# block 1

**Block 1: clock routing**

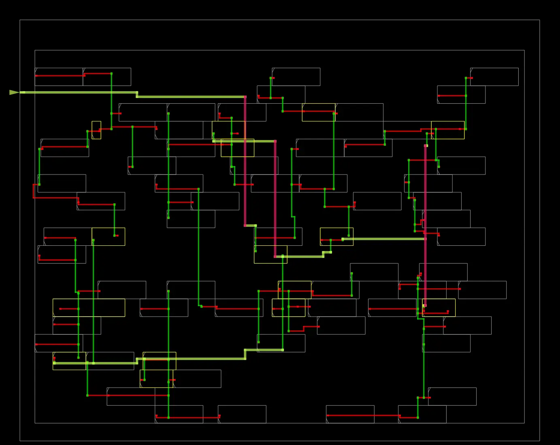

==> src/rtl/uart_cmd_rsp_if.sv <==
// Handshake bundle between the UART transceiver / command dispatcher and uart_cmd_rsp.
// The slave modport is the command/response block; master is the surrounding core.
interface uart_cmd_rsp_if;
    localparam int unsigned BYTE_W = 8;
    localparam int unsigned CMD_W  = 24;

    logic                rx_rdy;
    logic [BYTE_W-1:0]   rx_data;
    logic                clr_rx_rdy;
    logic [CMD_W-1:0]    cmd;
    logic                cmd_rdy;
    logic                clr_cmd_rdy;
    logic                timeout_err;
    logic                send_resp;
    logic [BYTE_W-1:0]   resp_data;
    logic                trmt;
    logic [BYTE_W-1:0]   tx_data;
    logic                tx_done;
    logic                resp_sent;
    logic                tx_busy;

    modport slave (
        input  rx_rdy, rx_data, clr_cmd_rdy, send_resp, resp_data, tx_done,
        output clr_rx_rdy, cmd, cmd_rdy, timeout_err, trmt, tx_data, resp_sent, tx_busy
    );

    modport master (
        output rx_rdy, rx_data, clr_cmd_rdy, send_resp, resp_data, tx_done,
        input  clr_rx_rdy, cmd, cmd_rdy, timeout_err, trmt, tx_data, resp_sent, tx_busy
    );
endinterface

==> src/rtl/uart_cmd_rsp.sv <==
// Device end of the 3-byte UART command protocol: frames received bytes into 24-bit
// commands with an inter-byte timeout, and forwards single response bytes to the transmitter.
module uart_cmd_rsp #(
    parameter int unsigned TO_CYCLES = 50000,
    parameter int unsigned TO_W      = 16
) (
    input  logic          clk,
    input  logic          rst,
    uart_cmd_rsp_if.slave bus
);
    localparam int unsigned BYTE_W = 8;
    localparam int unsigned CMD_W  = 24;

    typedef enum logic [1:0] {B0, B1, B2, HOLD} rx_state_e;
    typedef enum logic {TX_IDLE, TX_WAIT} tx_state_e;

    rx_state_e         rx_state, rx_next;
    logic              rx_rdy_q, rx_rdy_d;
    logic [TO_W-1:0]   to_cnt, to_cnt_d;
    logic [CMD_W-1:0]  cmd_q, cmd_d;
    logic              cmd_rdy_q, cmd_rdy_d;
    logic              clr_rx_q, clr_rx_d;
    logic              to_err_q, to_err_d;
    logic              accept_c;
    logic              to_hit_c;

    tx_state_e         tx_state, tx_next;
    logic              tx_done_q;
    logic [BYTE_W-1:0] tx_data_q, tx_data_d;
    logic              trmt_q, trmt_d;
    logic              busy_q, busy_d;
    logic              sent_q, sent_d;
    logic              done_edge_c;

    // A new byte is a rising edge of rx_rdy; a held level never re-captures.
    assign accept_c    = bus.rx_rdy & ~rx_rdy_q;
    assign to_hit_c    = (to_cnt == TO_W'(TO_CYCLES - 1));
    assign done_edge_c = bus.tx_done & ~tx_done_q;

    // Receive state register
    always_ff @(posedge clk) begin
        if (rst) rx_state <= B0;
        else     rx_state <= rx_next;
    end

    // Receive next-state; an accept in the terminal-count cycle beats the timeout
    always_comb begin
        rx_next = rx_state;
        case (rx_state)
            B0:      if (accept_c) rx_next = B1;
            B1: begin
                if (accept_c)      rx_next = B2;
                else if (to_hit_c) rx_next = B0;
            end
            B2: begin
                if (accept_c)      rx_next = HOLD;
                else if (to_hit_c) rx_next = B0;
            end
            HOLD:    if (bus.clr_cmd_rdy) rx_next = B0;
            default: rx_next = B0;
        endcase
    end

    // Receive datapath next values
    always_comb begin
        cmd_d     = cmd_q;
        cmd_rdy_d = cmd_rdy_q;
        clr_rx_d  = 1'b0;
        to_err_d  = 1'b0;
        to_cnt_d  = to_cnt;
        rx_rdy_d  = bus.rx_rdy;
        case (rx_state)
            B0: begin
                to_cnt_d = '0;
                if (accept_c) begin
                    cmd_d[23:16] = bus.rx_data;
                    clr_rx_d     = 1'b1;
                end
            end
            B1, B2: begin
                if (accept_c) begin
                    if (rx_state == B1) begin
                        cmd_d[15:8] = bus.rx_data;
                    end else begin
                        cmd_d[7:0] = bus.rx_data;
                        cmd_rdy_d  = 1'b1;
                    end
                    clr_rx_d = 1'b1;
                    to_cnt_d = '0;
                end else if (to_hit_c) begin
                    to_cnt_d = '0;
                    to_err_d = 1'b1;
                end else begin
                    to_cnt_d = to_cnt + TO_W'(1);
                end
            end
            HOLD: begin
                to_cnt_d = '0;
                // Forget the edge history so a byte left pending during HOLD is taken next
                if (bus.clr_cmd_rdy) begin
                    cmd_rdy_d = 1'b0;
                    rx_rdy_d  = 1'b0;
                end
            end
            default: to_cnt_d = '0;
        endcase
    end

    // Receive datapath registers
    always_ff @(posedge clk) begin
        if (rst) begin
            rx_rdy_q  <= 1'b0;
            to_cnt    <= '0;
            cmd_q     <= '0;
            cmd_rdy_q <= 1'b0;
            clr_rx_q  <= 1'b0;
            to_err_q  <= 1'b0;
        end else begin
            rx_rdy_q  <= rx_rdy_d;
            to_cnt    <= to_cnt_d;
            cmd_q     <= cmd_d;
            cmd_rdy_q <= cmd_rdy_d;
            clr_rx_q  <= clr_rx_d;
            to_err_q  <= to_err_d;
        end
    end

    // Transmit state register
    always_ff @(posedge clk) begin
        if (rst) tx_state <= TX_IDLE;
        else     tx_state <= tx_next;
    end

    // Transmit next-state; requests while waiting are dropped, not queued
    always_comb begin
        tx_next = tx_state;
        case (tx_state)
            TX_IDLE: if (bus.send_resp) tx_next = TX_WAIT;
            TX_WAIT: if (done_edge_c)   tx_next = TX_IDLE;
            default: tx_next = TX_IDLE;
        endcase
    end

    // Transmit datapath next values
    always_comb begin
        tx_data_d = tx_data_q;
        trmt_d    = 1'b0;
        busy_d    = busy_q;
        sent_d    = 1'b0;
        case (tx_state)
            TX_IDLE: begin
                if (bus.send_resp) begin
                    tx_data_d = bus.resp_data;
                    trmt_d    = 1'b1;
                    busy_d    = 1'b1;
                end
            end
            TX_WAIT: begin
                if (done_edge_c) begin
                    sent_d = 1'b1;
                    busy_d = 1'b0;
                end
            end
            default: busy_d = 1'b0;
        endcase
    end

    // Transmit datapath registers
    always_ff @(posedge clk) begin
        if (rst) begin
            tx_done_q <= 1'b0;
            tx_data_q <= '0;
            trmt_q    <= 1'b0;
            busy_q    <= 1'b0;
            sent_q    <= 1'b0;
        end else begin
            tx_done_q <= bus.tx_done;
            tx_data_q <= tx_data_d;
            trmt_q    <= trmt_d;
            busy_q    <= busy_d;
            sent_q    <= sent_d;
        end
    end

    assign bus.clr_rx_rdy  = clr_rx_q;
    assign bus.cmd         = cmd_q;
    assign bus.cmd_rdy     = cmd_rdy_q;
    assign bus.timeout_err = to_err_q;
    assign bus.trmt        = trmt_q;
    assign bus.tx_data     = tx_data_q;
    assign bus.resp_sent   = sent_q;
    assign bus.tx_busy     = busy_q;
endmodule

==> src/flat_wrapper.sv <==
// flat-port wrapper written by rule: the top's interface ports become plain ports
module uart_cmd_rsp_flat 
#(
    parameter int unsigned TO_CYCLES = 50000,
    parameter int unsigned TO_W      = 16
)
  (clk, rst, bus_rx_rdy, bus_rx_data, bus_clr_cmd_rdy, bus_send_resp, bus_resp_data, bus_tx_done, bus_clr_rx_rdy, bus_cmd, bus_cmd_rdy, bus_timeout_err, bus_trmt, bus_tx_data, bus_resp_sent, bus_tx_busy);
  uart_cmd_rsp_if bus_i ();
  input  logic clk;
  input  logic rst;
  input wire logic [$bits(bus_i.rx_rdy)-1:0] bus_rx_rdy;
  input wire logic [$bits(bus_i.rx_data)-1:0] bus_rx_data;
  input wire logic [$bits(bus_i.clr_cmd_rdy)-1:0] bus_clr_cmd_rdy;
  input wire logic [$bits(bus_i.send_resp)-1:0] bus_send_resp;
  input wire logic [$bits(bus_i.resp_data)-1:0] bus_resp_data;
  input wire logic [$bits(bus_i.tx_done)-1:0] bus_tx_done;
  output wire logic [$bits(bus_i.clr_rx_rdy)-1:0] bus_clr_rx_rdy;
  output wire logic [$bits(bus_i.cmd)-1:0] bus_cmd;
  output wire logic [$bits(bus_i.cmd_rdy)-1:0] bus_cmd_rdy;
  output wire logic [$bits(bus_i.timeout_err)-1:0] bus_timeout_err;
  output wire logic [$bits(bus_i.trmt)-1:0] bus_trmt;
  output wire logic [$bits(bus_i.tx_data)-1:0] bus_tx_data;
  output wire logic [$bits(bus_i.resp_sent)-1:0] bus_resp_sent;
  output wire logic [$bits(bus_i.tx_busy)-1:0] bus_tx_busy;
  assign bus_i.rx_rdy = bus_rx_rdy;
  assign bus_i.rx_data = bus_rx_data;
  assign bus_i.clr_cmd_rdy = bus_clr_cmd_rdy;
  assign bus_i.send_resp = bus_send_resp;
  assign bus_i.resp_data = bus_resp_data;
  assign bus_i.tx_done = bus_tx_done;
  assign bus_clr_rx_rdy = bus_i.clr_rx_rdy;
  assign bus_cmd = bus_i.cmd;
  assign bus_cmd_rdy = bus_i.cmd_rdy;
  assign bus_timeout_err = bus_i.timeout_err;
  assign bus_trmt = bus_i.trmt;
  assign bus_tx_data = bus_i.tx_data;
  assign bus_resp_sent = bus_i.resp_sent;
  assign bus_tx_busy = bus_i.tx_busy;
  uart_cmd_rsp #(.TO_CYCLES(TO_CYCLES), .TO_W(TO_W)) u_core (.clk(clk), .rst(rst), .bus(bus_i));
endmodule
==> config.mk <==
export PLATFORM = sky130hd
export DESIGN_NAME = uart_cmd_rsp_flat
export DESIGN_NICKNAME = d
export VERILOG_FILES = /design/src/rtl/uart_cmd_rsp_if.sv /design/src/rtl/uart_cmd_rsp.sv /design/src/flat_wrapper.sv
export SDC_FILE = /design/constraint.sdc
export NUM_CORES = 1
export LEC_CHECK = 0
export CORE_ASPECT_RATIO = 0.8
export CORE_MARGIN = 2
export CORE_UTILIZATION = 52
export DETAILED_ROUTE_END_ITERATION = 6
export HOLD_SLACK_MARGIN = 0.05
export PLACE_DENSITY = 0.85
export SYNTH_ARGS = -nofsm -noshare
export SYNTH_HDL_FRONTEND = slang
export SYNTH_SLANG_ARGS = --single-unit
==> constraint.sdc <==
create_clock -name clk -period 3.5 [get_ports clk]
set_input_delay 0.7 -clock clk [delete_from_list [all_inputs] [get_ports clk]]
set_output_delay 0.7 -clock clk [all_outputs]
set_load 0.01 [all_outputs]
# block 2

[src/rtl/idli_sqi_resp_m.sv]
// SQI responder: decodes READ (0x03) / WRITE (0x02) with a 16-bit address and
// streams bytes to or from a simple byte memory with one-cycle read latency.
package idli_sqi_pkg;
   typedef enum logic {
      SQI_IO_MODE_IN  = 1'b0,
      SQI_IO_MODE_OUT = 1'b1
   } sqi_io_mode_t;
endpackage

module idli_sqi_resp_m
   import idli_sqi_pkg::*;
(
   input  logic         i_resp_gck,
   input  logic         i_resp_rst_n,
   input  logic         i_resp_sck,
   input  logic         i_resp_cs,
   input  logic [3:0]   i_resp_sio,
   output logic [3:0]   o_resp_sio,
   output sqi_io_mode_t o_resp_io_mode,
   output logic [15:0]  o_resp_mem_addr,
   output logic         o_resp_mem_rd,
   input  logic [7:0]   i_resp_mem_rdata,
   output logic         o_resp_mem_wr,
   output logic [7:0]   o_resp_mem_wdata
);
   typedef enum logic [2:0] {
      ST_IDLE,
      ST_INSTR,
      ST_ADDR,
      ST_DUMMY,
      ST_RDATA,
      ST_WDATA,
      ST_IGNORE
   } state_t;

   state_t     state_reg;
   logic [2:0] cnt_reg;
   logic       sck_prev_reg;
   logic       is_read_reg;
   logic [3:0] nib_reg;
   logic [7:0] rbyte_reg;
   logic       rd_pend_reg;
   logic       sck_rise;
   logic       sck_fall;

   assign sck_rise = i_resp_sck & ~sck_prev_reg;
   assign sck_fall = ~i_resp_sck & sck_prev_reg;

   always_ff @(posedge i_resp_gck or negedge i_resp_rst_n) begin
      if (!i_resp_rst_n) begin
         state_reg        <= ST_IDLE;
         cnt_reg          <= 3'd0;
         sck_prev_reg     <= 1'b0;
         is_read_reg      <= 1'b0;
         nib_reg          <= 4'd0;
         rbyte_reg        <= 8'd0;
         rd_pend_reg      <= 1'b0;
         o_resp_sio       <= 4'd0;
         o_resp_io_mode   <= SQI_IO_MODE_IN;
         o_resp_mem_addr  <= 16'd0;
         o_resp_mem_rd    <= 1'b0;
         o_resp_mem_wr    <= 1'b0;
         o_resp_mem_wdata <= 8'd0;
      end else begin
         sck_prev_reg  <= i_resp_sck;
         o_resp_mem_rd <= 1'b0;
         o_resp_mem_wr <= 1'b0;
         // read data arrives one cycle after the strobe
         rd_pend_reg   <= o_resp_mem_rd;
         if (rd_pend_reg)
            rbyte_reg <= i_resp_mem_rdata;
         // a write holds its address for the strobe cycle, then advances
         if (o_resp_mem_wr)
            o_resp_mem_addr <= o_resp_mem_addr + 16'd1;

         if (i_resp_cs) begin
            state_reg      <= ST_IDLE;
            cnt_reg        <= 3'd0;
            o_resp_sio     <= 4'd0;
            o_resp_io_mode <= SQI_IO_MODE_IN;
         end else begin
            case (state_reg)
               ST_IDLE: begin
                  state_reg <= ST_INSTR;
                  cnt_reg   <= 3'd0;
               end
               ST_INSTR: begin
                  if (sck_rise) begin
                     if (cnt_reg == 3'd0) begin
                        nib_reg <= i_resp_sio;
                        cnt_reg <= 3'd1;
                     end else begin
                        cnt_reg <= 3'd0;
                        case ({nib_reg, i_resp_sio})
                           8'h03: begin
                              is_read_reg <= 1'b1;
                              state_reg   <= ST_ADDR;
                           end
                           8'h02: begin
                              is_read_reg <= 1'b0;
                              state_reg   <= ST_ADDR;
                           end
                           default: state_reg <= ST_IGNORE;
                        endcase
                     end
                  end
               end
               ST_ADDR: begin
                  if (sck_rise) begin
                     o_resp_mem_addr <= {o_resp_mem_addr[11:0], i_resp_sio};
                     if (cnt_reg == 3'd3) begin
                        cnt_reg       <= 3'd0;
                        state_reg     <= is_read_reg ? ST_DUMMY : ST_WDATA;
                        o_resp_mem_rd <= is_read_reg;
                     end else begin
                        cnt_reg <= cnt_reg + 3'd1;
                     end
                  end
               end
               ST_DUMMY: begin
                  if (sck_rise) begin
                     if (cnt_reg == 3'd1) begin
                        cnt_reg   <= 3'd0;
                        state_reg <= ST_RDATA;
                     end else begin
                        cnt_reg <= cnt_reg + 3'd1;
                     end
                  end
               end
               ST_RDATA: begin
                  if (sck_fall) begin
                     o_resp_io_mode <= SQI_IO_MODE_OUT;
                     if (cnt_reg == 3'd0) begin
                        // low nibble is parked so the prefetch may overwrite rbyte_reg
                        o_resp_sio      <= rbyte_reg[7:4];
                        nib_reg         <= rbyte_reg[3:0];
                        o_resp_mem_addr <= o_resp_mem_addr + 16'd1;
                        o_resp_mem_rd   <= 1'b1;
                        cnt_reg         <= 3'd1;
                     end else begin
                        o_resp_sio <= nib_reg;
                        cnt_reg    <= 3'd0;
                     end
                  end
               end
               ST_WDATA: begin
                  if (sck_rise) begin
                     if (cnt_reg == 3'd0) begin
                        nib_reg <= i_resp_sio;
                        cnt_reg <= 3'd1;
                     end else begin
                        o_resp_mem_wdata <= {nib_reg, i_resp_sio};
                        o_resp_mem_wr    <= 1'b1;
                        cnt_reg          <= 3'd0;
                     end
                  end
               end
               ST_IGNORE: begin
                  cnt_reg <= 3'd0;
               end
               default: begin
                  state_reg <= ST_IDLE;
                  cnt_reg   <= 3'd0;
               end
            endcase
         end
      end
   end

endmodule

[config.mk]
export PLATFORM = sky130hd
export DESIGN_NAME = idli_sqi_resp_m
export DESIGN_NICKNAME = d
export VERILOG_FILES = /design/src/rtl/idli_sqi_resp_m.sv
export SDC_FILE = /design/constraint.sdc
export NUM_CORES = 1
export LEC_CHECK = 0
export CAP_MARGIN = 10
export CORE_MARGIN = 2
export CORE_UTILIZATION = 54
export DETAILED_ROUTE_END_ITERATION = 6
export HOLD_SLACK_MARGIN = 0.1
export PLACE_DENSITY = 0.8
export SETUP_SLACK_MARGIN = 0.15
export SYNTH_ARGS = -nofsm -noshare
export SYNTH_HDL_FRONTEND = slang
export SYNTH_SLANG_ARGS = --single-unit
[constraint.sdc]
create_clock -name i_resp_gck -period 2.2 [get_ports i_resp_gck]
set_input_delay 0.44 -clock i_resp_gck [delete_from_list [all_inputs] [get_ports i_resp_gck]]
set_output_delay 0.44 -clock i_resp_gck [all_outputs]
set_load 0.005 [all_outputs]
**Block 2: metal 3**

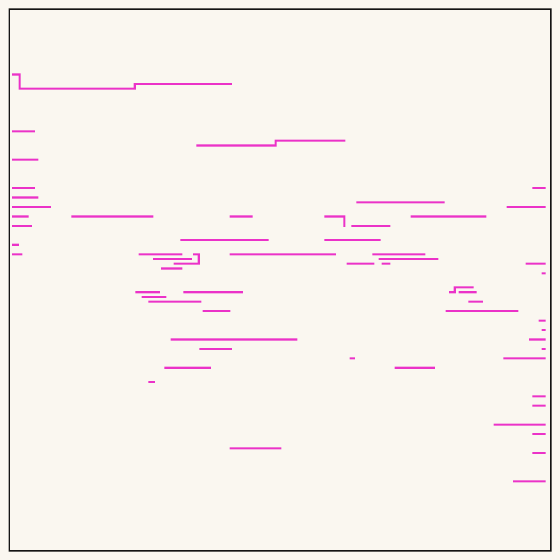
main direction: horizontal
share of all routed wire: 4.7%
nets with wire on the layer: 51
longest straight run: 17.9 um

**Block 2: the metal 2 layer**

Scale bar: 20 um.
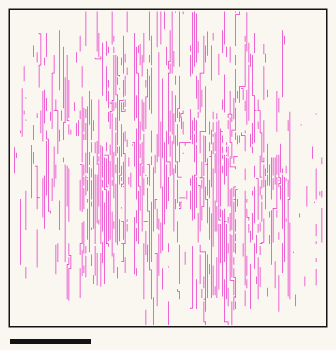
longest straight run: 27.8 um
main direction: vertical
GR Layer Usage met2: 0.403
Vias: 2,417
final WL: 6850 um

==> flow_summary.yaml, block 2 <==
# flow metrics
setup_path:
  slowest_stage: "dfrtp_2"
  r2r_slack_ns: 0.26
  crit_arrival_ns: 2.17
  crit_family: "AND-OR/OR-AND gates"
  cp.required_ns: 2.44
  crit_chain: "ha_1 > ha_1 > nor2_1 > a31oi_1 > a32oi_1 > or3_1 > a21oi_1"
floorplanning:
  coreArea_mm2: 0.00517
  chipArea_mm2: 0.00602
  fp.dieW_um: 77.6
grt:
  first_global_vias: 2330
placed_design:
  dp_cells: 410
  dp_hpwl_um: 5130
  pre_cts_ws_ns: -0.0435
logic_synthesis:
  ys.flop_type: "dfrtp_1"
  synth_cells: 287
  muxShareOfSynthArea: 0.121
  synth.top_cells.by_area: "dfrtp_1, mux2_2, mux2i_1"
  async_reset_ff_frac: 1.00
finish:
  logic_gate_count: 212
  fin_cells: 420
  nNonClkInverters: 7
  nets: 372
  sh_seq_area: 0.352
  design.seq.count: 52
route:
  met2_length_um: 3500
  wl_per_cell_um: 16.3
  ant_nets: 0
  via_per_inst: 5.75
status:
  status: "finished clean"
pwr:
  pg_clk_mw: 0.557
  power.density_mw_per_mm2: 962
  vdd_drop_max_mv: 0.569
  p_switching_mw: 1.35
  total_power_mw: 3.56
sta:
  finalCritPeriodShare: 0.880
  holdWs_ns: 0.400
  slew_headroom: 0.698
  fin_ws_ns: 0.264
  max_freq_mhz: 517
worst_hold_path:
  hold_depth: 0
  hp-start: "o_resp_mem_rd$_DFF_PN0_"
clocking:
  cts_tree: "built"
  cts-root-buf: "clkbuf_8"
**Block 1: routed metal, one color a layer**

Scale bar: 20 um. Two of the layers only.
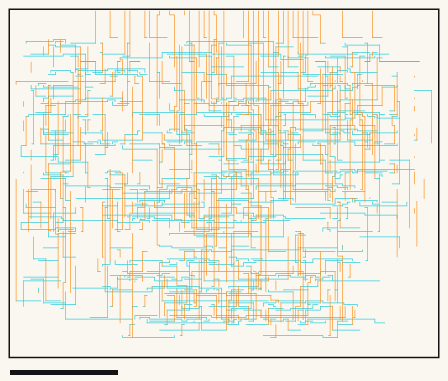
| layer | color | wire length |
|---|---|---|
| metal 2 | orange | 2,670 um |
| metal 1 | cyan | 2,590 um |
Wirelength per Cell: 14.4 um
Vias: 2,107
final WL: 5660 um

## Picture notes: 'clock routing' of block 1
num sequential: 59
clk latency of the worst-skew pair: 0.33 ns
Inserted Clock Buffers: 9
Fin Clk Skew: 0.00753 ns
CTS Sinks: 59

==> flow_summary.yaml, block 1 <==
# flow metrics
finish:
  layout-drive-gt1-share: 0.0714
  clk_share: 0.0664
  sh_seq_area: 0.369
  area_growth_pct: 34.6
  nonClkBufAreaFrac: 0.189
  n_all_buffers: 61
logic_synthesis:
  ys_cells: 275
  synthAoiAreaFrac: 0.108
  top_area_frac: 0.497
  ys.flop_type: "dfxtp_1"
  async_reset_ff_frac: 0
  top_cell: "dfxtp_1"
  yosys.stat.seqShare: 0.497
  edf_count: 0
  ys.flops: 59
  xor_area_frac: 0.0442
setup_path:
  timing.rr.end: "u_core.to_cnt[5]$_SDFF_PP0_"
  endpoint: "u_core.bus.cmd_rdy$_SDFFE_PP0P_"
  worstSetupPathType: "input port to register"
  crit_family: "buffers and inverters"
  cpPeakStageDelay_ns: 0.50
  crit_chain: "clkdlybuf4s50_1 > and2b_1 > buf_4 > mux2_1 > nand2_1 > a21oi_1"
worst_hold_path:
  hold_end: "u_core.bus.tx_data[7]$_SDFFE_PP0P_"
sta:
  fin_ws_ns: 1.55
  holdWs_ns: 0.456
  layout_min_cycle_time_ns: 1.95
  fin_tns_setup_ns: 0
  slew_violations: 0
status:
  status: "finished clean"
pwr:
  p_switching_mw: 0.365
floorplanning:
  fp_util: 0.555
clocking:
  post-cts-setup-buffers: 0
  cts_tree: "built"
route:
  met2_length_um: 2670
  top_layer: "met4"
  drtIter0Drc: 166
  post-route-drc-count: 0
grt:
  first_global_vias: 1948
placed_design:
  place_area_mm2: 0.00299
  pre_cts_ws_ns: 1.21
  dp_hpwl_um: 3900

# block 3

**Block 3: the metal 2 layer**

Scale bar: 50 um.
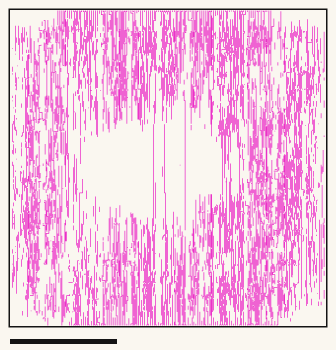

==> src/rtl/id_ex_if.sv <==
// ID/EX boundary bundle: decoded instruction from ID, registered copy to EX,
// plus the flush/stall controls and the hazard flags returned upstream.
interface id_ex_if #(
    parameter int XLEN   = 32,
    parameter int REG_AW = 5
);
    logic              id_valid;
    logic [XLEN-1:0]   id_pc, id_pc4, id_rd1, id_rd2, id_imm;
    logic [REG_AW-1:0] id_rs1, id_rs2, id_rd;
    logic              id_memory_we, id_reg_we, id_memory_read, id_slt, id_lui;
    logic [2:0]        id_ex;
    logic [1:0]        id_jump_t, id_branch_t;
    logic              flush_e, stall_e;

    logic              ex_valid;
    logic [XLEN-1:0]   ex_pc, ex_pc4, ex_rd1, ex_rd2, ex_imm;
    logic [REG_AW-1:0] ex_rs1, ex_rs2, ex_rd;
    logic              ex_memory_we, ex_reg_we, ex_memory_read, ex_slt, ex_lui;
    logic [2:0]        ex_ex;
    logic [1:0]        ex_jump_t, ex_branch_t;
    logic              load_use, stall_fd;

    modport master (
        output id_valid, id_pc, id_pc4, id_rd1, id_rd2, id_imm, id_rs1, id_rs2, id_rd,
               id_memory_we, id_reg_we, id_memory_read, id_slt, id_lui, id_ex,
               id_jump_t, id_branch_t, flush_e, stall_e,
        input  ex_valid, ex_pc, ex_pc4, ex_rd1, ex_rd2, ex_imm, ex_rs1, ex_rs2, ex_rd,
               ex_memory_we, ex_reg_we, ex_memory_read, ex_slt, ex_lui, ex_ex,
               ex_jump_t, ex_branch_t, load_use, stall_fd
    );

    modport slave (
        input  id_valid, id_pc, id_pc4, id_rd1, id_rd2, id_imm, id_rs1, id_rs2, id_rd,
               id_memory_we, id_reg_we, id_memory_read, id_slt, id_lui, id_ex,
               id_jump_t, id_branch_t, flush_e, stall_e,
        output ex_valid, ex_pc, ex_pc4, ex_rd1, ex_rd2, ex_imm, ex_rs1, ex_rs2, ex_rd,
               ex_memory_we, ex_reg_we, ex_memory_read, ex_slt, ex_lui, ex_ex,
               ex_jump_t, ex_branch_t, load_use, stall_fd
    );
endinterface

==> src/rtl/id_ex_stage.sv <==
// ID/EX pipeline register with load-use detection, bubble insertion, flush and stall hold.
// Optional IDEX_BUBBLE_CNT_EN adds bubble_cnt / flush_cnt event counters.
module id_ex_stage #(
    parameter int XLEN   = 32,
    parameter int REG_AW = 5
) (
    input  logic        clk,
    input  logic        rst_n,
    id_ex_if.slave      bus
`ifdef IDEX_BUBBLE_CNT_EN
    ,
    output logic [31:0] bubble_cnt,
    output logic [31:0] flush_cnt
`endif
);

    typedef struct packed {
        logic              valid;
        logic [XLEN-1:0]   pc;
        logic [XLEN-1:0]   pc4;
        logic [XLEN-1:0]   rd1;
        logic [XLEN-1:0]   rd2;
        logic [XLEN-1:0]   imm;
        logic [REG_AW-1:0] rs1;
        logic [REG_AW-1:0] rs2;
        logic [REG_AW-1:0] rd;
        logic              memory_we;
        logic              reg_we;
        logic              memory_read;
        logic              slt;
        logic              lui;
        logic [2:0]        ex;
        logic [1:0]        jump_t;
        logic [1:0]        branch_t;
    } ex_bundle_t;

    localparam int BW = $bits(ex_bundle_t);

    ex_bundle_t r_ex;
    ex_bundle_t w_id_bundle;
    logic       w_use1;
    logic       w_use2;
    logic       w_load_use;

    // Hazard detect: LUI and JAL read no source registers, and x0 never hazards.
    always_comb begin
        w_use1     = ~bus.id_lui & (bus.id_jump_t != 2'b01);
        w_use2     = w_use1;
        w_load_use = bus.id_valid & r_ex.valid & r_ex.memory_read
                   & (r_ex.rd != {REG_AW{1'b0}})
                   & ((w_use1 & (r_ex.rd == bus.id_rs1)) | (w_use2 & (r_ex.rd == bus.id_rs2)));
    end

    // Next-stage bundle from ID; an invalid slot keeps its data but loses all control.
    always_comb begin
        w_id_bundle       = ex_bundle_t'({BW{1'b0}});
        w_id_bundle.valid = bus.id_valid;
        w_id_bundle.pc    = bus.id_pc;
        w_id_bundle.pc4   = bus.id_pc4;
        w_id_bundle.rd1   = bus.id_rd1;
        w_id_bundle.rd2   = bus.id_rd2;
        w_id_bundle.imm   = bus.id_imm;
        w_id_bundle.rs1   = bus.id_rs1;
        w_id_bundle.rs2   = bus.id_rs2;
        w_id_bundle.rd    = bus.id_rd;
        if (bus.id_valid) begin
            w_id_bundle.memory_we   = bus.id_memory_we;
            w_id_bundle.reg_we      = bus.id_reg_we;
            w_id_bundle.memory_read = bus.id_memory_read;
            w_id_bundle.slt         = bus.id_slt;
            w_id_bundle.lui         = bus.id_lui;
            w_id_bundle.ex          = bus.id_ex;
            w_id_bundle.jump_t      = bus.id_jump_t;
            w_id_bundle.branch_t    = bus.id_branch_t;
        end else begin
            w_id_bundle.memory_we   = 1'b0;
            w_id_bundle.reg_we      = 1'b0;
            w_id_bundle.memory_read = 1'b0;
            w_id_bundle.slt         = 1'b0;
            w_id_bundle.lui         = 1'b0;
            w_id_bundle.ex          = 3'd0;
            w_id_bundle.jump_t      = 2'b00;
            w_id_bundle.branch_t    = 2'b00;
        end
    end

    // Pipeline register: flush beats stall, stall beats load-use bubble.
    always_ff @(posedge clk or negedge rst_n) begin
        if (!rst_n) begin
            r_ex <= ex_bundle_t'({BW{1'b0}});
        end else if (bus.flush_e) begin
            r_ex <= ex_bundle_t'({BW{1'b0}});
        end else if (bus.stall_e) begin
            r_ex <= r_ex;
        end else if (w_load_use) begin
            r_ex <= ex_bundle_t'({BW{1'b0}});
        end else begin
            r_ex <= w_id_bundle;
        end
    end

    assign bus.load_use       = w_load_use;
    assign bus.stall_fd       = (w_load_use | bus.stall_e) & ~bus.flush_e;
    assign bus.ex_valid       = r_ex.valid;
    assign bus.ex_pc          = r_ex.pc;
    assign bus.ex_pc4         = r_ex.pc4;
    assign bus.ex_rd1         = r_ex.rd1;
    assign bus.ex_rd2         = r_ex.rd2;
    assign bus.ex_imm         = r_ex.imm;
    assign bus.ex_rs1         = r_ex.rs1;
    assign bus.ex_rs2         = r_ex.rs2;
    assign bus.ex_rd          = r_ex.rd;
    assign bus.ex_memory_we   = r_ex.memory_we;
    assign bus.ex_reg_we      = r_ex.reg_we;
    assign bus.ex_memory_read = r_ex.memory_read;
    assign bus.ex_slt         = r_ex.slt;
    assign bus.ex_lui         = r_ex.lui;
    assign bus.ex_ex          = r_ex.ex;
    assign bus.ex_jump_t      = r_ex.jump_t;
    assign bus.ex_branch_t    = r_ex.branch_t;

`ifdef IDEX_BUBBLE_CNT_EN
    logic [31:0] r_bubble_cnt;
    logic [31:0] r_flush_cnt;

    // Event counters; a flush bubble is never also counted as a load-use bubble.
    always_ff @(posedge clk or negedge rst_n) begin
        if (!rst_n) begin
            r_bubble_cnt <= 32'd0;
            r_flush_cnt  <= 32'd0;
        end else if (bus.flush_e) begin
            r_bubble_cnt <= r_bubble_cnt;
            r_flush_cnt  <= r_flush_cnt + 32'd1;
        end else if (!bus.stall_e && w_load_use) begin
            r_bubble_cnt <= r_bubble_cnt + 32'd1;
            r_flush_cnt  <= r_flush_cnt;
        end else begin
            r_bubble_cnt <= r_bubble_cnt;
            r_flush_cnt  <= r_flush_cnt;
        end
    end

    assign bubble_cnt = r_bubble_cnt;
    assign flush_cnt  = r_flush_cnt;
`endif

endmodule

==> src/flat_wrapper.sv <==
// flat-port wrapper written by rule: the top's interface ports become plain ports
module id_ex_stage_flat 
#(
    parameter int XLEN   = 32,
    parameter int REG_AW = 5
)
  (clk, rst_n, bus_id_valid, bus_id_pc, bus_id_pc4, bus_id_rd1, bus_id_rd2, bus_id_imm, bus_id_rs1, bus_id_rs2, bus_id_rd, bus_id_memory_we, bus_id_reg_we, bus_id_memory_read, bus_id_slt, bus_id_lui, bus_id_ex, bus_id_jump_t, bus_id_branch_t, bus_flush_e, bus_stall_e, bus_ex_valid, bus_ex_pc, bus_ex_pc4, bus_ex_rd1, bus_ex_rd2, bus_ex_imm, bus_ex_rs1, bus_ex_rs2, bus_ex_rd, bus_ex_memory_we, bus_ex_reg_we, bus_ex_memory_read, bus_ex_slt, bus_ex_lui, bus_ex_ex, bus_ex_jump_t, bus_ex_branch_t, bus_load_use, bus_stall_fd);
  id_ex_if #(.XLEN(XLEN), .REG_AW(REG_AW)) bus_i ();
  input  logic clk;
  input  logic rst_n;
  input wire logic [$bits(bus_i.id_valid)-1:0] bus_id_valid;
  input wire logic [$bits(bus_i.id_pc)-1:0] bus_id_pc;
  input wire logic [$bits(bus_i.id_pc4)-1:0] bus_id_pc4;
  input wire logic [$bits(bus_i.id_rd1)-1:0] bus_id_rd1;
  input wire logic [$bits(bus_i.id_rd2)-1:0] bus_id_rd2;
  input wire logic [$bits(bus_i.id_imm)-1:0] bus_id_imm;
  input wire logic [$bits(bus_i.id_rs1)-1:0] bus_id_rs1;
  input wire logic [$bits(bus_i.id_rs2)-1:0] bus_id_rs2;
  input wire logic [$bits(bus_i.id_rd)-1:0] bus_id_rd;
  input wire logic [$bits(bus_i.id_memory_we)-1:0] bus_id_memory_we;
  input wire logic [$bits(bus_i.id_reg_we)-1:0] bus_id_reg_we;
  input wire logic [$bits(bus_i.id_memory_read)-1:0] bus_id_memory_read;
  input wire logic [$bits(bus_i.id_slt)-1:0] bus_id_slt;
  input wire logic [$bits(bus_i.id_lui)-1:0] bus_id_lui;
  input wire logic [$bits(bus_i.id_ex)-1:0] bus_id_ex;
  input wire logic [$bits(bus_i.id_jump_t)-1:0] bus_id_jump_t;
  input wire logic [$bits(bus_i.id_branch_t)-1:0] bus_id_branch_t;
  input wire logic [$bits(bus_i.flush_e)-1:0] bus_flush_e;
  input wire logic [$bits(bus_i.stall_e)-1:0] bus_stall_e;
  output wire logic [$bits(bus_i.ex_valid)-1:0] bus_ex_valid;
  output wire logic [$bits(bus_i.ex_pc)-1:0] bus_ex_pc;
  output wire logic [$bits(bus_i.ex_pc4)-1:0] bus_ex_pc4;
  output wire logic [$bits(bus_i.ex_rd1)-1:0] bus_ex_rd1;
  output wire logic [$bits(bus_i.ex_rd2)-1:0] bus_ex_rd2;
  output wire logic [$bits(bus_i.ex_imm)-1:0] bus_ex_imm;
  output wire logic [$bits(bus_i.ex_rs1)-1:0] bus_ex_rs1;
  output wire logic [$bits(bus_i.ex_rs2)-1:0] bus_ex_rs2;
  output wire logic [$bits(bus_i.ex_rd)-1:0] bus_ex_rd;
  output wire logic [$bits(bus_i.ex_memory_we)-1:0] bus_ex_memory_we;
  output wire logic [$bits(bus_i.ex_reg_we)-1:0] bus_ex_reg_we;
  output wire logic [$bits(bus_i.ex_memory_read)-1:0] bus_ex_memory_read;
  output wire logic [$bits(bus_i.ex_slt)-1:0] bus_ex_slt;
  output wire logic [$bits(bus_i.ex_lui)-1:0] bus_ex_lui;
  output wire logic [$bits(bus_i.ex_ex)-1:0] bus_ex_ex;
  output wire logic [$bits(bus_i.ex_jump_t)-1:0] bus_ex_jump_t;
  output wire logic [$bits(bus_i.ex_branch_t)-1:0] bus_ex_branch_t;
  output wire logic [$bits(bus_i.load_use)-1:0] bus_load_use;
  output wire logic [$bits(bus_i.stall_fd)-1:0] bus_stall_fd;
  assign bus_i.id_valid = bus_id_valid;
  assign bus_i.id_pc = bus_id_pc;
  assign bus_i.id_pc4 = bus_id_pc4;
  assign bus_i.id_rd1 = bus_id_rd1;
  assign bus_i.id_rd2 = bus_id_rd2;
  assign bus_i.id_imm = bus_id_imm;
  assign bus_i.id_rs1 = bus_id_rs1;
  assign bus_i.id_rs2 = bus_id_rs2;
  assign bus_i.id_rd = bus_id_rd;
  assign bus_i.id_memory_we = bus_id_memory_we;
  assign bus_i.id_reg_we = bus_id_reg_we;
  assign bus_i.id_memory_read = bus_id_memory_read;
  assign bus_i.id_slt = bus_id_slt;
  assign bus_i.id_lui = bus_id_lui;
  assign bus_i.id_ex = bus_id_ex;
  assign bus_i.id_jump_t = bus_id_jump_t;
  assign bus_i.id_branch_t = bus_id_branch_t;
  assign bus_i.flush_e = bus_flush_e;
  assign bus_i.stall_e = bus_stall_e;
  assign bus_ex_valid = bus_i.ex_valid;
  assign bus_ex_pc = bus_i.ex_pc;
  assign bus_ex_pc4 = bus_i.ex_pc4;
  assign bus_ex_rd1 = bus_i.ex_rd1;
  assign bus_ex_rd2 = bus_i.ex_rd2;
  assign bus_ex_imm = bus_i.ex_imm;
  assign bus_ex_rs1 = bus_i.ex_rs1;
  assign bus_ex_rs2 = bus_i.ex_rs2;
  assign bus_ex_rd = bus_i.ex_rd;
  assign bus_ex_memory_we = bus_i.ex_memory_we;
  assign bus_ex_reg_we = bus_i.ex_reg_we;
  assign bus_ex_memory_read = bus_i.ex_memory_read;
  assign bus_ex_slt = bus_i.ex_slt;
  assign bus_ex_lui = bus_i.ex_lui;
  assign bus_ex_ex = bus_i.ex_ex;
  assign bus_ex_jump_t = bus_i.ex_jump_t;
  assign bus_ex_branch_t = bus_i.ex_branch_t;
  assign bus_load_use = bus_i.load_use;
  assign bus_stall_fd = bus_i.stall_fd;
  id_ex_stage #(.XLEN(XLEN), .REG_AW(REG_AW)) u_core (.clk(clk), .rst_n(rst_n), .bus(bus_i));
endmodule
==> config.mk <==
export PLATFORM = sky130hd
export DESIGN_NAME = id_ex_stage_flat
export DESIGN_NICKNAME = d
export VERILOG_FILES = /design/src/rtl/id_ex_if.sv /design/src/rtl/id_ex_stage.sv /design/src/flat_wrapper.sv
export SDC_FILE = /design/constraint.sdc
export NUM_CORES = 1
export LEC_CHECK = 0
export ABC_AREA = 1
export CORE_UTILIZATION = 43
export DETAILED_ROUTE_END_ITERATION = 10
export HOLD_SLACK_MARGIN = 0.03
export PLACE_DENSITY = 0.85
export RECOVER_POWER = 25
export SLEW_MARGIN = 25
export SYNTH_ARGS = -nofsm -noshare
export SYNTH_HDL_FRONTEND = slang
export SYNTH_SLANG_ARGS = --single-unit
==> constraint.sdc <==
create_clock -name clk -period 1.65 [get_ports clk]
set_input_delay 0.33 -clock clk [delete_from_list [all_inputs] [get_ports clk]]
set_output_delay 0.33 -clock clk [all_outputs]
set_load 0.05 [all_outputs]
# block 4

[src/rtl/usb_rx_deserializer_pkg.sv]
// Shared types for the low-speed USB receive path.
//   d_port_t   : retimed line symbol {D+, D-} from the CDR
//   J, K, SE0  : line states (low-speed idle J has D- high)
//   rx_state_t : receive FSM states
package usb_rx_deserializer_pkg;

    typedef logic [1:0] d_port_t;

    localparam d_port_t SE0 = 2'b00;
    localparam d_port_t J   = 2'b01;
    localparam d_port_t K   = 2'b10;

    typedef enum logic [2:0] {IDLE, SYNC, DATA, EOP, ABORT} rx_state_t;

    localparam int SYNC_MIN_ZEROS_DEF = 5;
    localparam int IDLE_BITS_DEF      = 8;

endpackage

[src/rtl/usb_bit_unstuff.sv]
// NRZI decoder and consecutive-ones tracker.
//   clk, reset : system clock, synchronous active-high reset
//   strobe     : one pulse per bit-time; symbol is valid while high
//   symbol     : retimed line symbol
//   clear      : forces the ones counter to zero
//   bit_out    : NRZI-decoded bit for the current symbol (1 = no transition)
//   bit_valid  : strobe with a J/K symbol that is a data bit (not a stuff bit)
//   stuff_err  : strobe where a seventh consecutive 1 arrives
module usb_bit_unstuff
    import usb_rx_deserializer_pkg::*;
(
    input  logic    clk,
    input  logic    reset,
    input  logic    strobe,
    input  d_port_t symbol,
    input  logic    clear,
    output logic    bit_out,
    output logic    bit_valid,
    output logic    stuff_err
);

    d_port_t    prev_q, prev_d;
    logic [2:0] ones_q, ones_d;
    logic       is_jk;
    logic       at_six;

    always_comb begin
        is_jk     = (symbol == J) || (symbol == K);
        bit_out   = (symbol == prev_q);
        at_six    = (ones_q == 3'd6);
        stuff_err = strobe && is_jk && at_six && bit_out;
        // After six ones the next J/K is either the stuff bit or a violation.
        bit_valid = strobe && is_jk && !at_six;
        prev_d    = prev_q;
        ones_d    = ones_q;
        if (strobe && is_jk) begin
            prev_d = symbol;
            if (at_six)       ones_d = 3'd0;
            else if (bit_out) ones_d = ones_q + 3'd1;
            else              ones_d = 3'd0;
        end
        if (clear) ones_d = 3'd0;
    end

    always_ff @(posedge clk) begin
        if (reset) begin
            prev_q <= J;
            ones_q <= 3'd0;
        end else begin
            prev_q <= prev_d;
            ones_q <= ones_d;
        end
    end

endmodule

[src/rtl/usb_rx_deserializer.sv]
// Low-speed USB receive stage: SYNC detection, unstuffing, LSB-first byte
// assembly and EOP/abort handling behind the CDR.
//   clk, reset : 24 MHz clock, synchronous active-high reset
//   q, strobe  : retimed symbol and its one-clk per-bit strobe
//   rx_data    : last received byte, held until the next one
//   rx_valid   : one-clk pulse, rx_data holds a new byte
//   rx_active  : high from SYNC completion until EOP or abort exit
//   rx_error   : one-clk pulse on stuff, EOP-alignment or SE0 error
module usb_rx_deserializer
    import usb_rx_deserializer_pkg::*;
#(
    parameter int SYNC_MIN_ZEROS = SYNC_MIN_ZEROS_DEF,
    parameter int IDLE_BITS      = IDLE_BITS_DEF
) (
    input  logic       clk,
    input  logic       reset,
    input  d_port_t    q,
    input  logic       strobe,
    output logic [7:0] rx_data,
    output logic       rx_valid,
    output logic       rx_active,
    output logic       rx_error
);

    localparam int JW = $clog2(IDLE_BITS + 1);

    rx_state_t   state_q, state_d;
    logic [2:0]  zero_cnt_q, zero_cnt_d;
    logic [2:0]  bit_cnt_q, bit_cnt_d;
    logic [1:0]  se0_cnt_q, se0_cnt_d;
    logic [JW-1:0] j_cnt_q, j_cnt_d;
    logic [7:0]  shift_q, shift_d;
    logic [7:0]  rx_data_q, rx_data_d;
    logic        rx_valid_q, rx_valid_d;
    logic        rx_active_q, rx_active_d;
    logic        rx_error_q, rx_error_d;

    logic dec_bit, bit_valid, stuff_err, unstuff_clear;

    // Holding the ones counter clear in IDLE makes it read 1 right after the
    // SYNC-terminating 1, which is where bit stuffing starts counting.
    assign unstuff_clear = (state_q == IDLE);

    usb_bit_unstuff u_unstuff (
        .clk       (clk),
        .reset     (reset),
        .strobe    (strobe),
        .symbol    (q),
        .clear     (unstuff_clear),
        .bit_out   (dec_bit),
        .bit_valid (bit_valid),
        .stuff_err (stuff_err)
    );

    always_comb begin
        state_d     = state_q;
        zero_cnt_d  = zero_cnt_q;
        bit_cnt_d   = bit_cnt_q;
        se0_cnt_d   = se0_cnt_q;
        j_cnt_d     = j_cnt_q;
        shift_d     = shift_q;
        rx_data_d   = rx_data_q;
        rx_active_d = rx_active_q;
        rx_valid_d  = 1'b0;
        rx_error_d  = 1'b0;
        if (strobe) begin
            unique case (state_q)
                IDLE: if (q == K) begin
                    state_d    = SYNC;
                    zero_cnt_d = 3'd1;
                end
                SYNC: begin
                    if (q == SE0) begin
                        state_d = IDLE;
                    end else if (!dec_bit) begin
                        if (zero_cnt_q != 3'd7) zero_cnt_d = zero_cnt_q + 3'd1;
                    end else if (zero_cnt_q >= 3'(SYNC_MIN_ZEROS)) begin
                        state_d     = DATA;
                        rx_active_d = 1'b1;
                        bit_cnt_d   = 3'd0;
                    end else begin
                        state_d = IDLE;
                    end
                end
                DATA: begin
                    if (q == SE0) begin
                        state_d    = EOP;
                        se0_cnt_d  = 2'd1;
                        rx_error_d = (bit_cnt_q != 3'd0);
                    end else if (stuff_err) begin
                        state_d    = ABORT;
                        rx_error_d = 1'b1;
                        se0_cnt_d  = 2'd0;
                        j_cnt_d    = '0;
                    end else if (bit_valid) begin
                        shift_d   = {dec_bit, shift_q[7:1]};
                        bit_cnt_d = bit_cnt_q + 3'd1;
                        if (bit_cnt_q == 3'd7) begin
                            rx_data_d  = shift_d;
                            rx_valid_d = 1'b1;
                        end
                    end
                end
                EOP: begin
                    if (q == SE0) begin
                        if (se0_cnt_q != 2'd2) se0_cnt_d = se0_cnt_q + 2'd1;
                    end else if (q == J && se0_cnt_q == 2'd2) begin
                        state_d     = IDLE;
                        rx_active_d = 1'b0;
                    end else begin
                        state_d    = ABORT;
                        rx_error_d = 1'b1;
                        se0_cnt_d  = 2'd0;
                        j_cnt_d    = '0;
                    end
                end
                ABORT: begin
                    // se0_cnt remembers whether the previous strobe was SE0.
                    if (q == SE0) begin
                        se0_cnt_d = 2'd1;
                        j_cnt_d   = '0;
                    end else if (q == J) begin
                        se0_cnt_d = 2'd0;
                        if (se0_cnt_q != 2'd0 || j_cnt_q == JW'(IDLE_BITS - 1)) begin
                            state_d     = IDLE;
                            rx_active_d = 1'b0;
                        end else begin
                            j_cnt_d = j_cnt_q + 1'b1;
                        end
                    end else begin
                        se0_cnt_d = 2'd0;
                        j_cnt_d   = '0;
                    end
                end
                default: state_d = IDLE;
            endcase
        end
    end

    always_ff @(posedge clk) begin
        if (reset) begin
            state_q     <= IDLE;
            zero_cnt_q  <= 3'd0;
            bit_cnt_q   <= 3'd0;
            se0_cnt_q   <= 2'd0;
            j_cnt_q     <= '0;
            shift_q     <= 8'h00;
            rx_data_q   <= 8'h00;
            rx_valid_q  <= 1'b0;
            rx_active_q <= 1'b0;
            rx_error_q  <= 1'b0;
        end else begin
            state_q     <= state_d;
            zero_cnt_q  <= zero_cnt_d;
            bit_cnt_q   <= bit_cnt_d;
            se0_cnt_q   <= se0_cnt_d;
            j_cnt_q     <= j_cnt_d;
            shift_q     <= shift_d;
            rx_data_q   <= rx_data_d;
            rx_valid_q  <= rx_valid_d;
            rx_active_q <= rx_active_d;
            rx_error_q  <= rx_error_d;
        end
    end

    assign rx_data   = rx_data_q;
    assign rx_valid  = rx_valid_q;
    assign rx_active = rx_active_q;
    assign rx_error  = rx_error_q;

endmodule

[config.mk]
export PLATFORM = sky130hd
export DESIGN_NAME = usb_rx_deserializer
export DESIGN_NICKNAME = d
export VERILOG_FILES = /design/src/rtl/usb_rx_deserializer_pkg.sv /design/src/rtl/usb_bit_unstuff.sv /design/src/rtl/usb_rx_deserializer.sv
export SDC_FILE = /design/constraint.sdc
export NUM_CORES = 1
export LEC_CHECK = 0
export CAP_MARGIN = 30
export CORE_ASPECT_RATIO = 0.8
export CORE_MARGIN = 3
export CORE_UTILIZATION = 50
export DETAILED_ROUTE_END_ITERATION = 7
export PLACE_DENSITY = 0.7
export REMOVE_ABC_BUFFERS = 1
export SLEW_MARGIN = 20
export SYNTH_ARGS = -nofsm -noshare
export SYNTH_HDL_FRONTEND = slang
export SYNTH_SLANG_ARGS = --single-unit
export TNS_END_PERCENT = 100
[constraint.sdc]
create_clock -name clk -period 5.3 [get_ports clk]
set_input_delay 1.06 -clock clk [delete_from_list [all_inputs] [get_ports clk]]
set_output_delay 1.06 -clock clk [all_outputs]
set_load 0.01 [all_outputs]
# block 5

==> src/rtl/conv_pkg.sv <==
// Shared types and defaults for the convolution MAC datapath.
package conv_pkg;

  localparam int unsigned DefDataWidth = 8;
  localparam int unsigned DefFMemSize  = 4;
  localparam int unsigned DefXMemSize  = 8;

  typedef enum logic [1:0] {LOAD_F, IDLE, MAC, OUT} mac_state_t;

  // Accumulator width: full product plus headroom for F_MEM_SIZE additions.
  function automatic int unsigned y_width(input int unsigned data_width,
                                          input int unsigned f_addr_width);
    return 2 * data_width + f_addr_width;
  endfunction

endpackage

==> src/rtl/conv_regfile.sv <==
// Small register file: one synchronous write port, one combinational read port.
module conv_regfile #(
  parameter int unsigned Depth     = 8,
  parameter int unsigned Width     = 8,
  parameter int unsigned AddrWidth = $clog2(Depth)
) (
  input  logic                 clk,
  input  logic                 wr_en,
  input  logic [AddrWidth-1:0] wr_addr,
  input  logic [Width-1:0]     wr_data,
  input  logic [AddrWidth-1:0] rd_addr,
  output logic [Width-1:0]     rd_data
);

  logic [Width-1:0] mem_q [Depth];

  always_ff @(posedge clk) begin
    if (wr_en) begin
      mem_q[wr_addr] <= wr_data;
    end
  end

  // Same-cycle read of a written address returns the pre-write contents.
  assign rd_data = mem_q[rd_addr];

endmodule

==> src/rtl/conv_mac_engine.sv <==
// Convolution MAC stage: X/F memories plus a sequential one-tap-per-cycle
// multiply-accumulate with valid/ready coefficient, window and result ports.
module conv_mac_engine
  import conv_pkg::*;
#(
  parameter int unsigned F_MEM_SIZE       = DefFMemSize,
  parameter int unsigned X_MEM_SIZE       = DefXMemSize,
  parameter int unsigned X_MEM_ADDR_WIDTH = $clog2(X_MEM_SIZE),
  parameter int unsigned F_MEM_ADDR_WIDTH = $clog2(F_MEM_SIZE),
  parameter int unsigned DATA_WIDTH       = DefDataWidth,
  parameter int unsigned Y_WIDTH          = y_width(DATA_WIDTH, F_MEM_ADDR_WIDTH)
) (
  input  logic                        clk,
  input  logic                        reset,
  input  logic                        x_wr_en,
  input  logic [X_MEM_ADDR_WIDTH-1:0] x_wr_addr,
  input  logic [DATA_WIDTH-1:0]       x_wr_data,
  input  logic [DATA_WIDTH-1:0]       s_data_f,
  input  logic                        s_valid_f,
  output logic                        s_ready_f,
  input  logic                        f_clear,
  input  logic                        s_valid_win,
  output logic                        s_ready_win,
  input  logic [X_MEM_ADDR_WIDTH-1:0] win_base,
  output logic [Y_WIDTH-1:0]          m_data_y,
  output logic                        m_valid_y,
  input  logic                        m_ready_y
);

  localparam logic [F_MEM_ADDR_WIDTH-1:0] FLast = F_MEM_ADDR_WIDTH'(F_MEM_SIZE - 1);

  mac_state_t                    state_q, state_d;
  logic [F_MEM_ADDR_WIDTH-1:0]   f_cnt_q, f_cnt_d;
  logic [F_MEM_ADDR_WIDTH-1:0]   tap_q, tap_d;
  logic [X_MEM_ADDR_WIDTH-1:0]   base_q, base_d;
  logic signed [Y_WIDTH-1:0]     acc_q, acc_d;
  logic [Y_WIDTH-1:0]            m_data_y_q, m_data_y_d;
  logic                          s_ready_f_q, s_ready_f_d;
  logic                          s_ready_win_q, s_ready_win_d;
  logic                          m_valid_y_q, m_valid_y_d;
  logic                          f_wr_en;

  logic [X_MEM_ADDR_WIDTH-1:0]   x_rd_addr;
  logic [DATA_WIDTH-1:0]         x_rd_data;
  logic [DATA_WIDTH-1:0]         f_rd_data;
  logic signed [2*DATA_WIDTH-1:0] prod;

  conv_regfile #(
    .Depth     (X_MEM_SIZE),
    .Width     (DATA_WIDTH),
    .AddrWidth (X_MEM_ADDR_WIDTH)
  ) u_x_mem (
    .clk     (clk),
    .wr_en   (x_wr_en),
    .wr_addr (x_wr_addr),
    .wr_data (x_wr_data),
    .rd_addr (x_rd_addr),
    .rd_data (x_rd_data)
  );

  conv_regfile #(
    .Depth     (F_MEM_SIZE),
    .Width     (DATA_WIDTH),
    .AddrWidth (F_MEM_ADDR_WIDTH)
  ) u_f_mem (
    .clk     (clk),
    .wr_en   (f_wr_en),
    .wr_addr (f_cnt_q),
    .wr_data (s_data_f),
    .rd_addr (tap_q),
    .rd_data (f_rd_data)
  );

  // Window index wraps modulo X_MEM_SIZE by truncation.
  assign x_rd_addr = base_q + X_MEM_ADDR_WIDTH'(tap_q);
  assign prod      = $signed(f_rd_data) * $signed(x_rd_data);

  always_comb begin
    state_d       = state_q;
    f_cnt_d       = f_cnt_q;
    tap_d         = tap_q;
    base_d        = base_q;
    acc_d         = acc_q;
    m_data_y_d    = m_data_y_q;
    s_ready_f_d   = s_ready_f_q;
    s_ready_win_d = s_ready_win_q;
    m_valid_y_d   = m_valid_y_q;
    f_wr_en       = 1'b0;
    unique case (state_q)
      LOAD_F: begin
        s_ready_f_d = 1'b1;
        if (f_clear) begin
          f_cnt_d = '0;
        end else if (s_valid_f && s_ready_f_q) begin
          f_wr_en = 1'b1;
          f_cnt_d = f_cnt_q + 1'b1;
          if (f_cnt_q == FLast) begin
            s_ready_f_d   = 1'b0;
            s_ready_win_d = 1'b1;
            state_d       = IDLE;
          end
        end
      end
      IDLE: begin
        // A clear wins over a simultaneous window request.
        if (f_clear) begin
          f_cnt_d       = '0;
          s_ready_win_d = 1'b0;
          s_ready_f_d   = 1'b1;
          state_d       = LOAD_F;
        end else if (s_valid_win && s_ready_win_q) begin
          base_d        = win_base;
          tap_d         = '0;
          acc_d         = '0;
          s_ready_win_d = 1'b0;
          state_d       = MAC;
        end
      end
      MAC: begin
        acc_d = acc_q + Y_WIDTH'(prod);
        tap_d = tap_q + 1'b1;
        if (tap_q == FLast) begin
          m_data_y_d  = acc_d;
          m_valid_y_d = 1'b1;
          state_d     = OUT;
        end
      end
      OUT: begin
        if (m_ready_y) begin
          m_valid_y_d   = 1'b0;
          s_ready_win_d = 1'b1;
          state_d       = IDLE;
        end
      end
      default: state_d = LOAD_F;
    endcase
  end

  always_ff @(posedge clk or negedge reset) begin
    if (!reset) begin
      state_q       <= LOAD_F;
      f_cnt_q       <= '0;
      tap_q         <= '0;
      base_q        <= '0;
      acc_q         <= '0;
      m_data_y_q    <= '0;
      s_ready_f_q   <= 1'b0;
      s_ready_win_q <= 1'b0;
      m_valid_y_q   <= 1'b0;
    end else begin
      state_q       <= state_d;
      f_cnt_q       <= f_cnt_d;
      tap_q         <= tap_d;
      base_q        <= base_d;
      acc_q         <= acc_d;
      m_data_y_q    <= m_data_y_d;
      s_ready_f_q   <= s_ready_f_d;
      s_ready_win_q <= s_ready_win_d;
      m_valid_y_q   <= m_valid_y_d;
    end
  end

  assign s_ready_f   = s_ready_f_q;
  assign s_ready_win = s_ready_win_q;
  assign m_valid_y   = m_valid_y_q;
  assign m_data_y    = m_data_y_q;

endmodule

==> config.mk <==
export PLATFORM = sky130hd
export DESIGN_NAME = conv_mac_engine
export DESIGN_NICKNAME = d
export VERILOG_FILES = /design/src/rtl/conv_pkg.sv /design/src/rtl/conv_regfile.sv /design/src/rtl/conv_mac_engine.sv
export SDC_FILE = /design/constraint.sdc
export NUM_CORES = 1
export LEC_CHECK = 0
export ABC_AREA = 1
export CAP_MARGIN = 20
export CORE_ASPECT_RATIO = 1.25
export CORE_MARGIN = 2
export CORE_UTILIZATION = 55
export CTS_CLUSTER_SIZE = 24
export DETAILED_ROUTE_END_ITERATION = 10
export PLACE_DENSITY = 0.81
export SETUP_SLACK_MARGIN = 0.4
export SLEW_MARGIN = 20
export SYNTH_ARGS = -nofsm -noshare
export SYNTH_HDL_FRONTEND = slang
export SYNTH_HIERARCHICAL = 1
export SYNTH_SLANG_ARGS = --single-unit
==> constraint.sdc <==
create_clock -name clk -period 7.4 [get_ports clk]
set_input_delay 0.74 -clock clk [delete_from_list [all_inputs] [get_ports clk]]
set_output_delay 0.74 -clock clk [all_outputs]
set_load 0.05 [all_outputs]
**Block 4: metal 3**

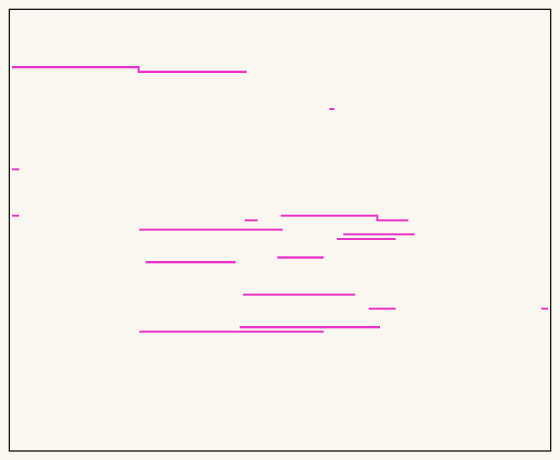
longest straight run: 26.7 um
main direction: horizontal
wire length on this layer: 183 um
Vias: 1,689
final WL: 4260 um
M3 GR Usage: 0.0486

==> flow_summary.yaml, block 4 <==
# flow metrics
status:
  status: "finished clean"
grt:
  antenna_found_initial: 0
  first_global_vias: 1576
  grt_pass1_wl_um: 7290
  grt_use_met2: 0.247
floorplanning:
  chipArea_mm2: 0.00510
  ios: 16
  coreArea_mm2: 0.00395
setup_path:
  endpoint: "rx_data[1]$_SDFFE_PP0P_"
  setup.worst_path.start: "q[0]"
  crit_fanout: 16
  crit_path_frequent_cell: "nand2_1"
  crit_chain: "clkdlybuf4s50_1 > inv_1 > ha_1 > and2_2 > and4_1 > nand2_1 > nand2_1 > a21oi_1"
  cp-end-kind: "register"
  reg2regPathDepth: 5
  slowest_stage: "and4_1"
  worstPathBufferInverterCount: 2
worst_hold_path:
  hold_end: "rx_data[5]$_SDFFE_PP0P_"
  hp-start: "rx_data[5]$_SDFFE_PP0P_"
logic_synthesis:
  synthTopCellsByCount: "dfxtp_1, nor2_1, a21oi_1, nand2_1, ha_1"
  ys_warn_count: 0
  synthAdderAreaFrac: 0.0878
  muxShareOfSynthArea: 0.0662
  avgSynthCellArea_um2: 8.76
  xor_area_frac: 0.0164
  netlist_area_mm2: 0.00214
  yosys.stat.seqShare: 0.356
  top_area_frac: 0.356
  yosysTopAreaCell: "dfxtp_1"
clocking:
  clock_sinks: 38
  clkLatencyLatePin_ns: 0.29
  cts.reportedPaths.clkPinSlew_ns: 0.08
  cts.path.max_buffers: 2
  numCtsBuffers: 5
  post-cts-setup-buffers: 0
finish:
  layout_top_cell: "dfxtp_1"
  logic_gate_count: 180
  layout-drive-gt1-share: 0.0745
  design.seq.count: 38
  clk_share: 0.0572
  final_area_mm2: 0.00240
  area_growth_pct: 12.5
  antenna_cells: 0
  fin_cells: 310
  sh_comb_area: 0.512
  nets: 274
sta:
  setup_violations: 0
  layout_min_cycle_time_ns: 3.30
placed_design:
  io_buffers: 15
  place_area_mm2: 0.00227
route:
  wl_met3_um: 182
  drt-pass1-iter-count: 4
  ant_nets: 0
  wl_per_cell_um: 13.8
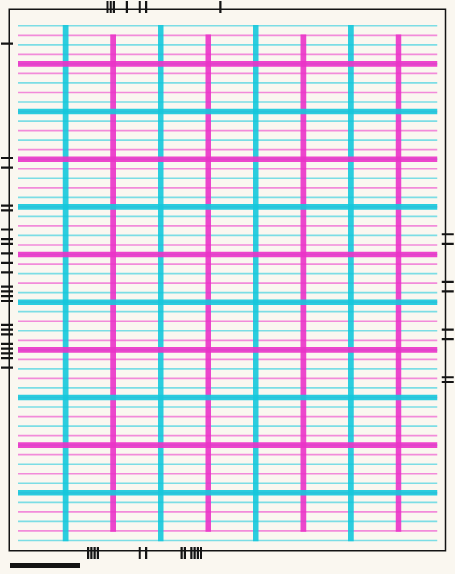
**Above:** block 5 (supply network).
Scale bar: 20 um. Pins as bars on the die edge.
| net | color |
|---|---|
| VDD | magenta |
| VSS | cyan |
met1 rails: 55
met5 straps: 10
signal pins: 50
met4 straps: 8
rows: 54
Die Y-Extent: 154 um
Placeable Area: 0.0176 mm^2

==> flow_summary.yaml, block 5 <==
# flow metrics
setup_path:
  crit_chain: "ha_1 > fa_2 > inv_2 > nand3_1 > nand2_1 > nand2_1 > nand2_1 > inv_1 > or2_2 > fa_1 > fa_1 > inv_1 > fa_1 > fa_1 > fa_1 > ha_1 > a21oi_1 > nand2_1 > nand3_1 > nand2_1 > or2_2 > nand3_1 > nand2_1"
  crit_family: "adder cells"
  crit_path_frequent_cell: "nand2_1"
  reg2regPathDepth: 23
  cp-end-kind: "register"
  cp.depth: 23
  cpPeakStageDelay_ns: 0.61
logic_synthesis:
  avgSynthCellArea_um2: 8.93
  ys.flops: 144
  netlist_area_mm2: 0.00991
  ys_cells: 1110
  synth_cells: 1110
  synthTopLogicFamily: "adder cells"
  yosys.stat.seqShare: 0.412
  synthAoiAreaFrac: 0.0343
placed_design:
  place_area_mm2: 0.0105
  globalplace.congestion: 0.919
  dp_cells: 1354
  dp_hpwl_um: 15300
finish:
  largest_register_ffs: 64
  area_growth_pct: 12.0
  sh_comb_area: 0.412
  n_all_buffers: 55
  seq_area_mm2: 0.00408
  nNonClkInverters: 278
  antenna_cells: 0
  final-comb-area_mm2: 0.00457
  clk_share: 0.0531
  nonClkBufAreaFrac: 0.0478
  layout_top_cell: "nand2_1"
  top_regs: "u_x_mem/mem_q (64), u_f_mem/mem_q (32)"
  final_cell_mix: "nand2_1, inv_1, edfxtp_1"
clocking:
  htreeDepth: 4
  cts_tree: "built"
  numCtsBuffers: 17
  clkLatencyLatePin_ns: 0.43
  cts_resized: 0
  post-cts-setup-buffers: 0
floorplanning:
  num_tap_cells: 224
  fp_util: 0.564
  row_count: 54
route:
  via_per_inst: 5.09
  post-route-drc-count: 0
  wl_per_cell_um: 14.9
  drtIter0Drc: 489
flow_run:
  drv_cap: 0
sta:
  finalCritPeriodShare: 0.877
  holdWs_ns: 0.404
  clock_skew_ns: 0.0122
grt:
  first_global_vias: 7441
status:
  status: "finished clean"
**Block 3: routed metal, one color a layer**

Scale bar: 50 um. Two of the layers only.
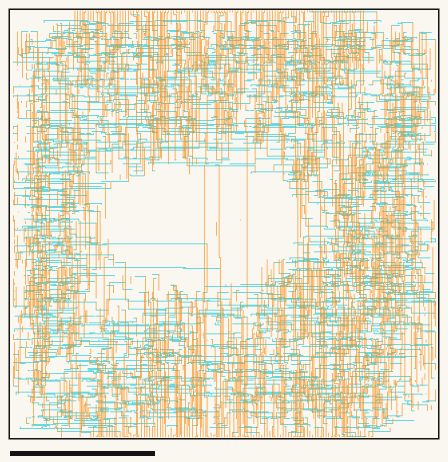
| layer | color | wire length |
|---|---|---|
| metal 1 | cyan | 12,200 um |
| metal 2 | orange | 16,600 um |
Vias: 10,000
Wirelength per Cell: 16.7 um
Total Routing Usage GR: 0.301

Notes on 'the metal 2 layer' of block 3 above:
main direction: vertical
nets with wire on the layer: 1,563
longest straight run: 60.3 um
share of all routed wire: 50%

==> flow_summary.yaml, block 3 <==
# flow metrics
finish:
  n_clock_buffer: 18
  layout_top_cell: "nand2_1"
  final_cell_mix: "nand2_1, buf_4, nor2_1"
  sh_comb_area: 0.245
  seq_area_mm2: 0.00471
  final-comb-area_mm2: 0.00370
  nets: 1883
  design.seq.count: 188
  antenna_cells: 0
  nonClkBufAreaFrac: 0.335
  clk_share: 0.0374
  nNonClkInverters: 193
  n_all_buffers: 498
  fin_cells: 1974
logic_synthesis:
  synthAdderAreaFrac: 0
  top_cell: "nand2_1"
  ys_warn_count: 0
  ys.flop_type: "dfrtp_1"
  yosys.stat.seqShare: 0.518
  synth_cells: 1255
  synthTopCellsByCount: "nand2_1, nor2_1, nand3_1"
  yosysTopAreaCell: "dfrtp_1"
  ys_sh_simple: 0.353
  synthAoiAreaFrac: 0.00193
sta:
  layout_min_cycle_time_ns: 2.18
  clock_skew_ns: 0.0178
  slew_headroom: 0.206
  setup_violations: 173
  fin_ws_ns: -0.530
  finalCritPeriodShare: 1.32
  tightest_slew_ns: 1.19
  fin_tns_setup_ns: -50.00
grt:
  antenna_found_initial: 0
  met1_usage: 0.356
clocking:
  cts_tree: "built"
  clock_sinks: 188
  cts_resized: 128
  cts-root-buf: "clkbuf_16"
  numCtsBuffers: 17
placed_design:
  place_area_mm2: 0.0133
  pre_cts_ws_ns: -0.466
  io_buffers: 381
  globalplace.congestion: 0.912
  dp_hpwl_um: 20900
setup_path:
  cp-end-kind: "register"
  crit_arrival_ns: 2.49
  slowest_stage: "clkdlybuf4s50_1"
  crit_family: "buffers and inverters"
  crit_chain: "clkdlybuf4s50_1 > inv_1 > nand2_1 > nand2_1 > nor2_1 > nand3_1 > nand2_2 > nand2_8 > buf_4 > buf_6 > buf_8 > buf_12 > buf_6 > buf_16 > nand3_1 > nand2_1"
  reg2regPathDepth: 15
  crit_path_frequent_cell: "nand2_1"
status:
  violations: "setup timing"
  status: "complete, but fails checks"
route:
  met2_length_um: 16600
  top_layer: "met4"
  routed_wl_um: 33000
floorplanning:
  row_count: 52
  fp_util: 0.443
  fp.dieW_um: 147
flow_run:
  drv_cap: 0


==> screenshots <==
Clock routing.
shot_01.png
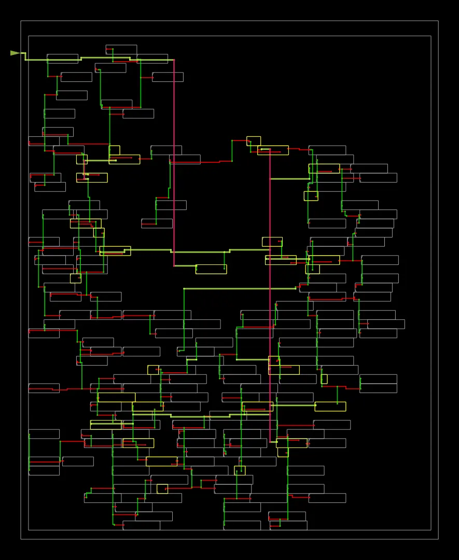
shot_02.png
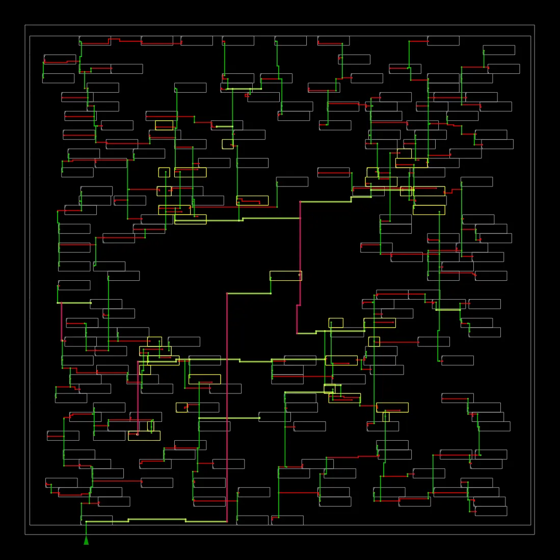
shot_03.png
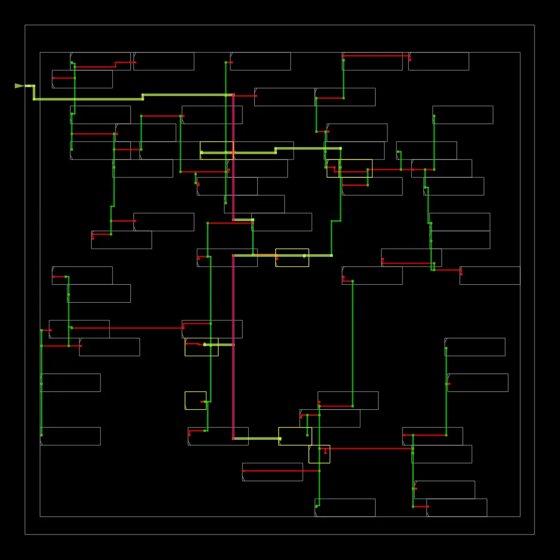
shot_04.png
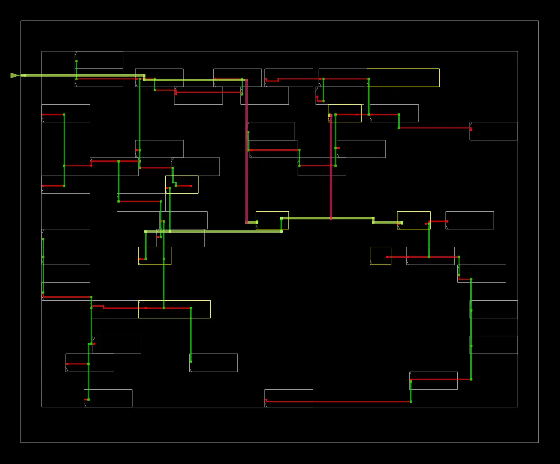
shot_01.png is block 5.
shot_04.png is block 4.
shot_03.png is block 2.
shot_02.png is block 3.
Of these, most sequential cells: shot_02.png
Of these, fewest sequential cells: shot_04.png


==> screenshots <==
Metal 3.
picture 1
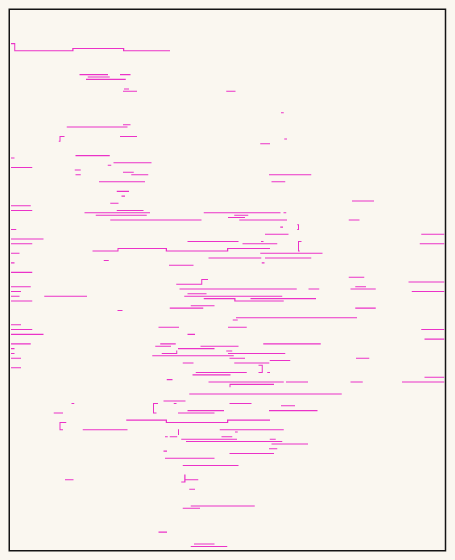
picture 2
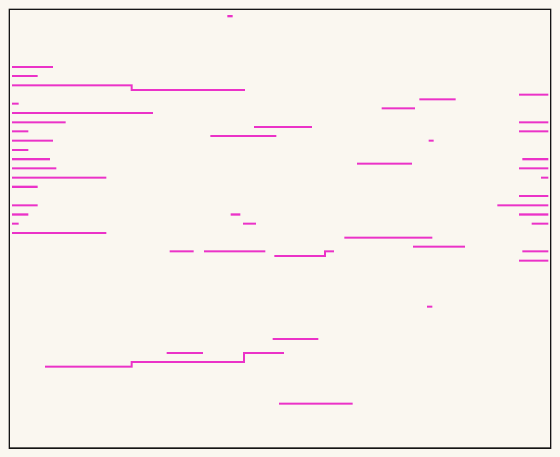
picture 3
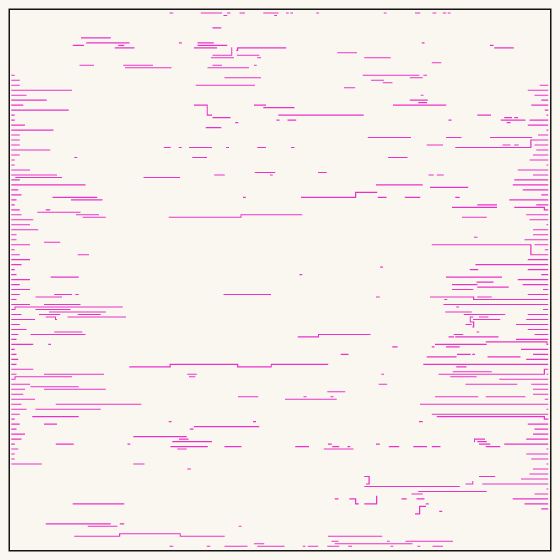
For block 1, see picture 2.
For block 3, see picture 3.
For block 5, see picture 1.

Key to picture 3:
wire length on this layer: 2,400 um
main direction: horizontal
nets with wire on the layer: 316

Power is estimated from default activity; no workload was simulated.
